==================== decompression_engine
Fig. 1: decompression_engine, clock wiring as the flow saved it
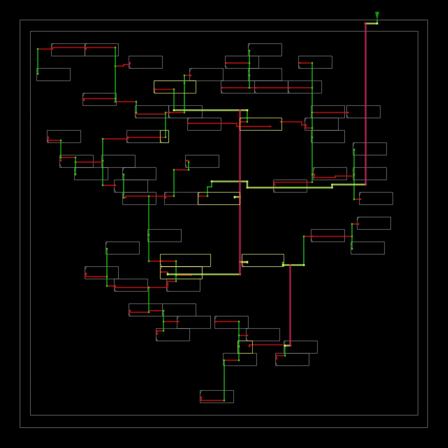
$ cat config.mk
export PLATFORM = sky130hd
export DESIGN_NAME = decompression_engine
export DESIGN_NICKNAME = d
export VERILOG_FILES = /design/src/rtl/decompression_engine.sv
export SDC_FILE = /design/constraint.sdc
export NUM_CORES = 1
export LEC_CHECK = 0
export CORE_MARGIN = 2
export CORE_UTILIZATION = 40
export CTS_BUF_LIST = sky130_fd_sc_hd__clkbuf_16
export CTS_CLUSTER_SIZE = 20
export DETAILED_ROUTE_END_ITERATION = 10
export PLACE_DENSITY = 0.71
export RECOVER_POWER = 50
export SYNTH_ARGS = -nofsm -noshare
export SYNTH_HDL_FRONTEND = slang
export SYNTH_SLANG_ARGS = --single-unit
$ cat constraint.sdc
create_clock -name clk -period 3.5 [get_ports clk]
set_clock_uncertainty 0.05 [all_clocks]
set_input_delay 0.7 -clock clk [delete_from_list [all_inputs] [get_ports clk]]
set_output_delay 0.7 -clock clk [all_outputs]
set_load 0.02 [all_outputs]
$ cat src/rtl/decompression_engine.sv
// Two-stage valid/ready decoder for the 12-bit mantissa / 4-bit exponent format.
// Optional build macro DECOMP_ROUND_EN sets the midpoint bit of the truncated range.
module decompression_engine (
   input  logic        clk,
   input  logic        reset,
   input  logic        valid_i,
   input  logic [11:0] mantissa_i,
   input  logic [3:0]  exponent_i,
   output logic        ready_o,
   output logic        valid_o,
   output logic [23:0] num_o,
   output logic        err_o,
   input  logic        ready_i,
   output logic [7:0]  err_cnt_o
);

   logic        s1_valid_q;
   logic [11:0] s1_man_q;
   logic [3:0]  s1_sh_q;
   logic        s1_one_q;
   logic        s1_ill_q;

   logic        valid_q;
   logic [23:0] num_q, num_d;
   logic        err_q;
   logic [7:0]  cnt_q, cnt_d;
   logic        adv;

   assign adv     = ~valid_q | ready_i;
   assign ready_o = (adv | ~s1_valid_q) & ~reset;

   // e==0 stores shift 0 and no implicit one, so one shifter covers both cases
   always_comb begin
      num_d = {11'd0, s1_one_q, s1_man_q} << s1_sh_q;
`ifdef DECOMP_ROUND_EN
      if (s1_sh_q != 4'd0) num_d = num_d | (24'd1 << (s1_sh_q - 4'd1));
`endif
      if (s1_ill_q) num_d = 24'hFFFFFF;
   end

   always_comb begin
      cnt_d = cnt_q;
      if (valid_q && ready_i && err_q && cnt_q != 8'hFF) cnt_d = cnt_q + 8'd1;
   end

   always_ff @(posedge clk) begin
      if (reset) begin
         s1_valid_q <= 1'b0;
         s1_man_q   <= 12'h000;
         s1_sh_q    <= 4'd0;
         s1_one_q   <= 1'b0;
         s1_ill_q   <= 1'b0;
         valid_q    <= 1'b0;
         num_q      <= 24'h0;
         err_q      <= 1'b0;
         cnt_q      <= 8'h00;
      end else begin
         cnt_q <= cnt_d;
         if (ready_o) begin
            s1_valid_q <= valid_i;
            if (valid_i) begin
               s1_man_q <= mantissa_i;
               s1_sh_q  <= (exponent_i == 4'd0) ? 4'd0 : exponent_i - 4'd1;
               s1_one_q <= (exponent_i != 4'd0);
               s1_ill_q <= (exponent_i >= 4'd13);
            end
         end
         // bubbles advance valid only, so idle cycles leave num_o/err_o untouched
         if (adv) begin
            valid_q <= s1_valid_q;
            if (s1_valid_q) begin
               num_q <= num_d;
               err_q <= s1_ill_q;
            end
         end
      end
   end

   assign valid_o   = valid_q;
   assign num_o     = num_q;
   assign err_o     = err_q;
   assign err_cnt_o = cnt_q;

endmodule

==> flow_results.org <==
#+TITLE: Synthesis and PnR summary

** Final timing
- In this run the tightest slew margin relative to its limit is 26.6%.
- Setup repair after global routing left no endpoint under its margin.
- The final hold violation count recorded for this run is 0.
- The worst path needs 2.80 ns of the cycle, external delays included.

** Power
- Cell internal power was estimated by the tool at 1.10 mW.
- In this run, the combinational gates consume 17.1% of the power.
- Leakage power :: 1.33 nW

** Floorplan
- According to the I/O placement log, the pin count is roughly 55.
- At the floorplan stage, the core utilization is reported as 40.8%.

** Placement
- Once detailed placement completed, the half-perimeter wirelength came to 4770 um.

** Finish
- Layout net count :: between 300 and 400
- The repair_antennas step left the layout with diodes totalling 0.

** Yosys
- Dividing the synthesized area by the synthesized cell count gives 9.03 um2.
- Most frequent cell after synthesis :: sky130_fd_sc_hd__dfxtp_1
- The number of nets handed over by synthesis was 345.
- Post-Syn Area :: just under 3000 um2
- Count of library flops with an enable pin :: 0
- sky130_fd_sc_hd__dfxtp_1 takes more of the synthesized area than any other cell.
- The share of synthesized area in the top cell type comes to 36.3%.
- XOR/XNOR Area Share :: 0.299%

** Clocking
- Clk sinks :: 53
- The H-tree was split into 2 levels.
- Hold buffers post-CTS :: 0
- TritonCTS clock tree :: done

** Setup path
- Worst setup path category :: in -> reg
- Endpoint class of the critical path :: flip-flop
- Worst endpoint required time :: 3.66 ns
- At the worst endpoint, the arrival time is 2.96 ns.
- Register-to-Register Setup Slack :: 0.99 ns

** Route
- DRC violation total after the first TritonRoute iteration :: 166
- Post-DR vias/cell :: about 5.5
- The first detailed-routing pass ran for 4 iterations.
- Total wire length :: between 6000 and 7000 um

** Status
- The flow ran to the end, and the final reports show no timing, DRC or antenna violations.

** Worst hold path
- STA shows the worst min-delay path finishing at err_o.
About Fig. 1:
clock-net power: 561 uW
worst skew pair latency: 0.29 ns
sequential cell count: 53
count of clock-net buffers in the final layout: 5
number of buffers added by the clock tree synthesis step: 5

-- layer usage --
layer  vias up  GRT usage, %  part of all wire [%]
li1       1267             -                     -
met1      1175          22.5                    45
met2        82          27.9                    47
met3        16          3.88                   5.8
met4         0          6.11                   2.4
met5         -             0                     0
-- through the flow --
step                      setup slack (ns)  instances  instance area (um2)
after floorplan                       1.11        324                 2930
after global placement               0.713        456                 3410
after detailed placement             0.694        456                 3410
after CTS                            0.680        464                 3580
after global routing                 0.435        464                 3570
final                                0.699        464                 3570
-- final cells by class --
class / instances / area [um2]
Clock buffer: 5 / 125
Timing Repair Buffer: 58 / 568
Multi-Input combinational cell: 241 / 1630
Sequential cell: 53 / 1060
Fill cell: 661 / 3600
Clock inverter: 3 / 43.8
Tap cell: 99 / 124
Inverter: 5 / 18.8
-- power groups by stage --
stage / Sequential (mW) / Combinational, mW / Clock (mW)
after floorplan: 0.699 / 0.172 / 0
after global placement: 0.695 / 0.261 / 0
after detailed placement: 0.696 / 0.263 / 0
after CTS: 0.682 / 0.265 / 0.572
after global routing: 0.686 / 0.283 / 0.600
final: 0.682 / 0.256 / 0.561
-- critical path, delay by kind of cell --
family          cells  cell delay, ns
compound gates      3            0.79
buf+inv             3            1.45

==================== usb_desc_reader
Fig. 2: usb_desc_reader, ports around the boundary
Scale: 1.5 px per um. Pins as bars across the die edge, other pins in grey.
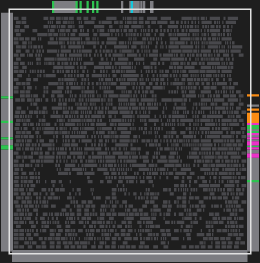
Fig. 3: usb_desc_reader, clock wiring as the flow saved it
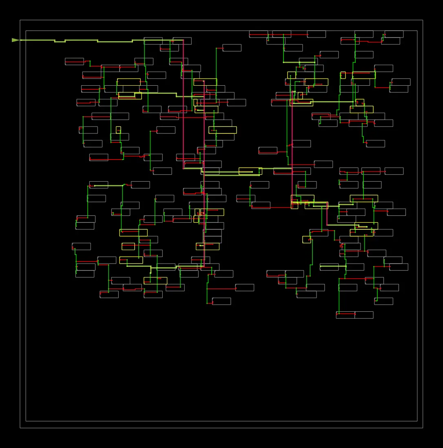
==> src/rtl/usb_desc_reader.sv <==
// EP0 GET_DESCRIPTOR data-stage sequencer: selects a descriptor from the table,
// clamps it to wLength, and streams it from the ROM as max-packet-size IN packets.
module usb_desc_reader #(
  parameter int ADDR_W = 16,
  parameter int LEN_W  = 16
) (
  input  logic              clk,
  input  logic              rst,
  input  logic              req_valid,
  output logic              req_ready,
  input  logic [7:0]        req_type,
  input  logic [7:0]        req_index,
  input  logic [LEN_W-1:0]  req_wlength,
  input  logic              hs_mode,
  input  logic [6:0]        ep0_mps,
  input  logic              abort,
  input  logic [ADDR_W-1:0] desc_dev_addr_i,
  input  logic [ADDR_W-1:0] desc_dev_len_i,
  input  logic [ADDR_W-1:0] desc_qual_addr_i,
  input  logic [ADDR_W-1:0] desc_qual_len_i,
  input  logic [ADDR_W-1:0] desc_fscfg_addr_i,
  input  logic [ADDR_W-1:0] desc_fscfg_len_i,
  input  logic [ADDR_W-1:0] desc_hscfg_addr_i,
  input  logic [ADDR_W-1:0] desc_hscfg_len_i,
  input  logic [ADDR_W-1:0] desc_hidrpt_addr_i,
  input  logic [ADDR_W-1:0] desc_hidrpt_len_i,
  input  logic [ADDR_W-1:0] desc_bos_addr_i,
  input  logic [ADDR_W-1:0] desc_bos_len_i,
  input  logic [ADDR_W-1:0] desc_strvendor_addr_i,
  input  logic [ADDR_W-1:0] desc_strvendor_len_i,
  input  logic [ADDR_W-1:0] desc_strproduct_addr_i,
  input  logic [ADDR_W-1:0] desc_strproduct_len_i,
  input  logic [ADDR_W-1:0] desc_strserial_addr_i,
  input  logic [ADDR_W-1:0] desc_strserial_len_i,
  input  logic [ADDR_W-1:0] desc_strlang_addr_i,
  input  logic              desc_have_strings_i,
  output logic [ADDR_W-1:0] descrom_raddr_o,
  input  logic [7:0]        descrom_rdata_i,
  input  logic              in_token,
  output logic [7:0]        tx_data,
  output logic              tx_valid,
  output logic              tx_last,
  output logic              tx_zlp,
  input  logic              tx_ready,
  input  logic              pkt_ack,
  input  logic              pkt_retry,
  output logic              req_stall,
  output logic              busy,
  output logic              done
);

  typedef enum logic [2:0] {IDLE, LOOKUP, WAIT_IN, SEND, WAIT_ACK} state_t;

  state_t            state;
  logic [7:0]        cur_type;
  logic [7:0]        cur_index;
  logic [LEN_W-1:0]  cur_wlength;
  logic              cur_hs;
  logic [ADDR_W-1:0] base;
  logic [LEN_W-1:0]  remaining;
  logic [LEN_W-1:0]  offset;
  logic [LEN_W-1:0]  pkt_start;
  logic [LEN_W-1:0]  pkt_len;
  logic [LEN_W-1:0]  pkt_left;
  logic              zlp_needed;
  logic              in_zlp;

  logic [ADDR_W-1:0] sel_addr;
  logic [ADDR_W-1:0] sel_len;
  logic              sel_hit;
  logic              sel_ok;
  logic [LEN_W-1:0]  desc_len;
  logic [LEN_W-1:0]  xfer_len;
  logic [LEN_W-1:0]  mps_len;
  logic              zlp_calc;
  logic [LEN_W-1:0]  pkt_len_next;

  // NOTE: every always_comb output gets a default first so no latch is inferred.
  always_comb begin
    sel_addr = '0;
    sel_len  = '0;
    sel_hit  = 1'b1;
    case (cur_type)
      8'h01: begin sel_addr = desc_dev_addr_i;    sel_len = desc_dev_len_i;    end
      8'h02: begin
        sel_addr = cur_hs ? desc_hscfg_addr_i : desc_fscfg_addr_i;
        sel_len  = cur_hs ? desc_hscfg_len_i  : desc_fscfg_len_i;
      end
      8'h06: begin sel_addr = desc_qual_addr_i;   sel_len = desc_qual_len_i;   end
      8'h07: begin
        sel_addr = cur_hs ? desc_fscfg_addr_i : desc_hscfg_addr_i;
        sel_len  = cur_hs ? desc_fscfg_len_i  : desc_hscfg_len_i;
      end
      8'h0F: begin sel_addr = desc_bos_addr_i;    sel_len = desc_bos_len_i;    end
      8'h22: begin sel_addr = desc_hidrpt_addr_i; sel_len = desc_hidrpt_len_i; end
      8'h03: begin
        if (!desc_have_strings_i) begin
          sel_hit = 1'b0;
        end else begin
          case (cur_index)
            8'd0: begin sel_addr = desc_strlang_addr_i;    sel_len = ADDR_W'(4);            end
            8'd1: begin sel_addr = desc_strvendor_addr_i;  sel_len = desc_strvendor_len_i;  end
            8'd2: begin sel_addr = desc_strproduct_addr_i; sel_len = desc_strproduct_len_i; end
            8'd3: begin sel_addr = desc_strserial_addr_i;  sel_len = desc_strserial_len_i;  end
            default: sel_hit = 1'b0;
          endcase
        end
      end
      default: sel_hit = 1'b0;
    endcase
  end

  assign sel_ok   = sel_hit && (sel_len != '0);
  assign desc_len = LEN_W'(sel_len);
  assign xfer_len = (desc_len < cur_wlength) ? desc_len : cur_wlength;
  assign mps_len  = LEN_W'(ep0_mps);
  // EP0 max packet size is a power of two, so the modulo reduces to a mask.
  assign zlp_calc = (xfer_len == '0) ||
                    ((desc_len < cur_wlength) && ((xfer_len & (mps_len - LEN_W'(1))) == '0));
  assign pkt_len_next = (remaining < mps_len) ? remaining : mps_len;

  // Byte 1 of an other-speed config must report its own descriptor type.
  assign tx_data   = (cur_type == 8'h07 && offset == LEN_W'(1)) ? 8'h07 : descrom_rdata_i;
  assign busy      = (state != IDLE);
  assign req_ready = (state == IDLE);

  // NOTE: sequential state uses non-blocking assignments only.
  always_ff @(posedge clk) begin
    if (rst) begin
      state           <= IDLE;
      cur_type        <= '0;
      cur_index       <= '0;
      cur_wlength     <= '0;
      cur_hs          <= 1'b0;
      base            <= '0;
      remaining       <= '0;
      offset          <= '0;
      pkt_start       <= '0;
      pkt_len         <= '0;
      pkt_left        <= '0;
      zlp_needed      <= 1'b0;
      in_zlp          <= 1'b0;
      descrom_raddr_o <= '0;
      tx_valid        <= 1'b0;
      tx_last         <= 1'b0;
      tx_zlp          <= 1'b0;
      req_stall       <= 1'b0;
      done            <= 1'b0;
    end else begin
      tx_zlp    <= 1'b0;
      req_stall <= 1'b0;
      done      <= 1'b0;
      if (abort) begin
        state    <= IDLE;
        tx_valid <= 1'b0;
        tx_last  <= 1'b0;
      end else begin
        case (state)
          IDLE: if (req_valid) begin
            cur_type    <= req_type;
            cur_index   <= req_index;
            cur_wlength <= req_wlength;
            cur_hs      <= hs_mode;
            state       <= LOOKUP;
          end
          LOOKUP: if (!sel_ok) begin
            req_stall <= 1'b1;
            state     <= IDLE;
          end else begin
            base            <= sel_addr;
            remaining       <= xfer_len;
            zlp_needed      <= zlp_calc;
            offset          <= '0;
            descrom_raddr_o <= sel_addr;
            state           <= WAIT_IN;
          end
          WAIT_IN: if (in_token) begin
            if (remaining != '0) begin
              pkt_start       <= offset;
              pkt_len         <= pkt_len_next;
              pkt_left        <= pkt_len_next;
              descrom_raddr_o <= base + ADDR_W'(offset);
              tx_valid        <= 1'b1;
              tx_last         <= (pkt_len_next == LEN_W'(1));
              in_zlp          <= 1'b0;
              state           <= SEND;
            end else if (zlp_needed) begin
              tx_zlp <= 1'b1;
              in_zlp <= 1'b1;
              state  <= WAIT_ACK;
            end
          end
          SEND: if (tx_ready) begin
            offset          <= offset + LEN_W'(1);
            descrom_raddr_o <= base + ADDR_W'(offset + LEN_W'(1));
            if (tx_last) begin
              tx_valid <= 1'b0;
              tx_last  <= 1'b0;
              state    <= WAIT_ACK;
            end else begin
              pkt_left <= pkt_left - LEN_W'(1);
              tx_last  <= (pkt_left == LEN_W'(2));
            end
          end
          WAIT_ACK: if (pkt_ack) begin
            if (in_zlp) begin
              zlp_needed <= 1'b0;
              done       <= 1'b1;
              state      <= IDLE;
            end else begin
              remaining <= remaining - pkt_len;
              if (remaining == pkt_len && !zlp_needed) begin
                done  <= 1'b1;
                state <= IDLE;
              end else begin
                state <= WAIT_IN;
              end
            end
          end else if (pkt_retry) begin
            if (!in_zlp) offset <= pkt_start;
            state <= WAIT_IN;
          end
          default: state <= IDLE;
        endcase
      end
    end
  end

endmodule

==> config.mk <==
export PLATFORM = sky130hd
export DESIGN_NAME = usb_desc_reader
export DESIGN_NICKNAME = d
export VERILOG_FILES = /design/src/rtl/usb_desc_reader.sv
export SDC_FILE = /design/constraint.sdc
export NUM_CORES = 1
export LEC_CHECK = 0
export ABC_AREA = 1
export CORE_AREA = 2 2 158 160
export CTS_CLUSTER_SIZE = 10
export DETAILED_ROUTE_END_ITERATION = 16
export DIE_AREA = 0 0 160 162
export HOLD_SLACK_MARGIN = 0.02
export MAX_ROUTING_LAYER = met4
export PLACE_DENSITY = 0.93
export SYNTH_ARGS = -nofsm -noshare
export SYNTH_HDL_FRONTEND = slang
export SYNTH_SLANG_ARGS = --single-unit
==> constraint.sdc <==
create_clock -name clk -period 7 [get_ports clk]
set_clock_uncertainty 0.2 [all_clocks]
set_input_delay 2.1 -clock clk [delete_from_list [all_inputs] [get_ports clk]]
set_output_delay 2.1 -clock clk [all_outputs]
set_load 0.02 [all_outputs]
==> flow_results.org <==
#+TITLE: Synthesis and PnR summary

** Route
- Iteration count of the initial detailed-routing pass :: 6

** Power
- Switching power :: 1.18 mW
- Worst IR drop on VDD :: 0.178 mV

** Placement
- Total placed instance area :: 16300 um2
- Note, the detailed placer reported a final HPWL of 39800 um.

** Status
- The run finished with clean final reports.

** Setup path
- Origin of the worst setup path :: descrom_rdata_i[5]
- Signal arrival time at the worst endpoint :: around 3.3 ns
- Endpoint class of the critical path :: output pin
- In this run the worst path has a maximum fanout of 1.

** Yosys
- Mux cell area share after synthesis :: 0%
- Register bit count reported by yosys :: 155
- Dividing the synthesized area by the synthesized cell count gives 6.56 um2.

** Job
- Tally of max-capacitance violations :: 0

** Final timing
- Post-Route Setup TNS :: 0 ns

** Finish
- Number of diodes added for antenna fixing :: 0
- Finished Cell Area :: about 17000 um2
About Fig. 2:
legend:
  green:
    port: `descrom_raddr_o`
    pins: 16
    direction: output
    edge: 6 north, 5 west, 5 east
  cyan:
    port: `tx_valid`
    pins: 1
    direction: output
    edge: north
  magenta:
    port: `req_type`
    pins: 8
    direction: input
    edge: east
  orange:
    port: `ep0_mps`
    pins: 7
    direction: input
    edge: east
die height: 162 um
die width: 160 um

About Fig. 3:
count of clock-net buffers in the final layout: 19
sequential cell count: 155
clk sinks: 155
number of buffers added by the clock tree synthesis step: 17

==> routing by layer <==
metal | track usage, % | share of wire (%)
met5 | - | 0
met4 | 17.0 | 4.8
met3 | 6.59 | 9.2
met2 | 65.9 | 46
met1 | 49.5 | 40
==> worst max-delay path, stage by stage <==
cell	delay (ns)
sky130_fd_sc_hd__clkdlybuf4s50_1	0.46
sky130_fd_sc_hd__nand2_1	0.05
sky130_fd_sc_hd__inv_1	0.07
sky130_fd_sc_hd__clkdlybuf4s50_1	0.60
==> power groups by stage <==
stage	registers [mW]	clock network (mW)	logic (mW)
after global routing	0.977	0.982	1.38
final	0.973	0.947	1.27
after floorplan	0.981	0	0.797
after CTS	0.971	0.943	1.24
after detailed placement	0.990	0	1.23
after global placement	0.989	0	1.20
==> final cells by class <==
type	count	area, um2
clock buffer	19	443
clock inverter	12	149
fill	2075	7200
inverter	237	897
multi-input combinational	1400	7880
sequential	155	3100
tap	324	405
timing repair buffer	406	4030

==================== score_display_multi
==> src/rtl/score_display_multi.sv <==
// Multi-digit score overlay: serial binary-to-BCD conversion with a single-cycle
// commit, numbers-ROM addressing and a pixel flag aligned to the ROM latency.
//
// state  | meaning
// IDLE   | waiting for score_stb
// CONV   | double-dabble shift, one bit per clk
// COMMIT | copy all BCD nibbles to the display registers
module score_display_multi #(
    parameter int DIGITS       = 4,
    parameter int SCORE_W      = 14,
    parameter int X0           = 336,
    parameter int Y0           = 320,
    parameter int SCALE_LOG2   = 0,
    parameter int BLANK_LZ     = 1,
    parameter int BLINK_FRAMES = 32
) (
    input  logic               clk,
    input  logic               reset,
    input  logic               playing,
    input  logic [SCORE_W-1:0] score,
    input  logic               score_stb,
    input  logic               frame_tick,
    input  logic [9:0]         x,
    input  logic [9:0]         y,
    output logic [7:0]         rom_row,
    output logic [3:0]         rom_col,
    input  logic               rom_data,
    output logic               score_on,
    output logic               busy
);

    localparam int BCD_W   = 4 * DIGITS;
    localparam int MAX_VAL = 10 ** DIGITS - 1;
    localparam int CNT_W   = $clog2(SCORE_W + 1);
    localparam int BLK_W   = ($clog2(BLINK_FRAMES + 1) < 3) ? 3 : $clog2(BLINK_FRAMES + 1);
    localparam int CELL    = 16 << SCALE_LOG2;

    localparam bit                 SAT_EN  = (longint'(MAX_VAL) < (longint'(1) << SCORE_W));
    localparam logic [SCORE_W-1:0] SAT_VAL = SCORE_W'(MAX_VAL);

    localparam logic [10:0] X_LO = 11'(X0);
    localparam logic [10:0] X_HI = 11'(X0 + DIGITS * CELL);
    localparam logic [10:0] Y_LO = 11'(Y0);
    localparam logic [10:0] Y_HI = 11'(Y0 + CELL);

    localparam logic [1:0] S_IDLE   = 2'd0;
    localparam logic [1:0] S_CONV   = 2'd1;
    localparam logic [1:0] S_COMMIT = 2'd2;

    logic [1:0]         state;
    logic [SCORE_W-1:0] sh;
    logic [BCD_W-1:0]   bcd;
    logic [BCD_W-1:0]   bcd_adj;
    logic [BCD_W-1:0]   disp;
    logic [CNT_W-1:0]   cnt;
    logic               pending;
    logic [SCORE_W-1:0] pend_score;
    logic [BLK_W-1:0]   blink;
    logic               commit_chg;
    logic               hide;

    function automatic logic [SCORE_W-1:0] sat(input logic [SCORE_W-1:0] v);
        return (SAT_EN && (v > SAT_VAL)) ? SAT_VAL : v;
    endfunction

    always_comb begin
        bcd_adj = bcd;
        for (int i = 0; i < DIGITS; i++) begin
            if (bcd[4*i +: 4] >= 4'd5)
                bcd_adj[4*i +: 4] = bcd[4*i +: 4] + 4'd3;
        end
    end

    always_ff @(posedge clk or negedge reset) begin
        if (!reset) begin
            state      <= S_IDLE;
            sh         <= '0;
            bcd        <= '0;
            disp       <= '0;
            cnt        <= '0;
            pending    <= 1'b0;
            pend_score <= '0;
        end else begin
            case (state)
                S_IDLE: begin
                    if (score_stb) begin
                        sh    <= sat(score);
                        bcd   <= '0;
                        cnt   <= CNT_W'(SCORE_W);
                        state <= S_CONV;
                    end
                end
                S_CONV: begin
                    bcd <= {bcd_adj[BCD_W-2:0], sh[SCORE_W-1]};
                    sh  <= {sh[SCORE_W-2:0], 1'b0};
                    cnt <= cnt - CNT_W'(1);
                    if (cnt == CNT_W'(1))
                        state <= S_COMMIT;
                    if (score_stb) begin
                        pending    <= 1'b1;
                        pend_score <= score;
                    end
                end
                S_COMMIT: begin
                    disp <= bcd;
                    // A strobe landing on the commit cycle is the newest value, so it wins over pending
                    if (score_stb || pending) begin
                        sh      <= sat(score_stb ? score : pend_score);
                        bcd     <= '0;
                        cnt     <= CNT_W'(SCORE_W);
                        pending <= 1'b0;
                        state   <= S_CONV;
                    end else begin
                        state <= S_IDLE;
                    end
                end
                default: state <= S_IDLE;
            endcase
        end
    end

    assign busy       = (state != S_IDLE);
    assign commit_chg = (state == S_COMMIT) && (bcd != disp);

    always_ff @(posedge clk or negedge reset) begin
        if (!reset)
            blink <= '0;
        else if (commit_chg && (BLINK_FRAMES != 0))
            blink <= BLK_W'(BLINK_FRAMES);
        else if (frame_tick && (blink != '0))
            blink <= blink - BLK_W'(1);
    end

    assign hide = (blink != '0) && blink[2];

    logic [10:0] xe, ye, dx, dy, k;
    logic        in_win;
    logic [3:0]  nib;
    logic [3:0]  dv;
    logic        lead;
    logic        blank;
    logic        visible;
    logic        visible_d1;

    assign xe     = {1'b0, x};
    assign ye     = {1'b0, y};
    assign dx     = xe - X_LO;
    assign dy     = ye - Y_LO;
    assign k      = dx >> (4 + SCALE_LOG2);
    assign in_win = (xe >= X_LO) && (xe < X_HI) && (ye >= Y_LO) && (ye < Y_HI);

    // lead tracks "every digit to the left, including this one, is zero"
    always_comb begin
        nib   = 4'd0;
        dv    = 4'd0;
        blank = 1'b0;
        lead  = 1'b1;
        for (int i = 0; i < DIGITS; i++) begin
            nib = playing ? disp[4*(DIGITS-1-i) +: 4] : 4'd0;
            if (k == 11'(i)) begin
                dv    = nib;
                blank = (BLANK_LZ != 0) && (i != DIGITS - 1) && lead && (nib == 4'd0);
            end
            lead = lead && (nib == 4'd0);
        end
    end

    assign rom_row = in_win ? {dv, 4'(dy >> SCALE_LOG2)} : 8'd0;
    assign rom_col = in_win ? 4'(dx >> SCALE_LOG2) : 4'd0;
    assign visible = in_win && !blank && !hide;

    always_ff @(posedge clk or negedge reset) begin
        if (!reset)
            visible_d1 <= 1'b0;
        else
            visible_d1 <= visible;
    end

    assign score_on = rom_data && visible_d1;

endmodule

==> config.mk <==
export PLATFORM = sky130hd
export DESIGN_NAME = score_display_multi
export DESIGN_NICKNAME = d
export VERILOG_FILES = /design/src/rtl/score_display_multi.sv
export SDC_FILE = /design/constraint.sdc
export NUM_CORES = 1
export LEC_CHECK = 0
export ABC_AREA = 1
export CORE_MARGIN = 3
export CORE_UTILIZATION = 35
export CTS_CLUSTER_DIAMETER = 60
export CTS_CLUSTER_SIZE = 14
export DETAILED_ROUTE_END_ITERATION = 12
export PLACE_DENSITY_LB_ADDON = 0.2
export SLEW_MARGIN = 15
export SYNTH_ARGS = -nofsm -noshare
export SYNTH_HDL_FRONTEND = slang
export SYNTH_SLANG_ARGS = --single-unit
==> constraint.sdc <==
create_clock -name clk -period 5.4 [get_ports clk]
set_input_delay 1.62 -clock clk [delete_from_list [all_inputs] [get_ports clk]]
set_output_delay 1.62 -clock clk [all_outputs]
set_load 0.005 [all_outputs]
Fig. 4: score_display_multi, clock network drawn from the DEF
Scale: 4 px per um.
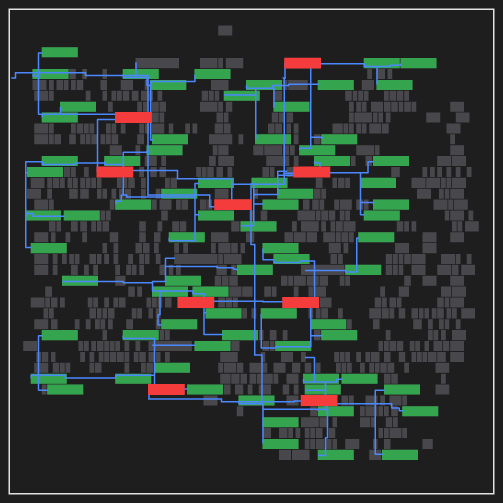
legend:
  green:
    item: flip-flops
    count: 74
  red:
    item: clock drivers
    count: 9
  blue:
    item: clock wires
    length: 1090 um
routed clock nets: 10
worst clock skew: 0.00677 ns
clock-net power: 743 uW
worst skew pair latency: 0.34 ns
part of the total power dissipated in the clock network: 30.1%

==> flow_results.org <==
#+TITLE: Synthesis and PnR summary

** Setup path
- Origin of the worst setup path :: x[5]
- STA classifies the critical path startpoint as an input pin.

** Route
- Residual DRC :: 0
- Using the TritonRoute via totals, the vias-per-cell ratio works out to around 4.7.

** Yosys
- Of the total synthesized cell area, the portion taken by AND, OR, NAND and NOR gates is 25.7%.
- Synth top area cells :: sky130_fd_sc_hd__dfrtp_1, sky130_fd_sc_hd__nand2_1, sky130_fd_sc_hd__inv_1
- Cell total in the yosys stat output :: around 640
- XOR/XNOR Area Share :: under 10%

** Finish
- Number of non-filler instances in the completed layout :: 860
- Layout net count :: 739
- Layout Area Growth over Synthesis :: 22.1%
- Number of diodes added for antenna fixing :: 0
- In the final layout, the share of cells above drive strength 1 is about 5.7%.

** Placement
- Tally of buffers added on design ports :: 53
- Worst setup slack after placement :: approximately 0.34 ns

** Final timing
- Per the timing report, the achievable frequency comes out to approximately 200 MHz.
- Unrepaired setup endpoints after global routing :: no
- Slew at the pin closest to its max-slew limit :: around 0.97 ns
- Period utilization :: 94.5%
- Number of hold violations in the final report :: 0

** Job
- Across the run, the number of max-cap violations was 0.

** Floorplan
- Overall die area :: approximately 15000 um2

** Worst hold path
- Endpoint with the worst hold slack :: sh[11]

** Status
- The flow ran to the end, and the final reports show no timing, DRC or antenna violations.

** Clocking
- Clk sinks :: 74
- In this run the number of H-tree levels came out at 3.

** Global route
- The via count of the first global-routing pass is 3890.
- Entering global routing, the biggest net connects 75 pins.
- Remaining Overflow, GRT :: 0
- Total global-route track usage over all layers is about 15%.

** Power
- The design draws about 2.5 mW.
- Worst IR drop on VDD :: about 0.22 mV
Fig. 5: score_display_multi, placement by cell class
Scale: 3 px per um. Fill, decap, tap and diode cells in grey.
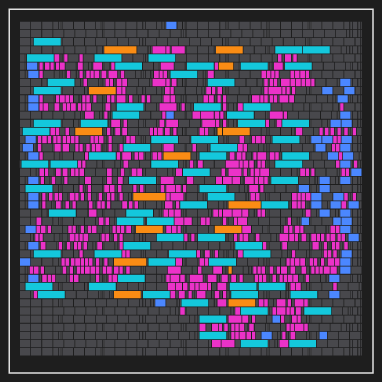
legend:
  cyan:
    class: flops
    cells: 74
    share_of_their_area: 34%
  blue:
    class: other buffers and delay cells
    cells: 57
    share_of_their_area: 10%
  orange:
    class: clock drivers and dummy loads
    cells: 16
    share_of_their_area: 6.8%
  magenta:
    class: combinational and other logic
    cells: 541
    share_of_their_area: 49%
fin util: 44.2%
Finished Cell Area: 5620 um2
area of the core region: 12700 um2
Site Rows: 41
flip-flop and latch share of the layout cell area: 32.9%

critical path, stage by stage:
cell and delay (ns):
sky130_fd_sc_hd__clkdlybuf4s50_1 0.47, sky130_fd_sc_hd__nor2_1 0.17, sky130_fd_sc_hd__inv_1 0.09, sky130_fd_sc_hd__nor4_1 0.21
sky130_fd_sc_hd__buf_4 0.18, sky130_fd_sc_hd__nand2_1 0.04, sky130_fd_sc_hd__a21oi_1 0.15, sky130_fd_sc_hd__clkdlybuf4s50_1 0.54
area by class of cell:
cell class	count	area share, %
multi-input combinational	451	40.8
inverter	90	6.01
sequential	74	32.9
tap	172	3.83
clock buffer	11	4.32
timing repair buffer	57	9.92
clock inverter	5	2.23
power breakdown:
group          internal (mW)  switching (mW)
Clock                  0.510           0.233
Combinational          0.325           0.583
Sequential             0.717           0.101
Total                   1.55           0.917
per-layer routing:
metal  vias up  share of wire [%]  track usage (%)
li1       2133                  -                -
met4         0                1.1             4.04
met2        86                 46             25.5
met5         -                  0                0
met1      1849                 48             19.3
met3         8                4.9             3.60
registers in the layout, summed over array words and instances (netlist names):
name	cells
bcd	16
blink	6
cnt	4
disp	16
pend_score	14
pending	1
sh	14
state	2
visible_d1	1

==================== conv_frame_ctrl
Fig. 6: conv_frame_ctrl, clock network drawn from the DEF
Scale: 10 px per um.
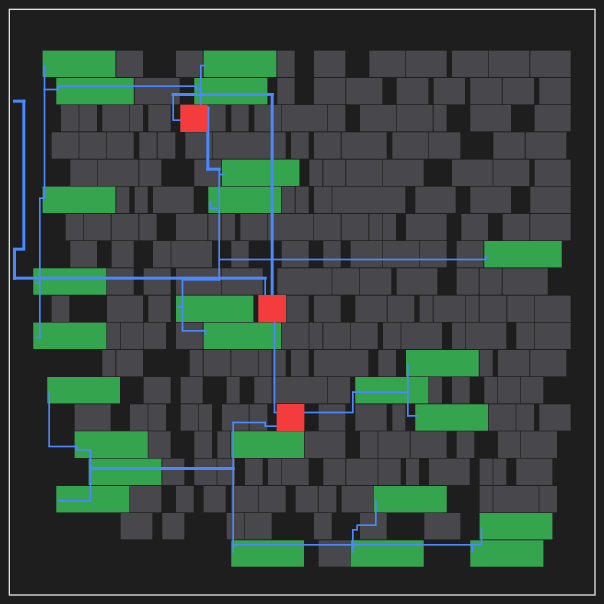
Fig. 7: conv_frame_ctrl, ports around the boundary
Scale: 4 px per um. Pins as bars across the die edge, other pins in grey.
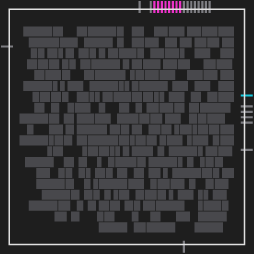
Fig. 8: conv_frame_ctrl, placement by cell class
Scale: 6 px per um. Fill, decap, tap and diode cells in grey.
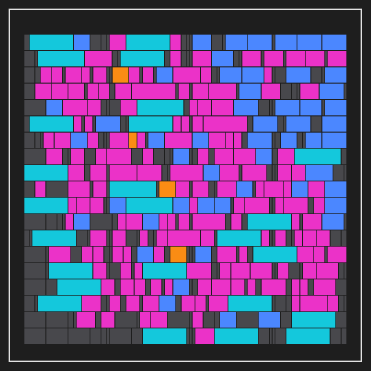
`config.mk`:
```
export PLATFORM = sky130hd
export DESIGN_NAME = conv_frame_ctrl
export DESIGN_NICKNAME = d
export VERILOG_FILES = /design/src/rtl/conv_frame_ctrl.sv
export SDC_FILE = /design/constraint.sdc
export NUM_CORES = 1
export LEC_CHECK = 0
export CORE_MARGIN = 2
export CORE_UTILIZATION = 53
export DETAILED_ROUTE_END_ITERATION = 12
export PLACE_DENSITY = 0.79
export SLEW_MARGIN = 10
export SYNTH_ARGS = -nofsm -noshare
export SYNTH_HDL_FRONTEND = slang
export SYNTH_SLANG_ARGS = --single-unit
```
`constraint.sdc`:
```
create_clock -name clk -period 2.2 [get_ports clk]
set_input_delay 0.33 -clock clk [delete_from_list [all_inputs] [get_ports clk]]
set_output_delay 0.33 -clock clk [all_outputs]
set_load 0.03 [all_outputs]
```
`src/rtl/conv_frame_ctrl.sv`:
```
// Frame controller: zero-pads a raw IMG_W x IMG_H pixel stream by one pixel on every side for a conv engine.
// Optional macro CONV_FRAME_CTRL_STATS_EN adds the o_frames completed-frame counter.
module conv_frame_ctrl #(
  parameter int IMG_W     = 512,
  parameter int IMG_H     = 512,
  parameter int DRAIN_CYC = 4
) (
  input  logic        clk,
  input  logic        reset,
  input  logic        i_start,
  input  logic        i_valid,
  input  logic [7:0]  i_x,
  output logic        o_ready,
  output logic        o_valid,
  output logic [7:0]  o_x,
  input  logic        i_ready,
  output logic        o_conv_reset,
  output logic        o_busy,
  output logic        o_done
`ifdef CONV_FRAME_CTRL_STATS_EN
  ,
  output logic [15:0] o_frames
`endif
);

  localparam int CW = $clog2(IMG_W + 2);
  localparam int RW = $clog2(IMG_H + 2);
  localparam int DW = (DRAIN_CYC > 1) ? $clog2(DRAIN_CYC) : 1;

  localparam logic [CW-1:0] COL_LAST   = CW'(IMG_W + 1);
  localparam logic [RW-1:0] ROW_LAST   = RW'(IMG_H + 1);
  localparam logic [DW-1:0] DRAIN_LAST = DW'(DRAIN_CYC - 1);

  typedef enum logic [2:0] {IDLE, CLEAR, STREAM, DRAIN, DONE} state_t;

  state_t        state, state_nx;
  logic [CW-1:0] col, col_nx;
  logic [RW-1:0] row, row_nx;
  logic [DW-1:0] dcnt, dcnt_nx;
  logic          pad;
  logic          fire;

  assign pad = (row == '0) || (row == ROW_LAST) || (col == '0) || (col == COL_LAST);

  always_comb begin
    state_nx     = state;
    col_nx       = col;
    row_nx       = row;
    dcnt_nx      = dcnt;
    o_valid      = 1'b0;
    o_ready      = 1'b0;
    o_x          = '0;
    o_conv_reset = 1'b0;
    o_done       = 1'b0;
    o_busy       = (state != IDLE);
    fire         = 1'b0;
    case (state)
      IDLE: begin
        if (i_start) state_nx = CLEAR;
      end
      CLEAR: begin
        o_conv_reset = 1'b1;
        col_nx       = '0;
        row_nx       = '0;
        state_nx     = STREAM;
      end
      STREAM: begin
        // Border pixels are synthesised here; interior pixels pass straight through.
        if (pad) begin
          o_valid = 1'b1;
          fire    = i_ready;
        end else begin
          o_valid = i_valid;
          o_x     = i_x;
          o_ready = i_ready;
          fire    = i_valid && i_ready;
        end
        if (fire) begin
          if (col == COL_LAST) begin
            col_nx = '0;
            if (row == ROW_LAST) begin
              row_nx   = '0;
              dcnt_nx  = '0;
              state_nx = DRAIN;
            end else begin
              row_nx = row + RW'(1);
            end
          end else begin
            col_nx = col + CW'(1);
          end
        end
      end
      DRAIN: begin
        if (i_ready) begin
          if (dcnt == DRAIN_LAST) begin
            dcnt_nx  = '0;
            state_nx = DONE;
          end else begin
            dcnt_nx = dcnt + DW'(1);
          end
        end
      end
      DONE: begin
        o_done   = 1'b1;
        state_nx = IDLE;
      end
      default: state_nx = IDLE;
    endcase
  end

  always_ff @(posedge clk) begin
    if (reset) begin
      state <= IDLE;
      col   <= '0;
      row   <= '0;
      dcnt  <= '0;
    end else begin
      state <= state_nx;
      col   <= col_nx;
      row   <= row_nx;
      dcnt  <= dcnt_nx;
    end
  end

`ifdef CONV_FRAME_CTRL_STATS_EN
  always_ff @(posedge clk) begin
    if (reset) begin
      o_frames <= '0;
    end else if (state == DRAIN && state_nx == DONE) begin
      o_frames <= o_frames + 16'd1;
    end
  end
`endif

endmodule

```
==> flow_results.org <==
#+TITLE: Synthesis and PnR summary

** Final timing
- Setup violation total in the final timing report :: 10
- Timing would allow up to 414 MHz.
- Period utilization :: 110%
- Final WS setup :: -0.217 ns

** Yosys
- Most frequent cell after synthesis :: sky130_fd_sc_hd__dfxtp_1
- Number of instances in the synthesized netlist :: 193
- Sorting the synthesized cells by area gives the leading types as sky130_fd_sc_hd__dfxtp_1, sky130_fd_sc_hd__a21oi_1, sky130_fd_sc_hd__ha_1.
- Post-Syn Area :: around 1600 um2

** Placement
- Routability cong. :: 0.816

** Setup path
- Critical path fanouts, max :: 5
- The worst setup path is of the reg -> out kind.
- Worst endpoint required time :: 1.87 ns

** Clocking
- Clk sinks :: 25
- In this run the deepest clock path goes through 2 buffers.
- Clock transition at the registers of the reported paths :: between 0.1 and 0.15 ns
- Number of buffers added by the clock tree synthesis step :: 3

** Global route
- GR Util All Layers :: 25.0%
- The via count of the first global-routing pass came to 1554.

** Finish
- The layout has 197 filler cells.
- The final design was reported to hold multi-input combinational gates totalling 151.
- For this run, the script counts the antenna cells in the layout as 0.
- The layout report lists the combined flip-flop and latch area as 507 um2.

** Status
- The final reports fail on negative setup slack.
- Result of the run :: complete, but fails checks

** Power
- PwrDens :: 668 nW/um2

** Route
- Per the detail_route report, routed wire per instance is 16.5 um.
- Iteration count of the initial detailed-routing pass :: 4
## Picture notes: Fig. 6
legend:
  red:
    item: clock drivers
    count: 3
  green:
    item: flip-flops
    count: 25
  blue:
    item: clock wires
    length: 308 um
flops lie: widely spread
routed clock nets: 4
worst clock skew: 0.00335 ns
worst skew pair latency: 0.33 ns
part of the total power dissipated in the clock network: 14.5%
clock-net power: 211 uW

## Picture notes: Fig. 7
legend:
  cyan:
    port: `o_ready`
    pins: 1
    direction: output
    edge: east
  magenta:
    port: `i_x`
    pins: 8
    direction: input
    edge: north
die height: 58.4 um
tally of buffers added on design ports: 25

## Picture notes: Fig. 8
legend:
  blue:
    class: other buffers and delay cells
    cells: 52
    share_of_their_area: 22%
  magenta:
    class: combinational and other logic
    cells: 161
    share_of_their_area: 53%
  orange:
    class: clock drivers and dummy loads
    cells: 4
    share_of_their_area: 1.2%
  cyan:
    class: flops
    cells: 25
    share_of_their_area: 24%
fin util: 78.0%
Site Rows: 19
flip-flop and latch share of the layout cell area: 23.3%
area of the core region: 2780 um2
Finished Cell Area: 2170 um2

[power by group through the flow]
| stage | logic [mW] | registers (mW) | clock network [mW] |
|---|---|---|---|
| floorplan | 0.444 | 0.517 | 0 |
| global placement | 0.628 | 0.527 | 0 |
| detailed placement | 0.649 | 0.528 | 0 |
| CTS | 0.669 | 0.518 | 0.215 |
| global route | 0.767 | 0.528 | 0.236 |
| finish | 0.717 | 0.523 | 0.211 |
[metal layers]
metal	global-route usage, %	share of wire (%)	vias up
li1	-	-	818
met1	31.2	42	817
met2	44.1	53	46
met3	3.08	4.1	6
met4	8.31	1.0	0
met5	0	0	-
[kinds of logic after synthesis]
logic type | synth area share, %
AOI/OAI and AO/OA | 22.8
DFF | 31.9
and+or+nand+nor | 30.9
adders and majority gates | 5.58
muxes | 3.98
buffers and inverters | 4.86
[stage by stage]
stage	setup slack [ns]	std cells
after global routing	-0.279	273
after detailed placement	-0.0288	262
after CTS	-0.192	272
final	-0.217	273
after global placement	0.0505	262
after floorplan	0.0335	193
[path summary, 6_finish.rpt]
check | start | to
max | row[0] | o_x[1]
min | col[6] | col[6]
max reg2reg | col[3] | col[5]
min reg2reg | col[6] | col[6]

==================== storer
==> src/rtl/storer_pkg.sv <==
// Shared definitions for the storer write path and its fetcher read-side twin.
package storer_pkg;

  // Default widths, shared with the fetcher so both sides of memory agree.
  localparam int DEFAULT_DATA_WIDTH = 8;
  localparam int DEFAULT_ADDR_WIDTH = 8;
  localparam int DEFAULT_FIFO_DEPTH = 4;

  // Storer control states.
  //   ST_RUN   : accepting and committing, flush not yet requested
  //   ST_DRAIN : flush requested, still accepting, finishing when idle
  //   ST_DONE  : finished; nothing accepted or committed until reset
  typedef enum logic [1:0] {
    ST_RUN   = 2'd0,
    ST_DRAIN = 2'd1,
    ST_DONE  = 2'd2
  } state_e;

endpackage : storer_pkg

==> src/rtl/sync_fifo.sv <==
// Small synchronous FIFO with a show-ahead head (dout always presents the
// oldest entry). Push into a full FIFO and pop from an empty FIFO are ignored.
// Push and pop in the same cycle leave the occupancy unchanged.
module sync_fifo #(
  parameter int DATA_WIDTH = 8,
  parameter int FIFO_DEPTH = 4
) (
  input  logic                          clk,
  input  logic                          rst,
  input  logic                          push,
  input  logic                          pop,
  input  logic [DATA_WIDTH-1:0]         din,
  output logic [DATA_WIDTH-1:0]         dout,
  output logic [$clog2(FIFO_DEPTH):0]   count,
  output logic                          full,
  output logic                          empty
);

  localparam int PTR_W = $clog2(FIFO_DEPTH);
  localparam int CNT_W = PTR_W + 1;

  logic [DATA_WIDTH-1:0] mem_q [FIFO_DEPTH];
  logic [PTR_W-1:0]      wr_ptr_q;
  logic [PTR_W-1:0]      rd_ptr_q;
  logic [CNT_W-1:0]      count_q;
  logic                  push_ok;
  logic                  pop_ok;

  assign full    = (count_q == CNT_W'(FIFO_DEPTH));
  assign empty   = (count_q == '0);
  assign push_ok = push && !full;
  assign pop_ok  = pop && !empty;
  assign dout    = mem_q[rd_ptr_q];
  assign count   = count_q;

  // Storage: written at the write pointer; no reset so it maps to plain RAM.
  always_ff @(posedge clk) begin
    if (push_ok) begin
      mem_q[wr_ptr_q] <= din;
    end
  end

  // Pointers and occupancy; depth is a power of two so pointers wrap freely.
  always_ff @(posedge clk) begin
    if (rst) begin
      wr_ptr_q <= '0;
      rd_ptr_q <= '0;
      count_q  <= '0;
    end else begin
      if (push_ok) begin
        wr_ptr_q <= wr_ptr_q + 1'b1;
      end
      if (pop_ok) begin
        rd_ptr_q <= rd_ptr_q + 1'b1;
      end
      case ({push_ok, pop_ok})
        2'b10:   count_q <= count_q + 1'b1;
        2'b01:   count_q <= count_q - 1'b1;
        default: count_q <= count_q;
      endcase
    end
  end

endmodule : sync_fifo

==> src/rtl/storer.sv <==
// Storer: accepts a byte stream from the datapath, buffers it in a small FIFO
// and commits it in order to memory through a registered write port. A flush
// drains the buffer and then reports completion; reaching the last memory
// address also completes the run.
module storer
  import storer_pkg::*;
#(
  parameter int DATA_WIDTH = DEFAULT_DATA_WIDTH,
  parameter int ADDR_WIDTH = DEFAULT_ADDR_WIDTH,
  parameter int FIFO_DEPTH = DEFAULT_FIFO_DEPTH
) (
  input  logic                  clk,
  input  logic                  rst,
  input  logic                  val_write,
  input  logic [DATA_WIDTH-1:0] in,
  output logic                  full,
  input  logic                  flush,
  output logic                  mem_we,
  output logic [ADDR_WIDTH-1:0] mem_addr,
  output logic [DATA_WIDTH-1:0] mem_data,
  output logic                  done,
  output logic [ADDR_WIDTH:0]   words,
  output logic                  overflow
);

  localparam int CNT_W = $clog2(FIFO_DEPTH) + 1;

  state_e                state_q;
  state_e                state_d;
  logic                  full_q;
  logic                  full_d;
  logic                  mem_we_q;
  logic [ADDR_WIDTH-1:0] mem_addr_q;
  logic [DATA_WIDTH-1:0] mem_data_q;
  logic                  done_q;
  logic [ADDR_WIDTH:0]   words_q;
  logic                  overflow_q;
  logic                  overflow_d;

  logic                  active;
  logic                  mem_end;
  logic                  push;
  logic                  pop;
  logic                  drop;
  logic                  discard;
  logic [CNT_W-1:0]      fifo_count;
  logic [CNT_W-1:0]      count_d;
  logic [DATA_WIDTH-1:0] fifo_dout;
  logic                  fifo_full;
  logic                  fifo_empty;

  // The word counter doubles as the write pointer; its top bit means the
  // last address has been committed, which stops all further commits.
  assign active  = (state_q != ST_DONE);
  assign mem_end = words_q[ADDR_WIDTH];

  // Acceptance looks only at the registered full flag, so a pop in the same
  // cycle never makes room for a push.
  assign push    = val_write && !full_q && !fifo_full && active;
  assign drop    = val_write && full_q;
  assign pop     = active && !fifo_empty && !mem_end;

  // Occupancy after this edge, used to register full.
  assign count_d = fifo_count + CNT_W'(push) - CNT_W'(pop);

  // Words still buffered (or arriving now) when memory runs out are lost.
  assign discard = active && mem_end && (!fifo_empty || push);

  sync_fifo #(
    .DATA_WIDTH (DATA_WIDTH),
    .FIFO_DEPTH (FIFO_DEPTH)
  ) u_fifo (
    .clk   (clk),
    .rst   (rst),
    .push  (push),
    .pop   (pop),
    .din   (in),
    .dout  (fifo_dout),
    .count (fifo_count),
    .full  (fifo_full),
    .empty (fifo_empty)
  );

  // Next-state logic: flush starts draining, idle drain or memory end finishes.
  always_comb begin
    state_d = state_q;
    case (state_q)
      ST_RUN: begin
        if (mem_end) begin
          state_d = ST_DONE;
        end else if (flush) begin
          state_d = ST_DRAIN;
        end
      end
      ST_DRAIN: begin
        // Empty FIFO means nothing popped this cycle; a push keeps us going.
        if (mem_end || (fifo_empty && !push)) begin
          state_d = ST_DONE;
        end
      end
      ST_DONE: begin
        state_d = ST_DONE;
      end
      default: begin
        state_d = ST_RUN;
      end
    endcase
  end

  // Next values for the registered status flags.
  always_comb begin
    full_d     = (count_d == CNT_W'(FIFO_DEPTH)) || (state_d == ST_DONE);
    overflow_d = overflow_q || drop || discard;
  end

  // State register.
  always_ff @(posedge clk) begin
    if (rst) begin
      state_q <= ST_RUN;
    end else begin
      state_q <= state_d;
    end
  end

  // Memory port, word counter and status registers.
  always_ff @(posedge clk) begin
    if (rst) begin
      full_q     <= 1'b0;
      mem_we_q   <= 1'b0;
      mem_addr_q <= '0;
      mem_data_q <= '0;
      done_q     <= 1'b0;
      words_q    <= '0;
      overflow_q <= 1'b0;
    end else begin
      full_q     <= full_d;
      mem_we_q   <= pop;
      done_q     <= (state_d == ST_DONE);
      overflow_q <= overflow_d;
      if (pop) begin
        mem_addr_q <= words_q[ADDR_WIDTH-1:0];
        mem_data_q <= fifo_dout;
        words_q    <= words_q + 1'b1;
      end
    end
  end

  assign full     = full_q;
  assign mem_we   = mem_we_q;
  assign mem_addr = mem_addr_q;
  assign mem_data = mem_data_q;
  assign done     = done_q;
  assign words    = words_q;
  assign overflow = overflow_q;

endmodule : storer
==> config.mk <==
export PLATFORM = sky130hd
export DESIGN_NAME = storer
export DESIGN_NICKNAME = d
export VERILOG_FILES = /design/src/rtl/storer_pkg.sv /design/src/rtl/sync_fifo.sv /design/src/rtl/storer.sv
export SDC_FILE = /design/constraint.sdc
export NUM_CORES = 1
export LEC_CHECK = 0
export CAP_MARGIN = 20
export CORE_MARGIN = 2
export CORE_UTILIZATION = 45
export DETAILED_ROUTE_END_ITERATION = 12
export GPL_TIMING_DRIVEN = 0
export PLACE_DENSITY = 0.65
export SLEW_MARGIN = 20
export SYNTH_ARGS = -nofsm -noshare
export SYNTH_HDL_FRONTEND = slang
export SYNTH_SLANG_ARGS = --single-unit
==> constraint.sdc <==
create_clock -name clk -period 4.5 [get_ports clk]
set_input_delay 0.9 -clock clk [delete_from_list [all_inputs] [get_ports clk]]
set_output_delay 0.9 -clock clk [all_outputs]
set_load 0.01 [all_outputs]
Fig. 9: storer, clock wiring as the flow saved it
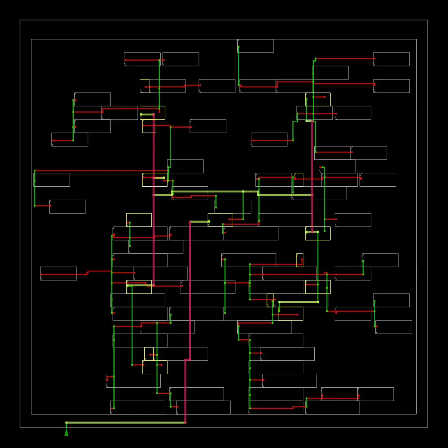
sequential cell count: 70
number of buffers added by the clock tree synthesis step: 9
worst skew pair latency: 0.34 ns
clock-net power: 432 uW
worst clock skew: 0.00700 ns

==> flow_results.org <==
#+TITLE: Synthesis and PnR summary

** Finish
- Layout net count :: 305
- In the final layout, the share of cells above drive strength 1 is 9.72%.
- Counting the clock-network buffers in the layout gives 12.
- Sequential cell area :: roughly 1700 um2
- Most common cell after layout, fill and taps aside :: sky130_fd_sc_hd__clkdlybuf4s50_1
- Comb area share :: 28.5%
- Across the whole layout, storage elements make up between 40% and 50% of the cell area.
- Non-clock buffering takes up approximately an eighth of total cell area after layout.
- The final layout report lists a non-clock buffer count of roughly 52.
- After filler insertion, the fill cell instance count of the layout stands at 519.
- Area fraction of clock buffers and clock inverters :: between 4 and 5%

** Power
- The flow reports that the clock network draws 22.3% of the design power.
- PwrDens :: between 500 and 600 nW/um2

** Global route
- Routing resource usage on met1 recorded by global route was 23.0%.
- Maximum number of pins on one net before global-route repair :: 12

** Final timing
- For the final routed database, the setup TNS stands at 0 ns.
- In this run the tightest slew margin relative to its limit is 46.6%.
- Final WS setup :: 1.44 ns
- Setup violation total in the final timing report :: 0

** Worst hold path
- The startpoint identified for the worst hold timing path is mem_addr[5].
- Endpoint with the worst hold slack :: mem_addr[5]

** Yosys
- Portion of synthesized cell area occupied by the leading cell type :: between 30% and 40%
- Register bit count reported by yosys :: 70
- Looking at the cell usage after synthesis, the top flip-flop cell is sky130_fd_sc_hd__dfxtp_1.
- In the Yosys report the total cell count is between 200 and 250.
- The synthesized netlist handed to floorplanning was reported with a cell count of ~230.
- Dividing the synthesized area by the synthesized cell count gives 12.0 um2.
- Most frequent cells after synthesis :: sky130_fd_sc_hd__dfxtp_1, sky130_fd_sc_hd__nand2_1, sky130_fd_sc_hd__edfxtp_1
- After Yosys synthesis, and, or, nand and nor cells account for 12.9% of the synthesized area.
- Number of unique standard cell types used by synthesis :: 34

** Setup path
- The OpenROAD report gives the critical path a required time of about 4.7 ns.
- Per the timing report, the most critical flop-to-flop path originates at u_fifo.count[2].
- The critical path crosses 12 cells after its start point.
- In this run the worst setup path begins at u_fifo.count[2].
- The worst setup path is captured at a flip-flop.
- Worst reg2reg path depth :: 12
- Per the post-run analysis, buffers plus inverters along the critical path come to 4.

** Floorplan
- In this run the full chip footprint comes out at ~7000 um2.
- Die height :: approximately 83 um
- Die width :: between 80 and 90 um

** Status
- The run finished with clean final reports.

** Clocking
- Quantity of gates resized following cts :: 0

** Placement
- Before CTS, the worst setup slack after placement is ~1.3 ns.
- Tally of buffers added on design ports :: 40

** Route
- The iteration count recorded for the first detailed-route pass is 4.
## per-layer routing
metal  share of wire (%)  wire [um]
met1                  50       2560
met2                  44       2240
met3                 3.5        179
met4                 1.9         98
met5                   0          0
## stage by stage
stage | std cells | area (um2) | hold slack [ns]
floorplan | 232 | 2790 | 0.471
global placement | 347 | 3290 | 0.441
detailed placement | 347 | 3290 | 0.446
CTS | 363 | 3450 | 0.457
global route | 363 | 3450 | 0.470
finish | 363 | 3450 | 0.455
## state kept, by name (all words and copies together) (netlist names), 2 cells and up
signal           cells
u_fifo.mem_q        32
words                9
mem_addr             8
mem_data             8
u_fifo.count         3
state_q              2
u_fifo.rd_ptr_q      2
u_fifo.wr_ptr_q      2
## power by group through the flow
| stage | clock (mW) | sequential [mW] | combinational [mW] |
|---|---|---|---|
| after global placement | 0 | 0.858 | 0.658 |
| after floorplan | 0 | 0.880 | 0.414 |
| after detailed placement | 0 | 0.863 | 0.663 |
| after CTS | 0.445 | 0.848 | 0.666 |
| final | 0.432 | 0.846 | 0.659 |
| after global routing | 0.472 | 0.862 | 0.745 |

==================== accel_burst_reader
## src/rtl/accel_burst_reader.sv

```systemverilog
// Periodic SPI burst reader for a 3-axis accelerometer: one multibyte read of
// six data registers per sample tick, published as signed X/Y/Z samples.
module accel_burst_reader #(
    parameter logic [7:0]  START_ADDR    = 8'h32,
    parameter int unsigned SAMPLE_PERIOD = 100000
) (
    input  logic        CLK100MHZ,
    input  logic        RESET,
    input  logic        ENABLE,
    output logic [2:0]  spi_tx_count,
    output logic [7:0]  spi_tx_byte,
    output logic        spi_tx_dv,
    input  logic        spi_tx_ready,
    input  logic [7:0]  spi_rx_byte,
    input  logic        spi_rx_dv,
    output logic [15:0] sample_x,
    output logic [15:0] sample_y,
    output logic [15:0] sample_z,
    output logic        sample_valid,
    output logic        overrun
);

    localparam int unsigned CNT_W     = (SAMPLE_PERIOD > 1) ? $clog2(SAMPLE_PERIOD) : 1;
    localparam int unsigned BURST_LEN = 7;
    localparam int unsigned IDX_W     = 3;
    localparam logic [7:0]  CMD_BYTE  = {1'b1, 1'b1, START_ADDR[5:0]};
    localparam logic [CNT_W-1:0] TICK_LAST = CNT_W'(SAMPLE_PERIOD - 1);
    localparam logic [IDX_W-1:0] IDX_FULL  = IDX_W'(BURST_LEN);

    typedef enum logic [2:0] {
        S_IDLE       = 3'd0,
        S_SEND_CMD   = 3'd1,
        S_WAIT_LOW   = 3'd2,
        S_WAIT_HIGH  = 3'd3,
        S_SEND_DUMMY = 3'd4,
        S_COLLECT    = 3'd5,
        S_PUBLISH    = 3'd6
    } state_e;

    state_e             state_q, state_d;
    logic [CNT_W-1:0]   tick_cnt_q, tick_cnt_d;
    logic               tick_c;
    logic [IDX_W-1:0]   tx_cnt_q, tx_cnt_d;
    logic [IDX_W-1:0]   rx_idx_q, rx_idx_d;
    logic [5:0][7:0]    shadow_q, shadow_d;
    logic [2:0]         spi_tx_count_q, spi_tx_count_d;
    logic [7:0]         spi_tx_byte_q, spi_tx_byte_d;
    logic               spi_tx_dv_q, spi_tx_dv_d;
    logic [15:0]        sample_x_q, sample_x_d;
    logic [15:0]        sample_y_q, sample_y_d;
    logic [15:0]        sample_z_q, sample_z_d;
    logic               sample_valid_q, sample_valid_d;
    logic               overrun_q, overrun_d;

    // Free-running sample timebase, independent of ENABLE
    assign tick_c = (tick_cnt_q == TICK_LAST);

    // State register
    always_ff @(posedge CLK100MHZ) begin
        if (RESET) begin
            state_q <= S_IDLE;
        end else begin
            state_q <= state_d;
        end
    end

    // Next-state logic
    always_comb begin
        state_d = state_q;
        unique case (state_q)
            S_IDLE: begin
                if (tick_c && ENABLE) state_d = S_SEND_CMD;
            end
            S_SEND_CMD: begin
                if (spi_tx_ready) state_d = S_WAIT_LOW;
            end
            S_WAIT_LOW: begin
                if (!spi_tx_ready) state_d = S_WAIT_HIGH;
            end
            S_WAIT_HIGH: begin
                if (spi_tx_ready) begin
                    state_d = (tx_cnt_q < IDX_FULL) ? S_SEND_DUMMY : S_COLLECT;
                end
            end
            S_SEND_DUMMY: begin
                if (spi_tx_ready) state_d = S_WAIT_LOW;
            end
            S_COLLECT: begin
                if (rx_idx_q == IDX_FULL) state_d = S_PUBLISH;
            end
            S_PUBLISH: begin
                state_d = S_IDLE;
            end
            default: begin
                state_d = S_IDLE;
            end
        endcase
    end

    // Output and datapath next values
    always_comb begin
        tick_cnt_d     = tick_c ? '0 : tick_cnt_q + 1'b1;
        tx_cnt_d       = tx_cnt_q;
        rx_idx_d       = rx_idx_q;
        shadow_d       = shadow_q;
        spi_tx_count_d = 3'(BURST_LEN);
        spi_tx_byte_d  = spi_tx_byte_q;
        spi_tx_dv_d    = 1'b0;
        sample_x_d     = sample_x_q;
        sample_y_d     = sample_y_q;
        sample_z_d     = sample_z_q;
        sample_valid_d = 1'b0;
        overrun_d      = overrun_q | (tick_c && (state_q != S_IDLE));

        unique case (state_q)
            S_IDLE: begin
                if (tick_c && ENABLE) begin
                    tx_cnt_d = '0;
                    rx_idx_d = '0;
                end
            end
            S_SEND_CMD: begin
                if (spi_tx_ready) begin
                    spi_tx_dv_d   = 1'b1;
                    spi_tx_byte_d = CMD_BYTE;
                    tx_cnt_d      = IDX_W'(1);
                end
            end
            S_SEND_DUMMY: begin
                // Dummy bytes only clock the read data out of the device
                if (spi_tx_ready) begin
                    spi_tx_dv_d   = 1'b1;
                    spi_tx_byte_d = 8'h00;
                    tx_cnt_d      = tx_cnt_q + 1'b1;
                end
            end
            S_COLLECT: begin
                if (rx_idx_q == IDX_FULL) begin
                    sample_x_d     = {shadow_q[1], shadow_q[0]};
                    sample_y_d     = {shadow_q[3], shadow_q[2]};
                    sample_z_d     = {shadow_q[5], shadow_q[4]};
                    sample_valid_d = 1'b1;
                end
            end
            default: begin
            end
        endcase

        // Index 0 is the command echo; indices 1..6 are little-endian axis bytes
        if ((state_q != S_IDLE) && spi_rx_dv && (rx_idx_q != IDX_FULL)) begin
            if (rx_idx_q != '0) begin
                shadow_d[rx_idx_q - 1'b1] = spi_rx_byte;
            end
            rx_idx_d = rx_idx_q + 1'b1;
        end
    end

    // Datapath and output registers
    always_ff @(posedge CLK100MHZ) begin
        if (RESET) begin
            tick_cnt_q     <= '0;
            tx_cnt_q       <= '0;
            rx_idx_q       <= '0;
            shadow_q       <= '0;
            spi_tx_count_q <= 3'(BURST_LEN);
            spi_tx_byte_q  <= 8'h00;
            spi_tx_dv_q    <= 1'b0;
            sample_x_q     <= 16'h0000;
            sample_y_q     <= 16'h0000;
            sample_z_q     <= 16'h0000;
            sample_valid_q <= 1'b0;
            overrun_q      <= 1'b0;
        end else begin
            tick_cnt_q     <= tick_cnt_d;
            tx_cnt_q       <= tx_cnt_d;
            rx_idx_q       <= rx_idx_d;
            shadow_q       <= shadow_d;
            spi_tx_count_q <= spi_tx_count_d;
            spi_tx_byte_q  <= spi_tx_byte_d;
            spi_tx_dv_q    <= spi_tx_dv_d;
            sample_x_q     <= sample_x_d;
            sample_y_q     <= sample_y_d;
            sample_z_q     <= sample_z_d;
            sample_valid_q <= sample_valid_d;
            overrun_q      <= overrun_d;
        end
    end

    assign spi_tx_count = spi_tx_count_q;
    assign spi_tx_byte  = spi_tx_byte_q;
    assign spi_tx_dv    = spi_tx_dv_q;
    assign sample_x     = sample_x_q;
    assign sample_y     = sample_y_q;
    assign sample_z     = sample_z_q;
    assign sample_valid = sample_valid_q;
    assign overrun      = overrun_q;

endmodule

```

## config.mk

```make
export PLATFORM = sky130hd
export DESIGN_NAME = accel_burst_reader
export DESIGN_NICKNAME = d
export VERILOG_FILES = /design/src/rtl/accel_burst_reader.sv
export SDC_FILE = /design/constraint.sdc
export NUM_CORES = 1
export LEC_CHECK = 0
export CAP_MARGIN = 20
export CORE_ASPECT_RATIO = 1.2
export CORE_MARGIN = 3
export CORE_UTILIZATION = 60
export CTS_CLUSTER_DIAMETER = 200
export CTS_CLUSTER_SIZE = 28
export DETAILED_ROUTE_END_ITERATION = 10
export DONT_BUFFER_PORTS = 1
export PLACE_DENSITY = 0.77
export SYNTH_ARGS = -nofsm -noshare
export SYNTH_HDL_FRONTEND = slang
export SYNTH_SLANG_ARGS = --single-unit
```

## constraint.sdc

```tcl
create_clock -name CLK100MHZ -period 2.6 [get_ports CLK100MHZ]
set_input_delay 0.26 -clock CLK100MHZ [delete_from_list [all_inputs] [get_ports CLK100MHZ]]
set_output_delay 0.26 -clock CLK100MHZ [all_outputs]
set_load 0.02 [all_outputs]
```

Fig. 10: accel_burst_reader, ports around the boundary
Scale: 2 px per um. Pins as bars across the die edge, other pins in grey.
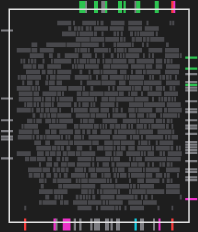
legend:
  cyan:
    port: `sample_valid`
    pins: 1
    direction: output
    edge: south
  magenta:
    port: `spi_tx_byte`
    pins: 8
    direction: output
    edge: 6 south, 1 east, 1 north
  red:
    port: `spi_tx_count`
    pins: 3
    direction: output
    edge: 2 south, 1 north
  green:
    port: `sample_x`
    pins: 16
    direction: output
    edge: 13 north, 3 east
die width: 89.2 um
die height: 106 um

==> flow_results.org <==
#+TITLE: Synthesis and PnR summary

** Yosys
- The synthesis stats list as the most numerous cell sky130_fd_sc_hd__dfxtp_1.
- A synthesized cell averages ~9 um2.
- Number of instances in the synthesized netlist :: 556
- In the synthesized netlist the async set-or-reset flop fraction comes to 0%.
- Cell total in the yosys stat output :: 556
- Yosys mapped the design onto 45 distinct sky130hd cell types.
- Summing the areas of all and, or, nand and nor instances in the mapped netlist gives 22.7% of the synthesized area.
- XOR/XNOR Area Share :: ~2.6%
- Summed over its instances, the top area cell type makes up 50.7% of the synthesized netlist area.

** Setup path
- The timing report attributes the biggest portion of critical-path delay to simple AND/OR/NAND/NOR gates.
- The critical path maximum fanout is 8.
- Crit path cell chain :: ha_1 > ha_1 > nand3b_2 > or4_1 > mux2i_1 > nor2_1
- The slowest stage of the critical path is the sky130_fd_sc_hd__or4_1 cell.

** Placement
- RePlAce ended its routability-driven mode at a weighted congestion of 0.857.
- HPWL reported at the end of detailed placement :: 6290 um

** Power
- Per the power-grid run, VDD falls by no more than ~0.46 mV.
- Combinational cell fraction of total power :: slightly above 5%
- Of the total power, the clock network draws 51.4%.

** Finish
- Layout net count :: 569
- The number of antenna diodes in the final layout is 1.
- Count of clock-net buffers in the final layout :: 19
- Sequential cell count :: 126
- Non-clock buffers :: 14

** Route
- The pre-antenna-repair detailed-routing pass consisted of 4 iterations.
- In this run the remaining antenna-violating nets after routing total 0.

** Clocking
- In this run the clock root is driven by a sky130_fd_sc_hd__clkbuf_8.
- Clk sinks :: 126

** Status
- The flow ran to the end, and the final reports show no timing, DRC or antenna violations.

** Worst hold path
- In this run the most critical hold path is launched from RESET.
- Depth of the worst hold-timing path :: 2

** Global route
- Remaining Overflow, GRT :: 0

** Final timing
- Worst clock skew :: 0.00839 ns
- After layout, the worst path uses between 90 and 100% of the clock period.
Fig. 11: accel_burst_reader, placement by cell class
Scale: 4 px per um. Fill, decap, tap and diode cells in grey.
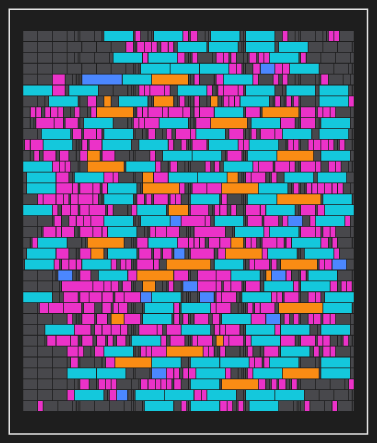
legend:
  orange:
    class: clock drivers and dummy loads
    cells: 32
    share_of_their_area: 11%
  cyan:
    class: flops
    cells: 126
    share_of_their_area: 46%
  blue:
    class: other buffers and delay cells
    cells: 14
    share_of_their_area: 2.7%
  magenta:
    class: combinational and other logic
    cells: 391
    share_of_their_area: 41%
area of the core region: 7880 um2
fin util: 71.6%
flip-flop and latch share of the layout cell area: 44.7%
Site Rows: 35
Finished Cell Area: 5640 um2

==> registers in the layout (all words and copies together) (netlist names) <==
name          flops
overrun           1
rx_idx_q          3
sample_valid      1
sample_x         16
sample_y         16
sample_z         16
shadow_q         48
spi_tx_byte       1
spi_tx_dv         1
state_q           3
tick_cnt_q       17
tx_cnt_q          3
==> stage by stage <==
step	hold WS (ns)	util, %	setup WS [ns]	total power [mW]	cell area (um2)
2_1_floorplan	0.404	-	0.528	2.22	4990
3_3_place_gp	0.343	62.5	0.397	2.19	4930
3_5_place_dp	0.344	62.5	0.304	2.20	4930
4_1_cts	0.00541	71.6	0.181	4.58	5640
5_1_grt	0.0199	71.6	0.0326	4.70	5640
6_report	0.0140	71.6	0.179	4.56	5640
==> per-layer routing <==
layer	routed length, um	track usage, %	vias to the layer above
met5	0	0	-
met4	341	10.7	0
met3	599	7.43	24
met2	5300	38.7	99
met1	4140	26.1	1703
li1	-	-	1826
==> power by group through the flow <==
stage	combinational, mW	clock (mW)	sequential (mW)
2_1_floorplan	0.202	0	2.02
3_3_place_gp	0.167	0	2.02
3_5_place_dp	0.173	0	2.03
4_1_cts	0.229	2.37	1.98
5_1_grt	0.249	2.46	1.99
6_report	0.231	2.34	1.98

==================== psi_set_extract
File: src/rtl/psi_set_extract.sv
// psi_set_extract: converts the PSI membership bitmask into a stream of element
// indices (lowest first). It then reports the cardinality and pulses done.
//
// Handshake semantics (both ports): a transfer happens on a rising clk edge where
// valid && ready are both high. The input side is ready only in IDLE. The output
// side holds out_idx/out_last/count stable while out_valid && !out_ready. valid
// never depends on ready within the same cycle.
module psi_set_extract #(
  parameter  int W  = 10,
  localparam int IW = $clog2(W),
  localparam int CW = $clog2(W + 1)
) (
  input  logic          clk,
  input  logic          rst,
  input  logic          in_valid,
  output logic          in_ready,
  input  logic [W-1:0]  in_mask,
  output logic          out_valid,
  input  logic          out_ready,
  output logic [IW-1:0] out_idx,
  output logic          out_last,
  output logic [CW-1:0] count,
  output logic          done
);

  typedef enum logic {
    IDLE = 1'b0,
    SCAN = 1'b1
  } state_t;

  // state is the observable FSM state for checkers bound to this block
  state_t         state;
  state_t         state_nxt;
  logic [W-1:0]   wm;
  logic           done_nxt;
  logic           capture;
  logic           pop;
  logic           single;
  logic [IW-1:0]  low_idx;

  // Priority encoder on the working mask: the lowest set bit wins.
  always_comb begin
    low_idx = '0;
    for (int i = W - 1; i >= 0; i--) begin
      if (wm[i]) low_idx = IW'(i);
    end
  end

  // Exactly one bit left: clearing the lowest bit would leave zero.
  always_comb begin
    single = (wm != '0) && ((wm & (wm - W'(1))) == '0);
  end

  // Next-state and handshake outputs; empty masks finish straight from IDLE.
  always_comb begin
    state_nxt = state;
    done_nxt  = 1'b0;
    in_ready  = 1'b0;
    out_valid = 1'b0;
    out_last  = 1'b0;
    out_idx   = low_idx;
    capture   = 1'b0;
    pop       = 1'b0;
    case (state)
      IDLE: begin
        in_ready = 1'b1;
        capture  = in_valid;
        if (in_valid) begin
          if (in_mask != '0) state_nxt = SCAN;
          else               done_nxt  = 1'b1;
        end
      end
      SCAN: begin
        out_valid = 1'b1;
        out_last  = single;
        pop       = out_ready;
        if (out_ready && single) begin
          state_nxt = IDLE;
          done_nxt  = 1'b1;
        end
      end
      default: state_nxt = IDLE;
    endcase
  end

  // State, working mask, cardinality and done registers.
  always_ff @(posedge clk) begin
    if (rst) begin
      state <= IDLE;
      wm    <= '0;
      count <= '0;
      done  <= 1'b0;
    end else begin
      state <= state_nxt;
      done  <= done_nxt;
      if (capture) begin
        wm    <= in_mask;
        count <= '0;
      end else if (pop) begin
        wm    <= wm & ~(W'(1) << low_idx);
        count <= count + CW'(1);
      end
    end
  end

endmodule

File: config.mk
export PLATFORM = sky130hd
export DESIGN_NAME = psi_set_extract
export DESIGN_NICKNAME = d
export VERILOG_FILES = /design/src/rtl/psi_set_extract.sv
export SDC_FILE = /design/constraint.sdc
export NUM_CORES = 1
export LEC_CHECK = 0
export CAP_MARGIN = 20
export CORE_MARGIN = 2
export CORE_UTILIZATION = 42
export CTS_CLUSTER_SIZE = 28
export DETAILED_ROUTE_END_ITERATION = 12
export GPL_ROUTABILITY_DRIVEN = 0
export PLACE_DENSITY = 0.74
export SYNTH_ARGS = -nofsm -noshare
export SYNTH_HDL_FRONTEND = slang
export SYNTH_SLANG_ARGS = --single-unit
File: constraint.sdc
create_clock -name clk -period 2.1 [get_ports clk]
set_input_delay 0.315 -clock clk [delete_from_list [all_inputs] [get_ports clk]]
set_output_delay 0.315 -clock clk [all_outputs]
set_load 0.01 [all_outputs]
Fig. 12: psi_set_extract, clock wiring as the flow saved it
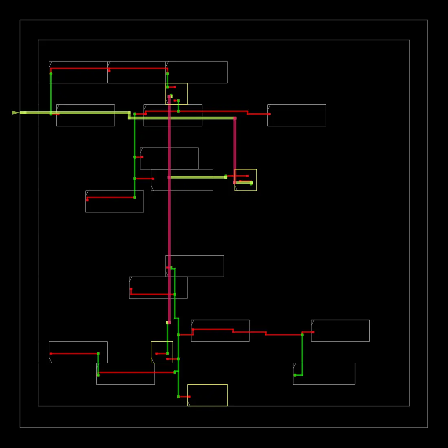
clk sinks: 16
worst clock skew: 0.00341 ns
clock-net power: 208 uW

Fig. 13: psi_set_extract, placement by cell class
Scale: 8 px per um. Fill, decap, tap and diode cells in grey.
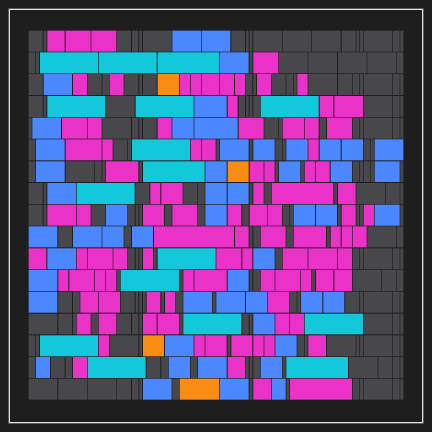
legend:
  orange:
    class: clock drivers and dummy loads
    cells: 4
    share_of_their_area: 2.5%
  magenta:
    class: combinational and other logic
    cells: 97
    share_of_their_area: 44%
  cyan:
    class: flops
    cells: 16
    share_of_their_area: 22%
  blue:
    class: other buffers and delay cells
    cells: 52
    share_of_their_area: 31%
flip-flop and latch share of the layout cell area: 21.9%
area of the core region: 2170 um2
fin util: 68.1%
Site Rows: 17
Finished Cell Area: 1480 um2

[flip-flops by register name, indices dropped and copies added, names as in the netlist]
signal / flops
state: 1
wm: 10
count: 4
done: 1
[per-stage QoR]
stage / utilization, % / total power [mW] / setup TNS (ns) / instance area, um2
CTS: 64.4 / 0.868 / -0.373 / 1400
detailed placement: 61.5 / 0.650 / -0.661 / 1330
finish: 68.1 / 0.904 / -0.375 / 1480
global placement: 61.5 / 0.642 / -0.606 / 1330
floorplan: - / 0.498 / 0 / 950
global route: 68.1 / 0.950 / -0.633 / 1480
[report_power, final]
group	switching (mW)	internal [mW]
Clock	0.102	0.106
Combinational	0.170	0.187
Sequential	0.0181	0.321
Total	0.290	0.614
[final cells by class]
type | instances | area, um2 | share of cell area [%]
tap | 28 | 35.0 | 2.37
clock buffer | 4 | 36.3 | 2.46
multi-input combinational | 95 | 623 | 42.2
sequential | 16 | 324 | 21.9
inverter | 2 | 7.51 | 0.508
timing repair buffer | 52 | 452 | 30.6
[path summary, 6_finish.rpt]
kind,startpoint,to,slack [ns],cells after the start
setup / recovery,wm[0],out_last,-0.37,6
hold / removal,count[3],count[3],0.58,2
setup reg to reg,wm[0],state,0.19,5
hold reg to reg,count[3],count[3],0.58,2
==> flow_results.org <==
#+TITLE: Synthesis and PnR summary

** Status
- The flow ran to the end, but the final reports show violations.
- The final reports fail on negative setup slack.

** Power
- Worst IR drop on VDD :: roughly 0.49 mV

** Final timing
- The flow reports an fmax of around 400 MHz.
- Final WS setup :: -0.371 ns
- The end-of-flow timing check tallies setup violations at 2.

** Clocking
- Looking at the post-CTS report, the setup buffer insertion count equals 2.
- The number of gates resized after CTS was 15.

** Route
- Across all layers, the routed design uses about 1.1k vias.
- DR top layer :: met4

** Floorplan
- Die height :: 51.5 um
- The die covers 2650 um2.

** Yosys
- Most used DFF post-synth :: sky130_fd_sc_hd__dfxtp_1
- The biggest area contributor in the post-synthesis netlist is sky130_fd_sc_hd__dfxtp_1.
- Register bit count reported by yosys :: 16
- For this run, asynchronously set or reset flops after synthesis account for 0%.

** Setup path
- The critical path maximum fanout is 3.
- Worst setup SP type :: flip-flop

==================== pixel_scheduler
Fig. 14: pixel_scheduler, ports around the boundary
Scale: 3 px per um. Pins as bars across the die edge, other pins in grey.
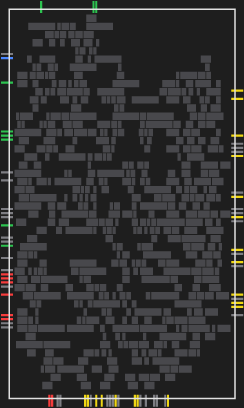
Fig. 15: pixel_scheduler, metal 2
Scale: 4 px per um.
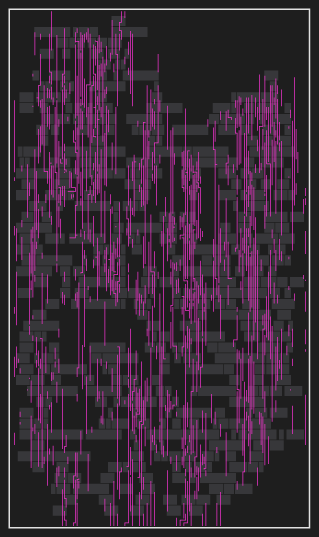
Fig. 16: pixel_scheduler, clock network drawn from the DEF
Scale: 6 px per um.
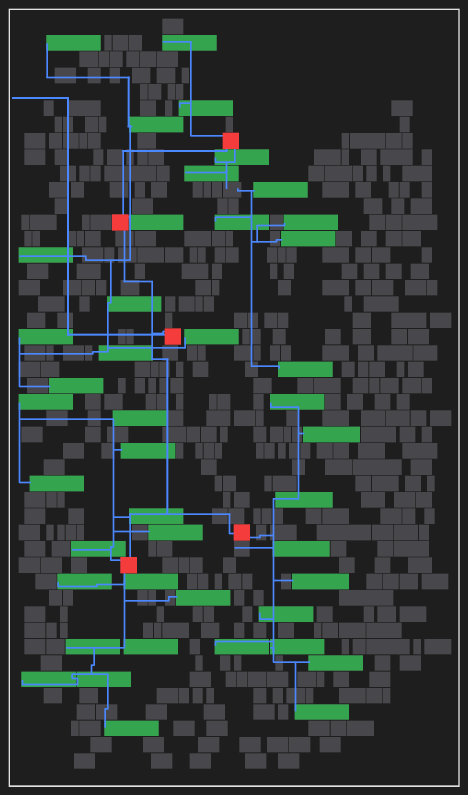
File: src/rtl/pixel_scheduler.sv
// Frame scheduler: walks every pixel, hands coordinates to the iteration engine,
// waits out the color-stage latency, then issues one framebuffer write per pixel.
module pixel_scheduler #(
    parameter int H_RES     = 640,
    parameter int V_RES     = 480,
    parameter int MAX_ITER  = 100,
    parameter int COLOR_LAT = 2,
    parameter int HUE_STEP  = 1
) (
    input  logic        clk,
    input  logic        reset_n,
    input  logic        start,
    input  logic        abort,
    output logic        busy,
    output logic        frame_done,
    output logic        iter_req,
    output logic [9:0]  iter_x,
    output logic [8:0]  iter_y,
    input  logic        iter_ack,
    input  logic        iter_valid,
    input  logic [7:0]  iter_count,
    output logic [6:0]  color_stability,
    output logic [8:0]  color_hue,
    output logic        fb_we,
    output logic [18:0] fb_addr,
    input  logic        fb_ready
);

    localparam logic [2:0] S_IDLE  = 3'd0;
    localparam logic [2:0] S_REQ   = 3'd1;
    localparam logic [2:0] S_WAIT  = 3'd2;
    localparam logic [2:0] S_COLOR = 3'd3;
    localparam logic [2:0] S_WRITE = 3'd4;

    localparam logic [9:0] X_LAST   = 10'(H_RES - 1);
    localparam logic [8:0] Y_LAST   = 9'(V_RES - 1);
    localparam logic [7:0] STAB_MAX = 8'(MAX_ITER);
    localparam logic [3:0] LAT_INIT = 4'(COLOR_LAT);
    localparam logic [9:0] HUE_INC  = 10'(HUE_STEP);

    logic [2:0] r_state;
    logic [9:0] r_x;
    logic [8:0] r_y;
    logic [6:0] r_stab;
    logic [8:0] r_hue;
    logic [3:0] r_lat;
    logic       r_done;

    logic [6:0] w_stab_sat;
    logic [9:0] w_hue_sum;
    logic [8:0] w_hue_next;
    logic [18:0] w_addr;

    assign w_stab_sat = (iter_count > STAB_MAX) ? STAB_MAX[6:0] : iter_count[6:0];

    // Hue step is at most 359, so a single conditional subtract keeps it in 0..359.
    assign w_hue_sum  = {1'b0, r_hue} + HUE_INC;
    assign w_hue_next = (w_hue_sum >= 10'd360) ? 9'(w_hue_sum - 10'd360) : w_hue_sum[8:0];

    assign w_addr = 19'(r_y) * 19'(H_RES) + 19'(r_x);

    always_ff @(posedge clk or negedge reset_n) begin
        if (!reset_n) begin
            r_state <= S_IDLE;
            r_x     <= '0;
            r_y     <= '0;
            r_stab  <= '0;
            r_hue   <= '0;
            r_lat   <= '0;
            r_done  <= 1'b0;
        end else begin
            r_done <= 1'b0;
            if (abort) begin
                r_state <= S_IDLE;
                r_x     <= '0;
                r_y     <= '0;
                r_lat   <= '0;
            end else begin
                case (r_state)
                    S_IDLE: begin
                        if (start) begin
                            r_state <= S_REQ;
                            r_x     <= '0;
                            r_y     <= '0;
                        end
                    end
                    S_REQ: begin
                        // A result strobe arriving with the ack is not taken here.
                        if (iter_ack) r_state <= S_WAIT;
                    end
                    S_WAIT: begin
                        if (iter_valid) begin
                            r_stab  <= w_stab_sat;
                            r_lat   <= LAT_INIT;
                            r_state <= S_COLOR;
                        end
                    end
                    S_COLOR: begin
                        if (r_lat <= 4'd1) begin
                            r_lat   <= '0;
                            r_state <= S_WRITE;
                        end else begin
                            r_lat <= r_lat - 4'd1;
                        end
                    end
                    S_WRITE: begin
                        if (fb_ready) begin
                            if (r_x != X_LAST) begin
                                r_x     <= r_x + 10'd1;
                                r_state <= S_REQ;
                            end else if (r_y != Y_LAST) begin
                                r_x     <= '0;
                                r_y     <= r_y + 9'd1;
                                r_state <= S_REQ;
                            end else begin
                                r_x     <= '0;
                                r_y     <= '0;
                                r_done  <= 1'b1;
                                r_hue   <= w_hue_next;
                                r_state <= S_IDLE;
                            end
                        end
                    end
                    default: r_state <= S_IDLE;
                endcase
            end
        end
    end

    assign busy            = (r_state != S_IDLE);
    assign iter_req        = (r_state == S_REQ);
    assign fb_we           = (r_state == S_WRITE);
    assign frame_done      = r_done;
    assign iter_x          = r_x;
    assign iter_y          = r_y;
    assign color_stability = r_stab;
    assign color_hue       = r_hue;
    assign fb_addr         = w_addr;

endmodule

File: config.mk
export PLATFORM = sky130hd
export DESIGN_NAME = pixel_scheduler
export DESIGN_NICKNAME = d
export VERILOG_FILES = /design/src/rtl/pixel_scheduler.sv
export SDC_FILE = /design/constraint.sdc
export NUM_CORES = 1
export LEC_CHECK = 0
export CAP_MARGIN = 20
export CORE_ASPECT_RATIO = 1.75
export CORE_UTILIZATION = 35
export CTS_BUF_LIST = sky130_fd_sc_hd__clkbuf_4
export DETAILED_ROUTE_END_ITERATION = 6
export PLACE_DENSITY_LB_ADDON = 0.15
export SKIP_CTS_REPAIR_TIMING = 1
export SLEW_MARGIN = 10
export SYNTH_ARGS = -nofsm -noshare
export SYNTH_HDL_FRONTEND = slang
export SYNTH_SLANG_ARGS = --single-unit
File: constraint.sdc
create_clock -name clk -period 2.8 [get_ports clk]
set_input_delay 0.56 -clock clk [delete_from_list [all_inputs] [get_ports clk]]
set_output_delay 0.56 -clock clk [all_outputs]
set_load 0.01 [all_outputs]
==> flow_results.org <==
#+TITLE: Synthesis and PnR summary

** Setup path
- Slowest-stage cell, CP :: sky130_fd_sc_hd__dfrtp_2
- All stages included, the depth of the critical timing path comes to 12.

** Yosys
- The synthesized design contains 43 register bits.
- The biggest area contributor in the post-synthesis netlist is sky130_fd_sc_hd__dfrtp_1.
- Per Yosys stat, the portion of area used by sequential elements is about 33%.
- After synthesis, the chip area reported by Yosys is roughly 3200 um2.
- After synthesis, the largest area contributor takes up 33.2% of total cell area.
- The Yosys step of the flow raised 0 warnings.

** Status
- The final reports fail on negative setup slack.
- The flow ran to the end, but the final reports show violations.

** Route
- In this run the remaining antenna-violating nets after routing total 0.

** Finish
- The number of antenna diodes in the final layout is 0.
- Finished Cell Area :: 4550 um2
- Max FFs per register :: 10

** Placement
- Worst setup slack after placement :: -0.620 ns
- Per the gpl log, the routability congestion estimate is 0.824.
- Dpl cells :: 595

** Global route
- Remaining Overflow, GRT :: 0
- The initial antenna violation count was 0.

** Final timing
- Fin crit period :: about 3.5 ns
- Setup violation total in the final timing report :: 7
- Slew at the pin closest to its max-slew limit :: 0.587 ns
- Final WS setup :: -0.709 ns

** Power
- Leakage power :: 2.12 nW
- Power Combinational :: slightly below 500 uW
- In this run the power spent charging and discharging nets is approximately 540 uW.
- Top power group :: sequential cells

** Floorplan
- The share of the core area taken by cells at floorplan is 35.8%.
- Area of the core region :: 9040 um2

** Clocking
- The tree is rooted in a sky130_fd_sc_hd__clkbuf_4.
- TritonCTS clock tree :: done

** Worst hold path
- Worst hold path type :: in -> async
## Picture notes: Fig. 14
legend:
  red:
    port: `iter_count`
    pins: 8
    direction: input
    edge: 6 west, 2 south
  blue:
    port: `reset_n`
    pins: 1
    direction: input
    edge: west
  yellow:
    port: `fb_addr`
    pins: 19
    direction: output
    edge: 11 east, 8 south
  green:
    port: `color_hue`
    pins: 9
    direction: output
    edge: 6 west, 3 north
all pins by edge: 26 west, 22 south, 22 east, 3 north
die height: 129 um
tally of buffers added on design ports: 72

## Picture notes: Fig. 15
wire length on this layer: 4760 um
share of all routed wire: 56%
nets with wire on the layer: 446
Global Route met2 Usage: 35.1%
via count of the routed design: 3140
total wire length: 8480 um

## Picture notes: Fig. 16
legend:
  green:
    item: flip-flops
    count: 43
  red:
    item: clock drivers
    count: 5
  blue:
    item: clock wires
    length: 672 um
routed clock nets: 6
worst skew pair latency: 0.39 ns
worst clock skew: 0.0126 ns
clock-net power: 344 uW
part of the total power dissipated in the clock network: 21.5%

-- area by class of cell --
class / instances / area [um2] / share of cell area, %
clock buffers: 5 / 37.5 / 0.825
clock inverters: 3 / 25.0 / 0.550
inverters: 13 / 48.8 / 1.07
multi-input cells: 300 / 2120 / 46.5
flip-flops and latches: 43 / 1080 / 23.8
well taps: 120 / 150 / 3.30
repair buffers: 124 / 1090 / 24.0
-- metal layers --
| metal | global-route usage [%] | vias to the layer above | routed length (um) |
|---|---|---|---|
| met1 | 19.3 | 1493 | 3340 |
| met3 | 2.57 | 10 | 275 |
| met2 | 35.1 | 71 | 4760 |
| li1 | - | 1566 | - |
| met4 | 6.99 | 0 | 108 |
| met5 | 0 | - | 0 |
-- logic make-up (layout without fill, tap and decap cells) --
kind of cell	after synthesis	count (layout)	share of synthesized area [%]
XOR/XNOR	25	25	6.76
buffers and inverters	36	145	5.95
multiplexers	5	5	1.66
AND-OR/OR-AND	97	97	18.9
adder cells (fa/ha/maj)	26	26	10.5
flip-flops	43	43	33.2
AND/OR/NAND/NOR	147	147	23.0

==================== benes_cfg_loader_flat
Fig. 17: benes_cfg_loader_flat, metal 2
Scale: 4 px per um.
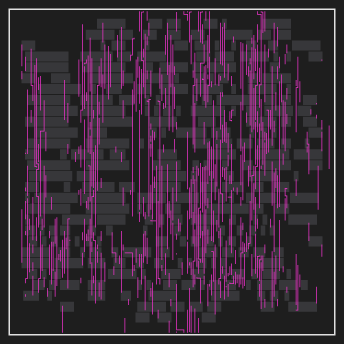
Fig. 18: benes_cfg_loader_flat, clock wiring as the flow saved it
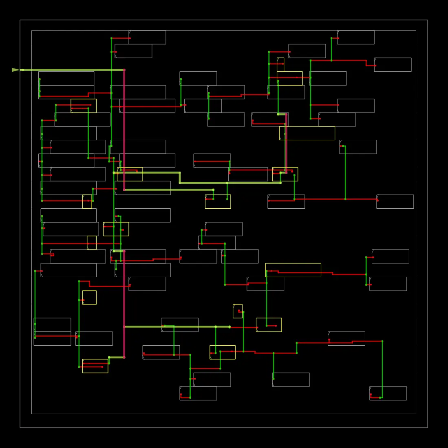
<file path="src/rtl/benes_cfg_loader_if.sv">
// Configuration beat channel for the Benes switch loader.
// Valid/ready handshake; one stage's worth of switch controls per beat.
interface benes_cfg_loader_if #(
  parameter int SW         = 3,
  parameter int SWITCH_NUM = 4
);
  logic                  cfg_valid;
  logic                  cfg_ready;
  logic [SW-1:0]         cfg_stage;
  logic [SWITCH_NUM-1:0] cfg_bits;
  logic                  cfg_last;

  modport master (
    output cfg_valid, cfg_stage, cfg_bits, cfg_last,
    input  cfg_ready
  );

  modport slave (
    input  cfg_valid, cfg_stage, cfg_bits, cfg_last,
    output cfg_ready
  );
endinterface

</file>
<file path="src/rtl/benes_cfg_loader.sv">
// Collects a full per-stage switch configuration into a shadow store, then on frame_start
// rolls it into the live controls one stage per cycle so each data word sees one consistent setting.
module benes_cfg_loader #(
  parameter int SIZE       = 8,
  parameter int SWITCH_NUM = SIZE / 2,
  parameter int STAGE_NUM  = 2 * $clog2(SIZE) - 1
) (
  input  logic                            clk,
  input  logic                            rst,
  benes_cfg_loader_if.slave               cfg,
  input  logic                            frame_start,
  output logic [STAGE_NUM*SWITCH_NUM-1:0] sw_ctrl,
  output logic                            applied,
  output logic                            err_range,
  output logic                            err_incomplete
);
  localparam int            SW         = $clog2(STAGE_NUM);
  localparam logic [SW-1:0] LAST_STAGE = SW'(STAGE_NUM - 1);

  typedef enum logic [1:0] {IDLE, PENDING, APPLY} state_t;

  state_t                state;
  logic [SWITCH_NUM-1:0] shadow [STAGE_NUM];
  logic [STAGE_NUM-1:0]  mask;
  logic [STAGE_NUM-1:0]  beat_bit;
  logic [STAGE_NUM-1:0]  mask_next;
  logic [SW-1:0]         skew;
  logic                  accept;
  logic                  in_range;

  always_comb begin
    accept    = cfg.cfg_valid && cfg.cfg_ready;
    in_range  = (cfg.cfg_stage <= LAST_STAGE);
    beat_bit  = in_range ? (STAGE_NUM'(1) << cfg.cfg_stage) : '0;
    mask_next = mask | beat_bit;
  end

  // Shadow contents are only trusted where the mask says so, hence no reset.
  always_ff @(posedge clk) begin
    if (accept && in_range) begin
      shadow[cfg.cfg_stage] <= cfg.cfg_bits;
    end
  end

  always_ff @(posedge clk) begin
    if (rst) begin
      state          <= IDLE;
      mask           <= '0;
      skew           <= '0;
      sw_ctrl        <= '0;
      applied        <= 1'b0;
      err_range      <= 1'b0;
      err_incomplete <= 1'b0;
      cfg.cfg_ready  <= 1'b0;
    end else begin
      applied        <= 1'b0;
      err_range      <= 1'b0;
      err_incomplete <= 1'b0;
      case (state)
        IDLE: begin
          cfg.cfg_ready <= 1'b1;
          if (accept) begin
            err_range <= !in_range;
            if (cfg.cfg_last) begin
              // An out-of-range closing beat spoils the set even if the mask is full.
              if (in_range && (&mask_next)) begin
                state         <= PENDING;
                mask          <= mask_next;
                cfg.cfg_ready <= 1'b0;
              end else begin
                err_incomplete <= 1'b1;
                mask           <= '0;
              end
            end else begin
              mask <= mask_next;
            end
          end
        end
        PENDING: begin
          cfg.cfg_ready <= 1'b0;
          if (frame_start) begin
            sw_ctrl[SWITCH_NUM-1:0] <= shadow[0];
            skew                    <= SW'(1);
            state                   <= APPLY;
          end
        end
        APPLY: begin
          sw_ctrl[int'(skew)*SWITCH_NUM +: SWITCH_NUM] <= shadow[skew];
          if (skew == LAST_STAGE) begin
            skew          <= '0;
            state         <= IDLE;
            mask          <= '0;
            applied       <= 1'b1;
            cfg.cfg_ready <= 1'b1;
          end else begin
            skew <= skew + SW'(1);
          end
        end
        default: state <= IDLE;
      endcase
    end
  end
endmodule

</file>
<file path="src/flat_wrapper.sv">
// flat-port wrapper written by rule: the top's interface ports become plain ports
module benes_cfg_loader_flat 
#(
  parameter int SIZE       = 8,
  parameter int SWITCH_NUM = SIZE / 2,
  parameter int STAGE_NUM  = 2 * $clog2(SIZE) - 1
)
  (clk, rst, frame_start, sw_ctrl, applied, err_range, err_incomplete, cfg_cfg_valid, cfg_cfg_stage, cfg_cfg_bits, cfg_cfg_last, cfg_cfg_ready);
  benes_cfg_loader_if #(.SW((3)), .SWITCH_NUM(SWITCH_NUM)) cfg_i ();
  input  logic clk;
  input  logic rst;
  input  logic frame_start;
  output logic [STAGE_NUM*SWITCH_NUM-1:0] sw_ctrl;
  output logic applied;
  output logic err_range;
  output logic err_incomplete;
  input wire logic [$bits(cfg_i.cfg_valid)-1:0] cfg_cfg_valid;
  input wire logic [$bits(cfg_i.cfg_stage)-1:0] cfg_cfg_stage;
  input wire logic [$bits(cfg_i.cfg_bits)-1:0] cfg_cfg_bits;
  input wire logic [$bits(cfg_i.cfg_last)-1:0] cfg_cfg_last;
  output wire logic [$bits(cfg_i.cfg_ready)-1:0] cfg_cfg_ready;
  assign cfg_i.cfg_valid = cfg_cfg_valid;
  assign cfg_i.cfg_stage = cfg_cfg_stage;
  assign cfg_i.cfg_bits = cfg_cfg_bits;
  assign cfg_i.cfg_last = cfg_cfg_last;
  assign cfg_cfg_ready = cfg_i.cfg_ready;
  benes_cfg_loader #(.SIZE(SIZE), .SWITCH_NUM(SWITCH_NUM), .STAGE_NUM(STAGE_NUM)) u_core (.clk(clk), .rst(rst), .cfg(cfg_i), .frame_start(frame_start), .sw_ctrl(sw_ctrl), .applied(applied), .err_range(err_range), .err_incomplete(err_incomplete));
endmodule
</file>
<file path="config.mk">
export PLATFORM = sky130hd
export DESIGN_NAME = benes_cfg_loader_flat
export DESIGN_NICKNAME = d
export VERILOG_FILES = /design/src/rtl/benes_cfg_loader_if.sv /design/src/rtl/benes_cfg_loader.sv /design/src/flat_wrapper.sv
export SDC_FILE = /design/constraint.sdc
export NUM_CORES = 1
export LEC_CHECK = 0
export ABC_CLOCK_PERIOD_IN_PS = 2460
export CAP_MARGIN = 40
export CELL_PAD_IN_SITES_DETAIL_PLACEMENT = 1
export CELL_PAD_IN_SITES_GLOBAL_PLACEMENT = 1
export CORE_MARGIN = 2
export CORE_UTILIZATION = 43
export CTS_CLUSTER_SIZE = 10
export DETAILED_ROUTE_END_ITERATION = 8
export GPL_TIMING_DRIVEN = 0
export PLACE_DENSITY_LB_ADDON = 0.1
export SLEW_MARGIN = 20
export SYNTH_ARGS = -nofsm -noshare
export SYNTH_HDL_FRONTEND = slang
export SYNTH_SLANG_ARGS = --single-unit
</file>
<file path="constraint.sdc">
create_clock -name clk -period 2.46 [get_ports clk]
set_input_delay 0.492 -clock clk [delete_from_list [all_inputs] [get_ports clk]]
set_output_delay 0.492 -clock clk [all_outputs]
set_load 0.03 [all_outputs]
</file>
==> flow_results.org <==
#+TITLE: Synthesis and PnR summary

** Status
- The run finished with clean final reports.

** Route
- Tally of nets with antenna violations remaining after routing :: 0

** Finish
- The final layout contains 296 nets.
- Layout fillers :: around 660
- Number of multi-input combinational cells :: 152
- Flip-flop and latch share of the layout cell area :: between 40% and 50%

** Power
- Leakage power :: approximately 1.1 nW

** Yosys
- Count of library flops with an enable pin :: 20
- Fraction of synthesis flops using an asynchronous set or reset pin :: 0%
- Portion of synthesized cell area occupied by the leading cell type :: 29.1%

** Placement
- The pre-CTS setup check shows a worst slack of -0.00530 ns.
- At the end of routability-driven placement, the weighted congestion stood at 0.749.

** Floorplan
- For this configuration, the core starts out at a cell density of 43.8%.
- The initialized floorplan defines 28 standard-cell rows.
- For this design the top-level I/O count stands at 36.

** Global route
- Remaining Overflow, GRT :: 0
- Entering global routing, the biggest net connects 11 pins.
- The first global-routing pass estimated around 9900 um of wire.

** Setup path
- STA reports a reg2reg setup slack of 0.19 ns.
- Stage delay of the slowest cell on the critical path :: 0.37 ns
- Logic depth of the worst path, buffers included :: 9

** Worst hold path
- Min-Delay Startpoint :: cfg_cfg_stage[2]

** Clocking
- Count of buffers added by post-CTS timing repair for setup :: 0
Notes on Fig. 17 above:
longest straight run: 32.0 um
main direction: vertical
nets with wire on the layer: 267
via count of the routed design: 1930
total wire length: 6050 um
Global Route met2 Usage: 34.2%

Notes on Fig. 18 above:
number of buffers added by the clock tree synthesis step: 9
count of clock-net buffers in the final layout: 10

kinds of logic (layout without fill, tap and decap cells):
group	after synthesis	after routing	synth area share, %
and+or+nand+nor	87	87	18.4
DFF	57	57	52.7
AOI/OAI and AO/OA	39	39	12.2
buffers and inverters	19	70	3.44
muxes	15	15	8.10
adders and majority gates	10	10	4.91
xor gates and xnor gates	1	1	0.344
report_power, final:
| part | switching [mW] | internal [mW] |
|---|---|---|
| Clock | 0.382 | 0.565 |
| Sequential | 0.00312 | 0.981 |
| Combinational | 0.0445 | 0.0317 |
| Total | 0.430 | 1.58 |
routing by layer:
metal / vias to the layer above / wire length, um / global-route usage, %
met5: - / 0 / 0
met4: 0 / 88 / 7.63
met3: 9 / 209 / 5.33
met2: 33 / 3100 / 34.2
met1: 960 / 2650 / 25.1
li1: 928 / - / -
worst reg2reg max path: cells and delay by family, from the launching register on:
family / cells / cell delay (ns)
AND-OR/OR-AND: 1 / 0.14
adder cells (fa/ha/maj): 2 / 0.61
buffers and inverters: 3 / 0.45
flip-flops: 1 / 0.37
multiplexers: 1 / 0.21
AND/OR/NAND/NOR: 2 / 0.37

==================== musa_mem_arbiter_flat
Fig. 19: musa_mem_arbiter_flat, ports around the boundary
Scale: 3 px per um. Pins as bars across the die edge, other pins in grey.
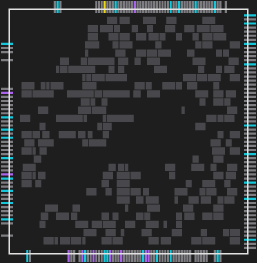
Fig. 20: musa_mem_arbiter_flat, placement by cell class
Scale: 4 px per um. Fill, decap, tap and diode cells in grey.
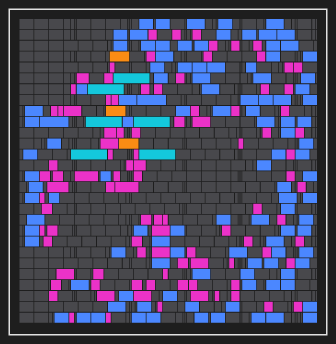
<file path="src/rtl/musa_mem_arbiter_if.sv">
// Request/grant/response bundle between MUSA fetch+data ports, the arbiter and the memory.
// The arbiter takes the slave side; requesters and memory sit on the master side.
interface musa_mem_arbiter_if #(
  parameter int DATA_WIDTH = 32,
  parameter int ADDR_WIDTH = 10
);
  logic                  if_req;
  logic [ADDR_WIDTH-1:0] if_addr;
  logic                  if_gnt;
  logic                  if_rvalid;
  logic [DATA_WIDTH-1:0] if_rdata;

  logic                  d_req;
  logic                  d_we;
  logic [ADDR_WIDTH-1:0] d_addr;
  logic [DATA_WIDTH-1:0] d_wdata;
  logic                  d_gnt;
  logic                  d_rvalid;
  logic [DATA_WIDTH-1:0] d_rdata;

  logic                  mem_en;
  logic                  mem_we;
  logic [ADDR_WIDTH-1:0] mem_addr;
  logic [DATA_WIDTH-1:0] mem_wdata;
  logic [DATA_WIDTH-1:0] mem_rdata;

  modport slave (
    input  if_req, if_addr, d_req, d_we, d_addr, d_wdata, mem_rdata,
    output if_gnt, if_rvalid, if_rdata, d_gnt, d_rvalid, d_rdata,
    output mem_en, mem_we, mem_addr, mem_wdata
  );

  modport master (
    output if_req, if_addr, d_req, d_we, d_addr, d_wdata, mem_rdata,
    input  if_gnt, if_rvalid, if_rdata, d_gnt, d_rvalid, d_rdata,
    input  mem_en, mem_we, mem_addr, mem_wdata
  );
endinterface

</file>
<file path="src/rtl/musa_mem_arbiter.sv">
// Single-port memory arbiter: data has priority, a bounded run counter lets a waiting fetch in.
// Grants are combinational; read data returns one cycle later to the port recorded in rd_owner.
module musa_mem_arbiter #(
  parameter int DATA_WIDTH = 32,
  parameter int ADDR_WIDTH = 10,
  parameter int DATA_RUN   = 4
) (
  input  logic              i_clk,
  input  logic              i_rst,
  musa_mem_arbiter_if.slave bus
);

  localparam logic [3:0] RUN_MAX = 4'(DATA_RUN);

  typedef enum logic [1:0] {
    OWN_NONE  = 2'd0,
    OWN_FETCH = 2'd1,
    OWN_DATA  = 2'd2
  } owner_e;

  logic [3:0] r_run_cnt;
  owner_e     r_rd_owner;

  logic w_d_win;
  logic w_f_win;
  logic w_d_gnt;
  logic w_f_gnt;

  // Data wins unless a fetch has already waited through RUN_MAX data grants.
  always_comb begin
    w_d_win = bus.d_req & (~bus.if_req | (r_run_cnt < RUN_MAX));
    w_f_win = bus.if_req & ~w_d_win;
    w_d_gnt = w_d_win & ~i_rst;
    w_f_gnt = w_f_win & ~i_rst;
  end

  assign bus.if_gnt    = w_f_gnt;
  assign bus.d_gnt     = w_d_gnt;
  assign bus.mem_en    = w_f_gnt | w_d_gnt;
  assign bus.mem_we    = w_d_gnt & bus.d_we;
  assign bus.mem_addr  = w_d_win ? bus.d_addr : bus.if_addr;
  assign bus.mem_wdata = w_d_win ? bus.d_wdata : '0;

  assign bus.if_rdata  = bus.mem_rdata;
  assign bus.d_rdata   = bus.mem_rdata;
  assign bus.if_rvalid = (r_rd_owner == OWN_FETCH);
  assign bus.d_rvalid  = (r_rd_owner == OWN_DATA);

  always_ff @(posedge i_clk or posedge i_rst) begin
    if (i_rst) begin
      r_run_cnt  <= '0;
      r_rd_owner <= OWN_NONE;
    end else begin
      if (!bus.if_req || w_f_gnt) begin
        r_run_cnt <= '0;
      end else if (w_d_gnt && (r_run_cnt < RUN_MAX)) begin
        r_run_cnt <= r_run_cnt + 4'd1;
      end

      if (w_f_gnt) begin
        r_rd_owner <= OWN_FETCH;
      end else if (w_d_gnt && !bus.d_we) begin
        r_rd_owner <= OWN_DATA;
      end else begin
        r_rd_owner <= OWN_NONE;
      end
    end
  end

endmodule

</file>
<file path="src/flat_wrapper.sv">
// flat-port wrapper written by rule: the top's interface ports become plain ports
module musa_mem_arbiter_flat 
#(
  parameter int DATA_WIDTH = 32,
  parameter int ADDR_WIDTH = 10,
  parameter int DATA_RUN   = 4
)
  (i_clk, i_rst, bus_if_req, bus_if_addr, bus_d_req, bus_d_we, bus_d_addr, bus_d_wdata, bus_mem_rdata, bus_if_gnt, bus_if_rvalid, bus_if_rdata, bus_d_gnt, bus_d_rvalid, bus_d_rdata, bus_mem_en, bus_mem_we, bus_mem_addr, bus_mem_wdata);
  musa_mem_arbiter_if #(.DATA_WIDTH(DATA_WIDTH), .ADDR_WIDTH(ADDR_WIDTH)) bus_i ();
  input  logic i_clk;
  input  logic i_rst;
  input wire logic [$bits(bus_i.if_req)-1:0] bus_if_req;
  input wire logic [$bits(bus_i.if_addr)-1:0] bus_if_addr;
  input wire logic [$bits(bus_i.d_req)-1:0] bus_d_req;
  input wire logic [$bits(bus_i.d_we)-1:0] bus_d_we;
  input wire logic [$bits(bus_i.d_addr)-1:0] bus_d_addr;
  input wire logic [$bits(bus_i.d_wdata)-1:0] bus_d_wdata;
  input wire logic [$bits(bus_i.mem_rdata)-1:0] bus_mem_rdata;
  output wire logic [$bits(bus_i.if_gnt)-1:0] bus_if_gnt;
  output wire logic [$bits(bus_i.if_rvalid)-1:0] bus_if_rvalid;
  output wire logic [$bits(bus_i.if_rdata)-1:0] bus_if_rdata;
  output wire logic [$bits(bus_i.d_gnt)-1:0] bus_d_gnt;
  output wire logic [$bits(bus_i.d_rvalid)-1:0] bus_d_rvalid;
  output wire logic [$bits(bus_i.d_rdata)-1:0] bus_d_rdata;
  output wire logic [$bits(bus_i.mem_en)-1:0] bus_mem_en;
  output wire logic [$bits(bus_i.mem_we)-1:0] bus_mem_we;
  output wire logic [$bits(bus_i.mem_addr)-1:0] bus_mem_addr;
  output wire logic [$bits(bus_i.mem_wdata)-1:0] bus_mem_wdata;
  assign bus_i.if_req = bus_if_req;
  assign bus_i.if_addr = bus_if_addr;
  assign bus_i.d_req = bus_d_req;
  assign bus_i.d_we = bus_d_we;
  assign bus_i.d_addr = bus_d_addr;
  assign bus_i.d_wdata = bus_d_wdata;
  assign bus_i.mem_rdata = bus_mem_rdata;
  assign bus_if_gnt = bus_i.if_gnt;
  assign bus_if_rvalid = bus_i.if_rvalid;
  assign bus_if_rdata = bus_i.if_rdata;
  assign bus_d_gnt = bus_i.d_gnt;
  assign bus_d_rvalid = bus_i.d_rvalid;
  assign bus_d_rdata = bus_i.d_rdata;
  assign bus_mem_en = bus_i.mem_en;
  assign bus_mem_we = bus_i.mem_we;
  assign bus_mem_addr = bus_i.mem_addr;
  assign bus_mem_wdata = bus_i.mem_wdata;
  musa_mem_arbiter #(.DATA_WIDTH(DATA_WIDTH), .ADDR_WIDTH(ADDR_WIDTH), .DATA_RUN(DATA_RUN)) u_core (.i_clk(i_clk), .i_rst(i_rst), .bus(bus_i));
endmodule
</file>
<file path="config.mk">
export PLATFORM = sky130hd
export DESIGN_NAME = musa_mem_arbiter_flat
export DESIGN_NICKNAME = d
export VERILOG_FILES = /design/src/rtl/musa_mem_arbiter_if.sv /design/src/rtl/musa_mem_arbiter.sv /design/src/flat_wrapper.sv
export SDC_FILE = /design/constraint.sdc
export NUM_CORES = 1
export LEC_CHECK = 0
export CAP_MARGIN = 20
export CORE_AREA = 2 2 77 79
export CTS_CLUSTER_SIZE = 16
export DETAILED_ROUTE_END_ITERATION = 8
export DIE_AREA = 0 0 79 81
export HOLD_SLACK_MARGIN = 0.06
export PLACE_DENSITY_LB_ADDON = 0.15
export SYNTH_ARGS = -nofsm -noshare
export SYNTH_HDL_FRONTEND = slang
export SYNTH_SLANG_ARGS = --single-unit
</file>
<file path="constraint.sdc">
create_clock -name i_clk -period 4.3 [get_ports i_clk]
set_input_delay 1.29 -clock i_clk [delete_from_list [all_inputs] [get_ports i_clk]]
set_output_delay 1.29 -clock i_clk [all_outputs]
set_load 0.02 [all_outputs]
</file>
==> flow_results.org <==
#+TITLE: Synthesis and PnR summary

** Clocking
- In this run the number of H-tree levels came out at 1.
- In the CTS report, the clock slew at the register clock pins of the worst setup and hold paths is listed as 0.04 ns.
- For the worst-skew pair, the clock arrives at the later sink with an insertion delay of 0.22 ns.
- Count of buffers added by post-CTS timing repair for setup :: 0

** Power
- Switch share :: 30.6%
- Top power group :: combinational cells
- Switching power :: 98.8 uW
- Internal power comes to 224 uW.
- Combinational cell fraction of total power :: 55.8%

** Global route
- GR Util All Layers :: 12.4%
- Met1 routing resource usage after global routing :: between 10% and 20%
- Wire length of the first global-routing pass :: 6450 um

** Finish
- Proportion of final cell area spent on non-clock buffers :: about 55%
- After routing the design area is 2150 um2.
- Layout Area Growth over Synthesis :: 52.9%
- Most frequently placed logic cells in the final layout :: sky130_fd_sc_hd__clkdlybuf4s50_1, sky130_fd_sc_hd__and3_1, sky130_fd_sc_hd__dlymetal6s2s_1
- Area fraction of clock buffers and clock inverters :: 1.92%
- Cell kind with the greatest summed area :: buffers
- Most common cell after layout, fill and taps aside :: sky130_fd_sc_hd__clkdlybuf4s50_1
- Number of diodes added for antenna fixing :: 0

** Floorplan
- Site Rows :: 28
- The chip occupies 6400 um2.

** Status
- Result of the run :: completed

** Final timing
- Fin crit period :: roughly 4.3 ns
- The final hold violation count recorded for this run is 0.
- Upper clock frequency limit :: 235 MHz

** Placement
- Routability-driven placement finished with a final weighted congestion of 0.697.

** Setup path
- Per STA, the endpoint of the critical path is bus_mem_wdata[25].
- The report puts the cell count of the worst reg-to-reg path at 2.
- The capture point of the worst register-to-register path is recorded as u_core.r_rd_owner[1].
- Worst setup path category :: in -> out
- The setup check on the worst reg-to-reg path leaves a slack of 3.02 ns.
- In this design, the critical path's most frequently occurring cell is sky130_fd_sc_hd__clkdlybuf4s50_1.

** Yosys
- The post-synth register bit count is 6.
- Compound-Gate Fraction of Synth Area :: 18.1%
- Number of unique standard cell types used by synthesis :: 23
- Among the non-sequential cells, buffers and inverters take the most area.

** Route
- The first detailed-routing pass ran for 4 iterations.
- Mean routed wirelength per cell :: approximately 14 um
- Once iteration 0 of detailed routing completed, the report listed 28 DRC markers.

** Worst hold path
- Min-Delay Startpoint :: u_core.r_run_cnt[1]
Notes on Fig. 19 above:
legend:
  yellow:
    port: `bus_if_gnt`
    pins: 1
    direction: output
    edge: north
  purple:
    port: `bus_if_addr`
    pins: 10
    direction: input
    edge: 7 south, 2 west, 1 north
  cyan:
    port: `bus_if_rdata`
    pins: 32
    direction: output
    edge: 9 east, 9 west, 8 south, 6 north
all pins by edge: 58 east, 54 south, 50 north, 39 west
die width: 79 um
die height: 81 um
tally of buffers added on design ports: 104

Notes on Fig. 20 above:
legend:
  magenta:
    class: combinational and other logic
    cells: 97
    share_of_their_area: 33%
  orange:
    class: clock drivers
    cells: 3
    share_of_their_area: 2.0%
  blue:
    class: other buffers and delay cells
    cells: 111
    share_of_their_area: 58%
  cyan:
    class: flops
    cells: 6
    share_of_their_area: 7.3%
fin util: 37.9%
area of the core region: 5680 um2
flip-flop and latch share of the layout cell area: 6.99%

==> timing repair <==
item / CTS / global route
hold buffers: 0 / 0
pin swaps: 0 / 0
gates resized: 1 / 28
setup endpoints to repair: 4 / 28
==> cell usage after synthesis, types with 2 or more instances <==
cell type | number | share of area (%)
sky130_fd_sc_hd__nand2b_1 | 13 | 5.8
sky130_fd_sc_hd__nand2_1 | 12 | 3.2
sky130_fd_sc_hd__nor2_1 | 2 | 0.53
sky130_fd_sc_hd__buf_2 | 7 | 2.5
sky130_fd_sc_hd__o211ai_1 | 12 | 6.4
sky130_fd_sc_hd__dfrtp_1 | 6 | 11
sky130_fd_sc_hd__nor2b_1 | 2 | 0.89
sky130_fd_sc_hd__o41ai_1 | 2 | 1.2
sky130_fd_sc_hd__inv_1 | 2 | 0.53
sky130_fd_sc_hd__buf_6 | 4 | 3.2
sky130_fd_sc_hd__clkbuf_1 | 3 | 0.80
sky130_fd_sc_hd__nand3_1 | 3 | 1.1
sky130_fd_sc_hd__buf_4 | 66 | 35
sky130_fd_sc_hd__o211ai_2 | 8 | 7.1
sky130_fd_sc_hd__and3_1 | 33 | 15

==================== etapa_busqueda
Fig. 21: etapa_busqueda, clock wiring as the flow saved it
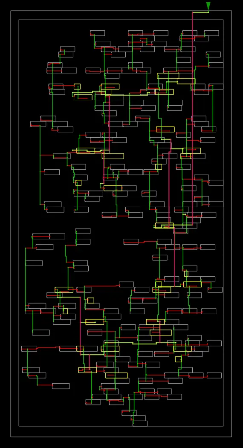
### config.mk
export PLATFORM = sky130hd
export DESIGN_NAME = etapa_busqueda
export DESIGN_NICKNAME = d
export VERILOG_FILES = /design/src/rtl/etapa_busqueda.sv
export SDC_FILE = /design/constraint.sdc
export NUM_CORES = 1
export LEC_CHECK = 0
export CAP_MARGIN = 40
export CORE_ASPECT_RATIO = 2
export CORE_MARGIN = 4
export CORE_UTILIZATION = 46
export DETAILED_ROUTE_END_ITERATION = 10
export GPL_TIMING_DRIVEN = 0
export PLACE_DENSITY_LB_ADDON = 0.2
export SLEW_MARGIN = 30
export SYNTH_ARGS = -nofsm -noshare
export SYNTH_HDL_FRONTEND = slang
export SYNTH_SLANG_ARGS = --single-unit
### constraint.sdc
create_clock -name clk -period 1.8 [get_ports clk]
set_clock_uncertainty 0.15 [all_clocks]
set_input_delay 0.18 -clock clk [delete_from_list [all_inputs] [get_ports clk]]
set_output_delay 0.18 -clock clk [all_outputs]
set_load 0.02 [all_outputs]
### src/rtl/etapa_busqueda.sv
// etapa_busqueda: instruction-fetch stage with PC, imem req/ack handshake, stall buffer and redirect flush
module etapa_busqueda #(
  parameter int ANCHO = 32,
  parameter logic [ANCHO-1:0] PC_RESET = '0,
  parameter int INCREMENTO = 4
) (
  input  logic             clk,
  input  logic             rst_n,
  input  logic [ANCHO-1:0] pc_siguiente,
  input  logic             salto_tomado,
  input  logic             detener,
  output logic             imem_req,
  output logic [ANCHO-1:0] imem_dir,
  input  logic             imem_ack,
  input  logic [ANCHO-1:0] imem_dato,
  output logic [ANCHO-1:0] pc_actual,
  output logic [ANCHO-1:0] pc_mas4,
  output logic [ANCHO-1:0] if_instr,
  output logic [ANCHO-1:0] if_pc,
  output logic             if_valido
);
  typedef enum logic [1:0] {INACTIVO, ESPERA, DETENIDO} estado_t;
  estado_t estado_q, estado_d;
  logic [ANCHO-1:0] pc_q, pc_d, dir_q, dir_d, instr_q, instr_d, ifpc_q, ifpc_d;
  logic [ANCHO-1:0] buf_instr_q, buf_instr_d, buf_pc_q, buf_pc_d;
  logic req_q, req_d, valido_q, valido_d, descartar_q, descartar_d;
  assign pc_mas4   = pc_q + ANCHO'(INCREMENTO);
  assign pc_actual = pc_q;
  assign imem_dir  = dir_q;
  assign imem_req  = req_q;
  assign if_instr  = instr_q;
  assign if_pc     = ifpc_q;
  assign if_valido = valido_q;
  always_comb begin
    estado_d    = estado_q;
    pc_d        = pc_q;
    dir_d       = dir_q;
    req_d       = req_q;
    instr_d     = instr_q;
    ifpc_d      = ifpc_q;
    valido_d    = valido_q;
    buf_instr_d = buf_instr_q;
    buf_pc_d    = buf_pc_q;
    descartar_d = descartar_q;
    case (estado_q)
      INACTIVO: begin
        estado_d = ESPERA;
        req_d    = 1'b1;
        pc_d     = salto_tomado ? pc_siguiente : pc_q;
        dir_d    = salto_tomado ? pc_siguiente : pc_q;
        valido_d = salto_tomado ? 1'b0 : valido_q;
      end
      ESPERA: begin
        // a redirect with no ack leaves the request open; its late data is dropped
        if (salto_tomado) begin
          valido_d    = 1'b0;
          pc_d        = pc_siguiente;
          dir_d       = imem_ack ? pc_siguiente : dir_q;
          descartar_d = !imem_ack;
        end else if (imem_ack && descartar_q) begin
          dir_d       = pc_q;
          descartar_d = 1'b0;
        end else if (imem_ack && detener) begin
          buf_instr_d = imem_dato;
          buf_pc_d    = dir_q;
          req_d       = 1'b0;
          estado_d    = DETENIDO;
        end else if (imem_ack) begin
          instr_d  = imem_dato;
          ifpc_d   = dir_q;
          valido_d = 1'b1;
          pc_d     = pc_siguiente;
          dir_d    = pc_siguiente;
        end else if (!detener) begin
          valido_d = 1'b0;
        end
      end
      DETENIDO: begin
        if (salto_tomado || !detener) begin
          pc_d     = pc_siguiente;
          dir_d    = pc_siguiente;
          req_d    = 1'b1;
          estado_d = ESPERA;
          valido_d = !salto_tomado;
          instr_d  = salto_tomado ? instr_q : buf_instr_q;
          ifpc_d   = salto_tomado ? ifpc_q : buf_pc_q;
        end
      end
      default: estado_d = INACTIVO;
    endcase
  end
  always_ff @(posedge clk) begin
    if (!rst_n) begin
      estado_q    <= INACTIVO;
      pc_q        <= PC_RESET;
      dir_q       <= PC_RESET;
      req_q       <= 1'b0;
      instr_q     <= '0;
      ifpc_q      <= '0;
      valido_q    <= 1'b0;
      buf_instr_q <= '0;
      buf_pc_q    <= '0;
      descartar_q <= 1'b0;
    end else begin
      estado_q    <= estado_d;
      pc_q        <= pc_d;
      dir_q       <= dir_d;
      req_q       <= req_d;
      instr_q     <= instr_d;
      ifpc_q      <= ifpc_d;
      valido_q    <= valido_d;
      buf_instr_q <= buf_instr_d;
      buf_pc_q    <= buf_pc_d;
      descartar_q <= descartar_d;
    end
  end
endmodule

==> flow_results.org <==
#+TITLE: Synthesis and PnR summary

** Floorplan
- In this run the horizontal extent of the chip is 112 um.

** Final timing
- Final WS setup :: -0.633 ns
- Per the finish-stage timing summary, setup violations number roughly 220.
- Fin crit period :: roughly 2.4 ns
- The final critical path takes up 135% of the cycle.

** Placement
- Routability-driven placement finished with a final weighted congestion of ~0.9.

** Setup path
- The worst setup path is launched from a flip-flop.
- Logic depth of the worst path, buffers included :: 8
- In this run the critical register-to-register path is launched from estado_q[1].
- The most critical setup path has its startpoint at pc_actual[10].
- Worst reg2reg path depth :: 11

** Clocking
- Cell chosen for the clock root :: sky130_fd_sc_hd__clkbuf_16
- After clock tree synthesis, the flow added hold-fix buffers numbering 0.

** Yosys
- Per the Yosys statistics, synthesis produced 1192 cells.
- XOR/XNOR Area Share :: 2.45%

** Status
- The final reports fail on negative setup slack.
- The run finished, with violations left.

** Route
- The first TritonRoute pass finished after 5 iterations.

** Finish
- Multi-input combinational cells in the finished layout were counted as 867.
Notes on Fig. 21 above:
clock-net power: 4.27 mW
number of buffers added by the clock tree synthesis step: 17
count of clock-net buffers in the final layout: 19
worst skew pair latency: 0.46 ns
clk sinks: 197

worst min path at each step:
stage / to / slack [ns] / cells after the start
6_report: if_valido / 0.12 / 4
5_1_grt: if_valido / 0.13 / 4
4_1_cts: if_valido / 0.06 / 4
3_5_place_dp: buf_instr_q[22] / 0.30 / 2
3_3_place_gp: buf_pc_q[23] / 0.29 / 2
2_1_floorplan: buf_instr_q[0] / 0.17 / 2
through the flow:
stage	utilization, %	setup WS (ns)	hold WS, ns	std cells
4_1_cts	75.5	-0.642	0.0573	1841
6_report	82.7	-0.633	0.117	1861
5_1_grt	82.7	-0.714	0.127	1861
3_3_place_gp	60.7	-1.27	0.291	1692
3_5_place_dp	60.7	-1.31	0.296	1692
2_1_floorplan	-	-0.198	0.166	1192
where the power goes:
part           internal [mW]  leakage (nW)  switching, mW  total (mW)
combinational           7.18          5.98           7.78        15.0
sequential              5.48          1.62           1.45        6.93
clock                   2.43         0.316           1.85        4.27
total                   15.1          7.92           11.1        26.2
tightest hold or removal path: cells and delay by family:
kind	cells	cell delay (ns)
simple gates	2	0.24
compound gates	1	0.06
buf+inv	1	0.20

==================== sat_add_rr_arb
Fig. 22: sat_add_rr_arb, metal 2
Scale: 4 px per um.
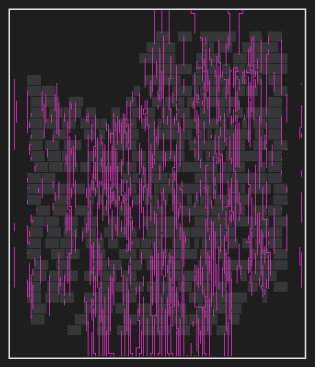
Fig. 23: sat_add_rr_arb, ports around the boundary
Scale: 3 px per um. Pins as bars across the die edge, other pins in grey.
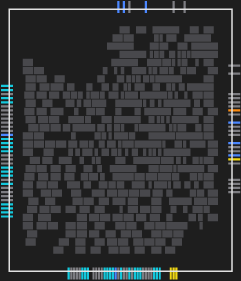
<file path="src/rtl/sat_add_rr_arb.sv">
// Round-robin arbiter that shares one signed saturating adder among NREQ requesters,
// with a single registered output slot and a saturating count of clipped results.
module sat_add_rr_arb #(
  parameter  int NREQ = 4,
  parameter  int W    = 8,
  localparam int IDW  = $clog2(NREQ)
) (
  input  logic              clk,
  input  logic              rst_n,
  input  logic [NREQ-1:0]   req_valid,
  input  logic [NREQ*W-1:0] req_a,
  input  logic [NREQ*W-1:0] req_b,
  output logic [NREQ-1:0]   req_ready,
  output logic              out_valid,
  input  logic              out_ready,
  output logic [W-1:0]      out_sum,
  output logic              out_ovf,
  output logic              out_uvf,
  output logic [IDW-1:0]    out_id,
  input  logic              cnt_clr,
  output logic [7:0]        sat_count
);

  logic              r_out_valid;
  logic [W-1:0]      r_sum;
  logic              r_ovf;
  logic              r_uvf;
  logic [IDW-1:0]    r_id;
  logic [IDW-1:0]    r_ptr;
  logic [7:0]        r_cnt;

  logic              w_any;
  logic [IDW-1:0]    w_gnt_id;
  logic [IDW-1:0]    w_ptr_nxt;
  int unsigned       w_idx;
  logic              w_can_accept;
  logic              w_accept;
  logic [W-1:0]      w_a;
  logic [W-1:0]      w_b;
  logic [W:0]        w_s;
  logic              w_ovf;
  logic              w_uvf;
  logic [W-1:0]      w_sum;

  // Scan from the pointer upward with wrap; the first valid requester wins.
  always_comb begin
    w_any    = 1'b0;
    w_gnt_id = '0;
    w_idx    = 0;
    for (int unsigned k = 0; k < NREQ; k++) begin
      w_idx = (int'(r_ptr) + k) % NREQ;
      if (!w_any && req_valid[w_idx[IDW-1:0]]) begin
        w_any    = 1'b1;
        w_gnt_id = w_idx[IDW-1:0];
      end
    end
  end

  assign w_ptr_nxt    = (w_gnt_id == IDW'(NREQ - 1)) ? '0 : w_gnt_id + 1'b1;
  assign w_can_accept = !r_out_valid || out_ready;
  assign w_accept     = w_can_accept && w_any;

  always_comb begin
    req_ready = '0;
    if (w_accept) req_ready[w_gnt_id] = 1'b1;
  end

  assign w_a = req_a[w_gnt_id*W +: W];
  assign w_b = req_b[w_gnt_id*W +: W];
  assign w_s = {w_a[W-1], w_a} + {w_b[W-1], w_b};

  // Sign bit and the bit below disagree only when the true sum left the W-bit range.
  assign w_ovf = ~w_s[W] &  w_s[W-1];
  assign w_uvf =  w_s[W] & ~w_s[W-1];
  assign w_sum = w_ovf ? {1'b0, {(W-1){1'b1}}} :
                 w_uvf ? {1'b1, {(W-1){1'b0}}} : w_s[W-1:0];

  always_ff @(posedge clk or negedge rst_n) begin
    if (!rst_n) begin
      r_out_valid <= 1'b0;
      r_sum       <= '0;
      r_ovf       <= 1'b0;
      r_uvf       <= 1'b0;
      r_id        <= '0;
      r_ptr       <= '0;
    end else if (w_accept) begin
      r_out_valid <= 1'b1;
      r_sum       <= w_sum;
      r_ovf       <= w_ovf;
      r_uvf       <= w_uvf;
      r_id        <= w_gnt_id;
      r_ptr       <= w_ptr_nxt;
    end else if (r_out_valid && out_ready) begin
      r_out_valid <= 1'b0;
    end
  end

  always_ff @(posedge clk or negedge rst_n) begin
    if (!rst_n) begin
      r_cnt <= '0;
    end else if (cnt_clr) begin
      r_cnt <= '0;
    end else if (w_accept && (w_ovf || w_uvf) && (r_cnt != 8'hFF)) begin
      r_cnt <= r_cnt + 8'd1;
    end
  end

  assign out_valid = r_out_valid;
  assign out_sum   = r_sum;
  assign out_ovf   = r_ovf;
  assign out_uvf   = r_uvf;
  assign out_id    = r_id;
  assign sat_count = r_cnt;

endmodule
</file>
<file path="config.mk">
export PLATFORM = sky130hd
export DESIGN_NAME = sat_add_rr_arb
export DESIGN_NICKNAME = d
export VERILOG_FILES = /design/src/rtl/sat_add_rr_arb.sv
export SDC_FILE = /design/constraint.sdc
export NUM_CORES = 1
export LEC_CHECK = 0
export ABC_AREA = 0
export CAP_MARGIN = 20
export CORE_ASPECT_RATIO = 1.2
export CORE_MARGIN = 4
export CORE_UTILIZATION = 43
export CTS_CLUSTER_SIZE = 28
export DETAILED_ROUTE_END_ITERATION = 10
export PLACE_DENSITY = 0.82
export REMOVE_ABC_BUFFERS = 1
export SLEW_MARGIN = 10
export SYNTH_ARGS = -nofsm -noshare
export SYNTH_HDL_FRONTEND = slang
export SYNTH_SLANG_ARGS = --single-unit
</file>
<file path="constraint.sdc">
create_clock -name clk -period 5.5 [get_ports clk]
set_input_delay 0.825 -clock clk [delete_from_list [all_inputs] [get_ports clk]]
set_output_delay 0.825 -clock clk [all_outputs]
set_load 0.01 [all_outputs]
</file>
==> flow_results.org <==
#+TITLE: Synthesis and PnR summary

** Clocking
- Clock-pin slew was measured on the worst setup and hold paths at 0.08 ns.
- H-Tree Level Count :: 1
- Worst skew pair latency :: 0.26 ns
- Post-CTS timing repair inserted 0 buffers for setup.
- Quantity of gates resized following cts :: 0

** Yosys
- Cell type with the largest total area after synthesis :: sky130_fd_sc_hd__dfrtp_1
- A synthesized cell averages 9.25 um2.
- After Yosys synthesis, full adders, half adders and majority gates account for 8.76% of the synthesized area.
- The chip area line in the Yosys stat output reads 2230 um2.
- Yosys instantiated no cell more often than sky130_fd_sc_hd__mux2i_1.
- Summing the areas of all compound-gate instances in the mapped netlist gives 13.1% of the synthesized area.
- Summing the areas of all and, or, nand and nor instances in the mapped netlist gives 20.2% of the synthesized area.
- Number of instances in the synthesized netlist :: 241
- Fraction of synthesis flops using an asynchronous set or reset pin :: 100%
- Portion of synthesized cell area occupied by the leading cell type :: 25.8%

** Placement
- Summing all placed instances gives a cell area of 3250 um2.
- After legalization and detailed placement, the total HPWL measured 4710 um.

** Status
- The run finished with clean final reports.

** Floorplan
- The region available for standard cell placement spans 4970 um2.
- Site Rows :: 28

** Route
- For this run, design rule violations remaining after detail routing come to 0.
- The violation tally recorded at the end of detailed-routing iteration 0 is 97.

** Global route
- The first global-routing pass estimated 9400 um of wire.
- Entering global routing, the biggest net connects 36 pins.
- Total global-route track usage over all layers is between 15 and 20%.
- Initial antenna violation count :: 0

** Setup path
- Signal arrival time at the worst endpoint :: 5.32 ns
- The capture point of the critical path was reported as sat_count[5].
- The timing report notes that buffer and inverter cells on the critical path total 4.
- On the critical path, the stage with the largest delay is an instance of sky130_fd_sc_hd__clkdlybuf4s50_1.
- The worst setup path is launched from an input pin.
- Critical path fanouts, max :: 35
- In this design, the critical path's most frequently occurring cell is sky130_fd_sc_hd__mux2i_1.

** Final timing
- Unrepaired setup endpoints after global routing :: no
- Counting pins that exceed their max-slew limit in the final report gives 0.
- Post-Route Setup TNS :: 0 ns
- Worst hold margin :: between 0.5 and 0.6 ns
- The clock arrives with 0.00297 ns of skew.

** Worst hold path
- Endpoint with the worst hold slack :: out_uvf
- The worst hold path belongs to the class reg -> reg.

** Power
- The leakage power in the latest report is 1.45 nW.

** Finish
- Most frequently placed logic cells in the final layout :: sky130_fd_sc_hd__clkdlybuf4s50_1, sky130_fd_sc_hd__mux2i_1, sky130_fd_sc_hd__dfrtp_1
- For this run, the share of the core covered by cells in the final layout is 66.5%.
- Layout Area Growth over Synthesis :: 48.6%

** Job
- The tool warning count for the run is 28.
## Picture notes: Fig. 22
share of all routed wire: 56%
wire length on this layer: 3120 um
main direction: vertical
Global Route met2 Usage: 35.3%
via count of the routed design: 2151
total wire length: 5600 um

## Picture notes: Fig. 23
legend:
  orange:
    port: `cnt_clr`
    pins: 1
    direction: input
    edge: east
  blue:
    port: `out_sum`
    pins: 8
    direction: output
    edge: 3 east, 3 north, 1 south, 1 west
  cyan:
    port: `req_a`
    pins: 32
    direction: input
    edge: 16 south, 16 west
  yellow:
    port: `req_ready`
    pins: 4
    direction: output
    edge: 3 south, 1 east
tally of buffers added on design ports: 96
die width: 73.7 um
die height: 86.9 um

==> layer usage <==
layer	global-route usage (%)	routed length, um	vias to the layer above
li1	-	-	1079
met1	19.4	2090	993
met2	35.3	3120	72
met3	2.66	320	7
met4	5.44	72	0
met5	0	0	-
==> metrics by stage <==
step	std cells	worst slack [ns]	total power, mW
after floorplan	231	-1.46	1.20
after global placement	395	0.253	1.57
after detailed placement	395	0.0894	1.61
after CTS	399	0.350	1.72
after global routing	400	0.0165	1.88
final	400	0.369	1.70
==> worst min-delay path, stage by stage, from the launching register on <==
cell,delay [ns]
sky130_fd_sc_hd__dfrtp_1,0.36
sky130_fd_sc_hd__nand2_1,0.05
sky130_fd_sc_hd__o31ai_1,0.06
==> area by class of cell <==
class                           count  area [um2]
Clock buffer                        3        41.3
Clock inverter                      1        5.00
Fill cell                         448        1660
Inverter                            8        30.0
Multi-Input combinational cell    200        1540
Sequential cell                    23         576
Tap cell                           60        75.1
Timing Repair Buffer              105        1050
==> power by group <==
part           switching (mW)  leakage, nW  internal [mW]
clock                  0.0527       0.0255         0.0505
combinational           0.663         1.14          0.669
sequential             0.0413        0.286          0.226


## Gallery

Ports around the boundary.
shot_01.png
Scale: 3 px per um. Pins as bars across the die edge, other pins in grey.
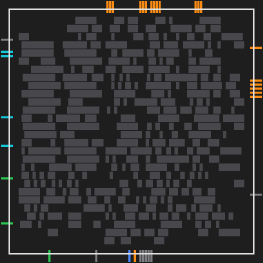
shot_02.png
Scale: 3 px per um. Pins as bars across the die edge, other pins in grey.
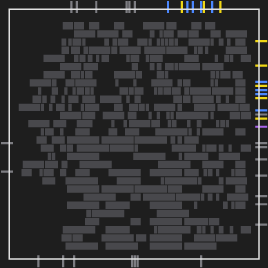
shot_03.png
Scale: 3 px per um. Pins as bars across the die edge, other pins in grey.
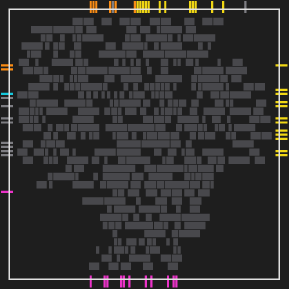
shot_04.png
Scale: 1.5 px per um. Pins as bars across the die edge, other pins in grey.
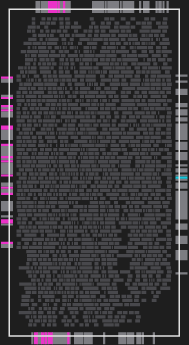
shot_05.png
Scale: 2 px per um. Pins as bars across the die edge, other pins in grey.
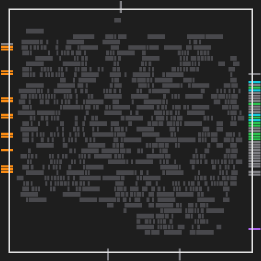
shot_06.png
Scale: 6 px per um. Pins as bars across the die edge, other pins in grey.
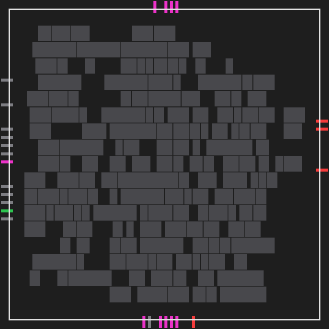
Of these, smallest die: shot_06.png
Of these, largest die: shot_04.png
shot_05.png comes from score_display_multi.
shot_06.png comes from psi_set_extract.
shot_04.png comes from etapa_busqueda.
shot_03.png comes from decompression_engine.
shot_01.png comes from benes_cfg_loader_flat.
shot_02.png comes from storer.

Key to shot_03.png:
legend:
  orange:
    port: `err_cnt_o`
    pins: 8
    direction: output
    edge: 6 north, 2 west
  yellow:
    port: `num_o`
    pins: 24
    direction: output
    edge: 12 north, 12 east
  cyan:
    port: `valid_o`
    pins: 1
    direction: output
    edge: west
  magenta:
    port: `mantissa_i`
    pins: 12
    direction: input
    edge: 11 south, 1 west


==> gallery <==
Metal 2.
Plate I
Scale: 6 px per um.
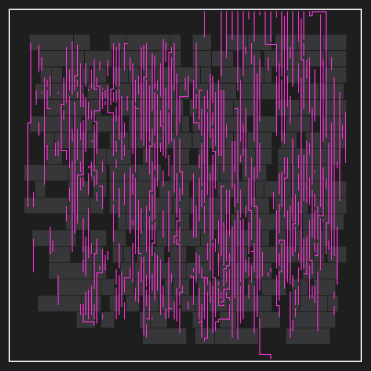
Plate II
Scale: 4 px per um.
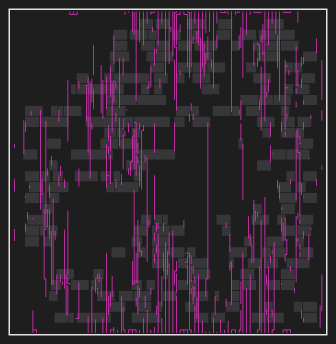
Plate III
Scale: 4 px per um.
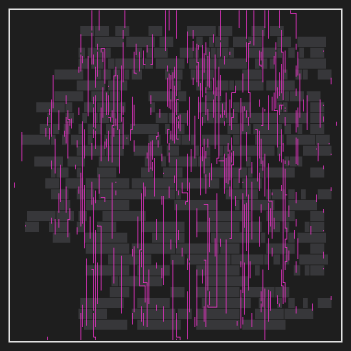
Plate IV
Scale: 2 px per um.
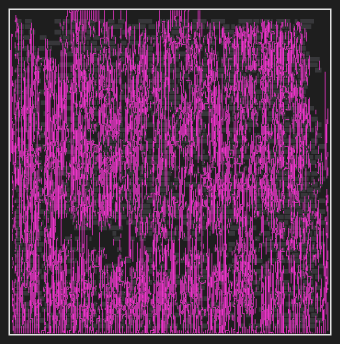
Plate V
Scale: 8 px per um.
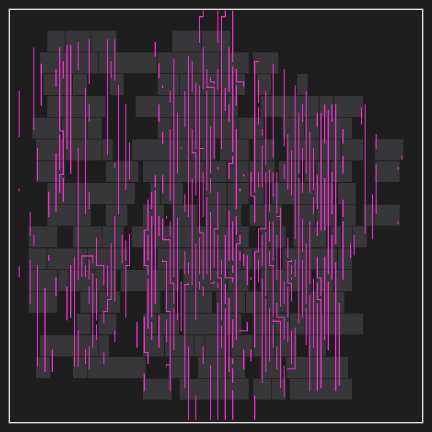
Plate VI
Scale: 4 px per um.
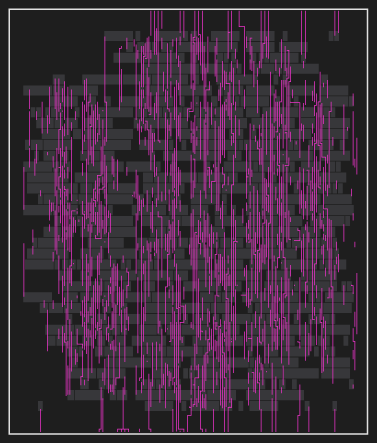
Of these, smallest die: Plate V
Of these, largest die: Plate IV
| picture | from |
|---|---|
| Plate III | storer |
| Plate V | psi_set_extract |
| Plate I | conv_frame_ctrl |
| Plate II | musa_mem_arbiter_flat |
| Plate IV | usb_desc_reader |
| Plate VI | accel_burst_reader |

Key to Plate IV:
longest straight run: 73.4 um
share of all routed wire: 46%
main direction: vertical
nets with wire on the layer: 2220

Power is estimated from default activity; no workload was simulated.
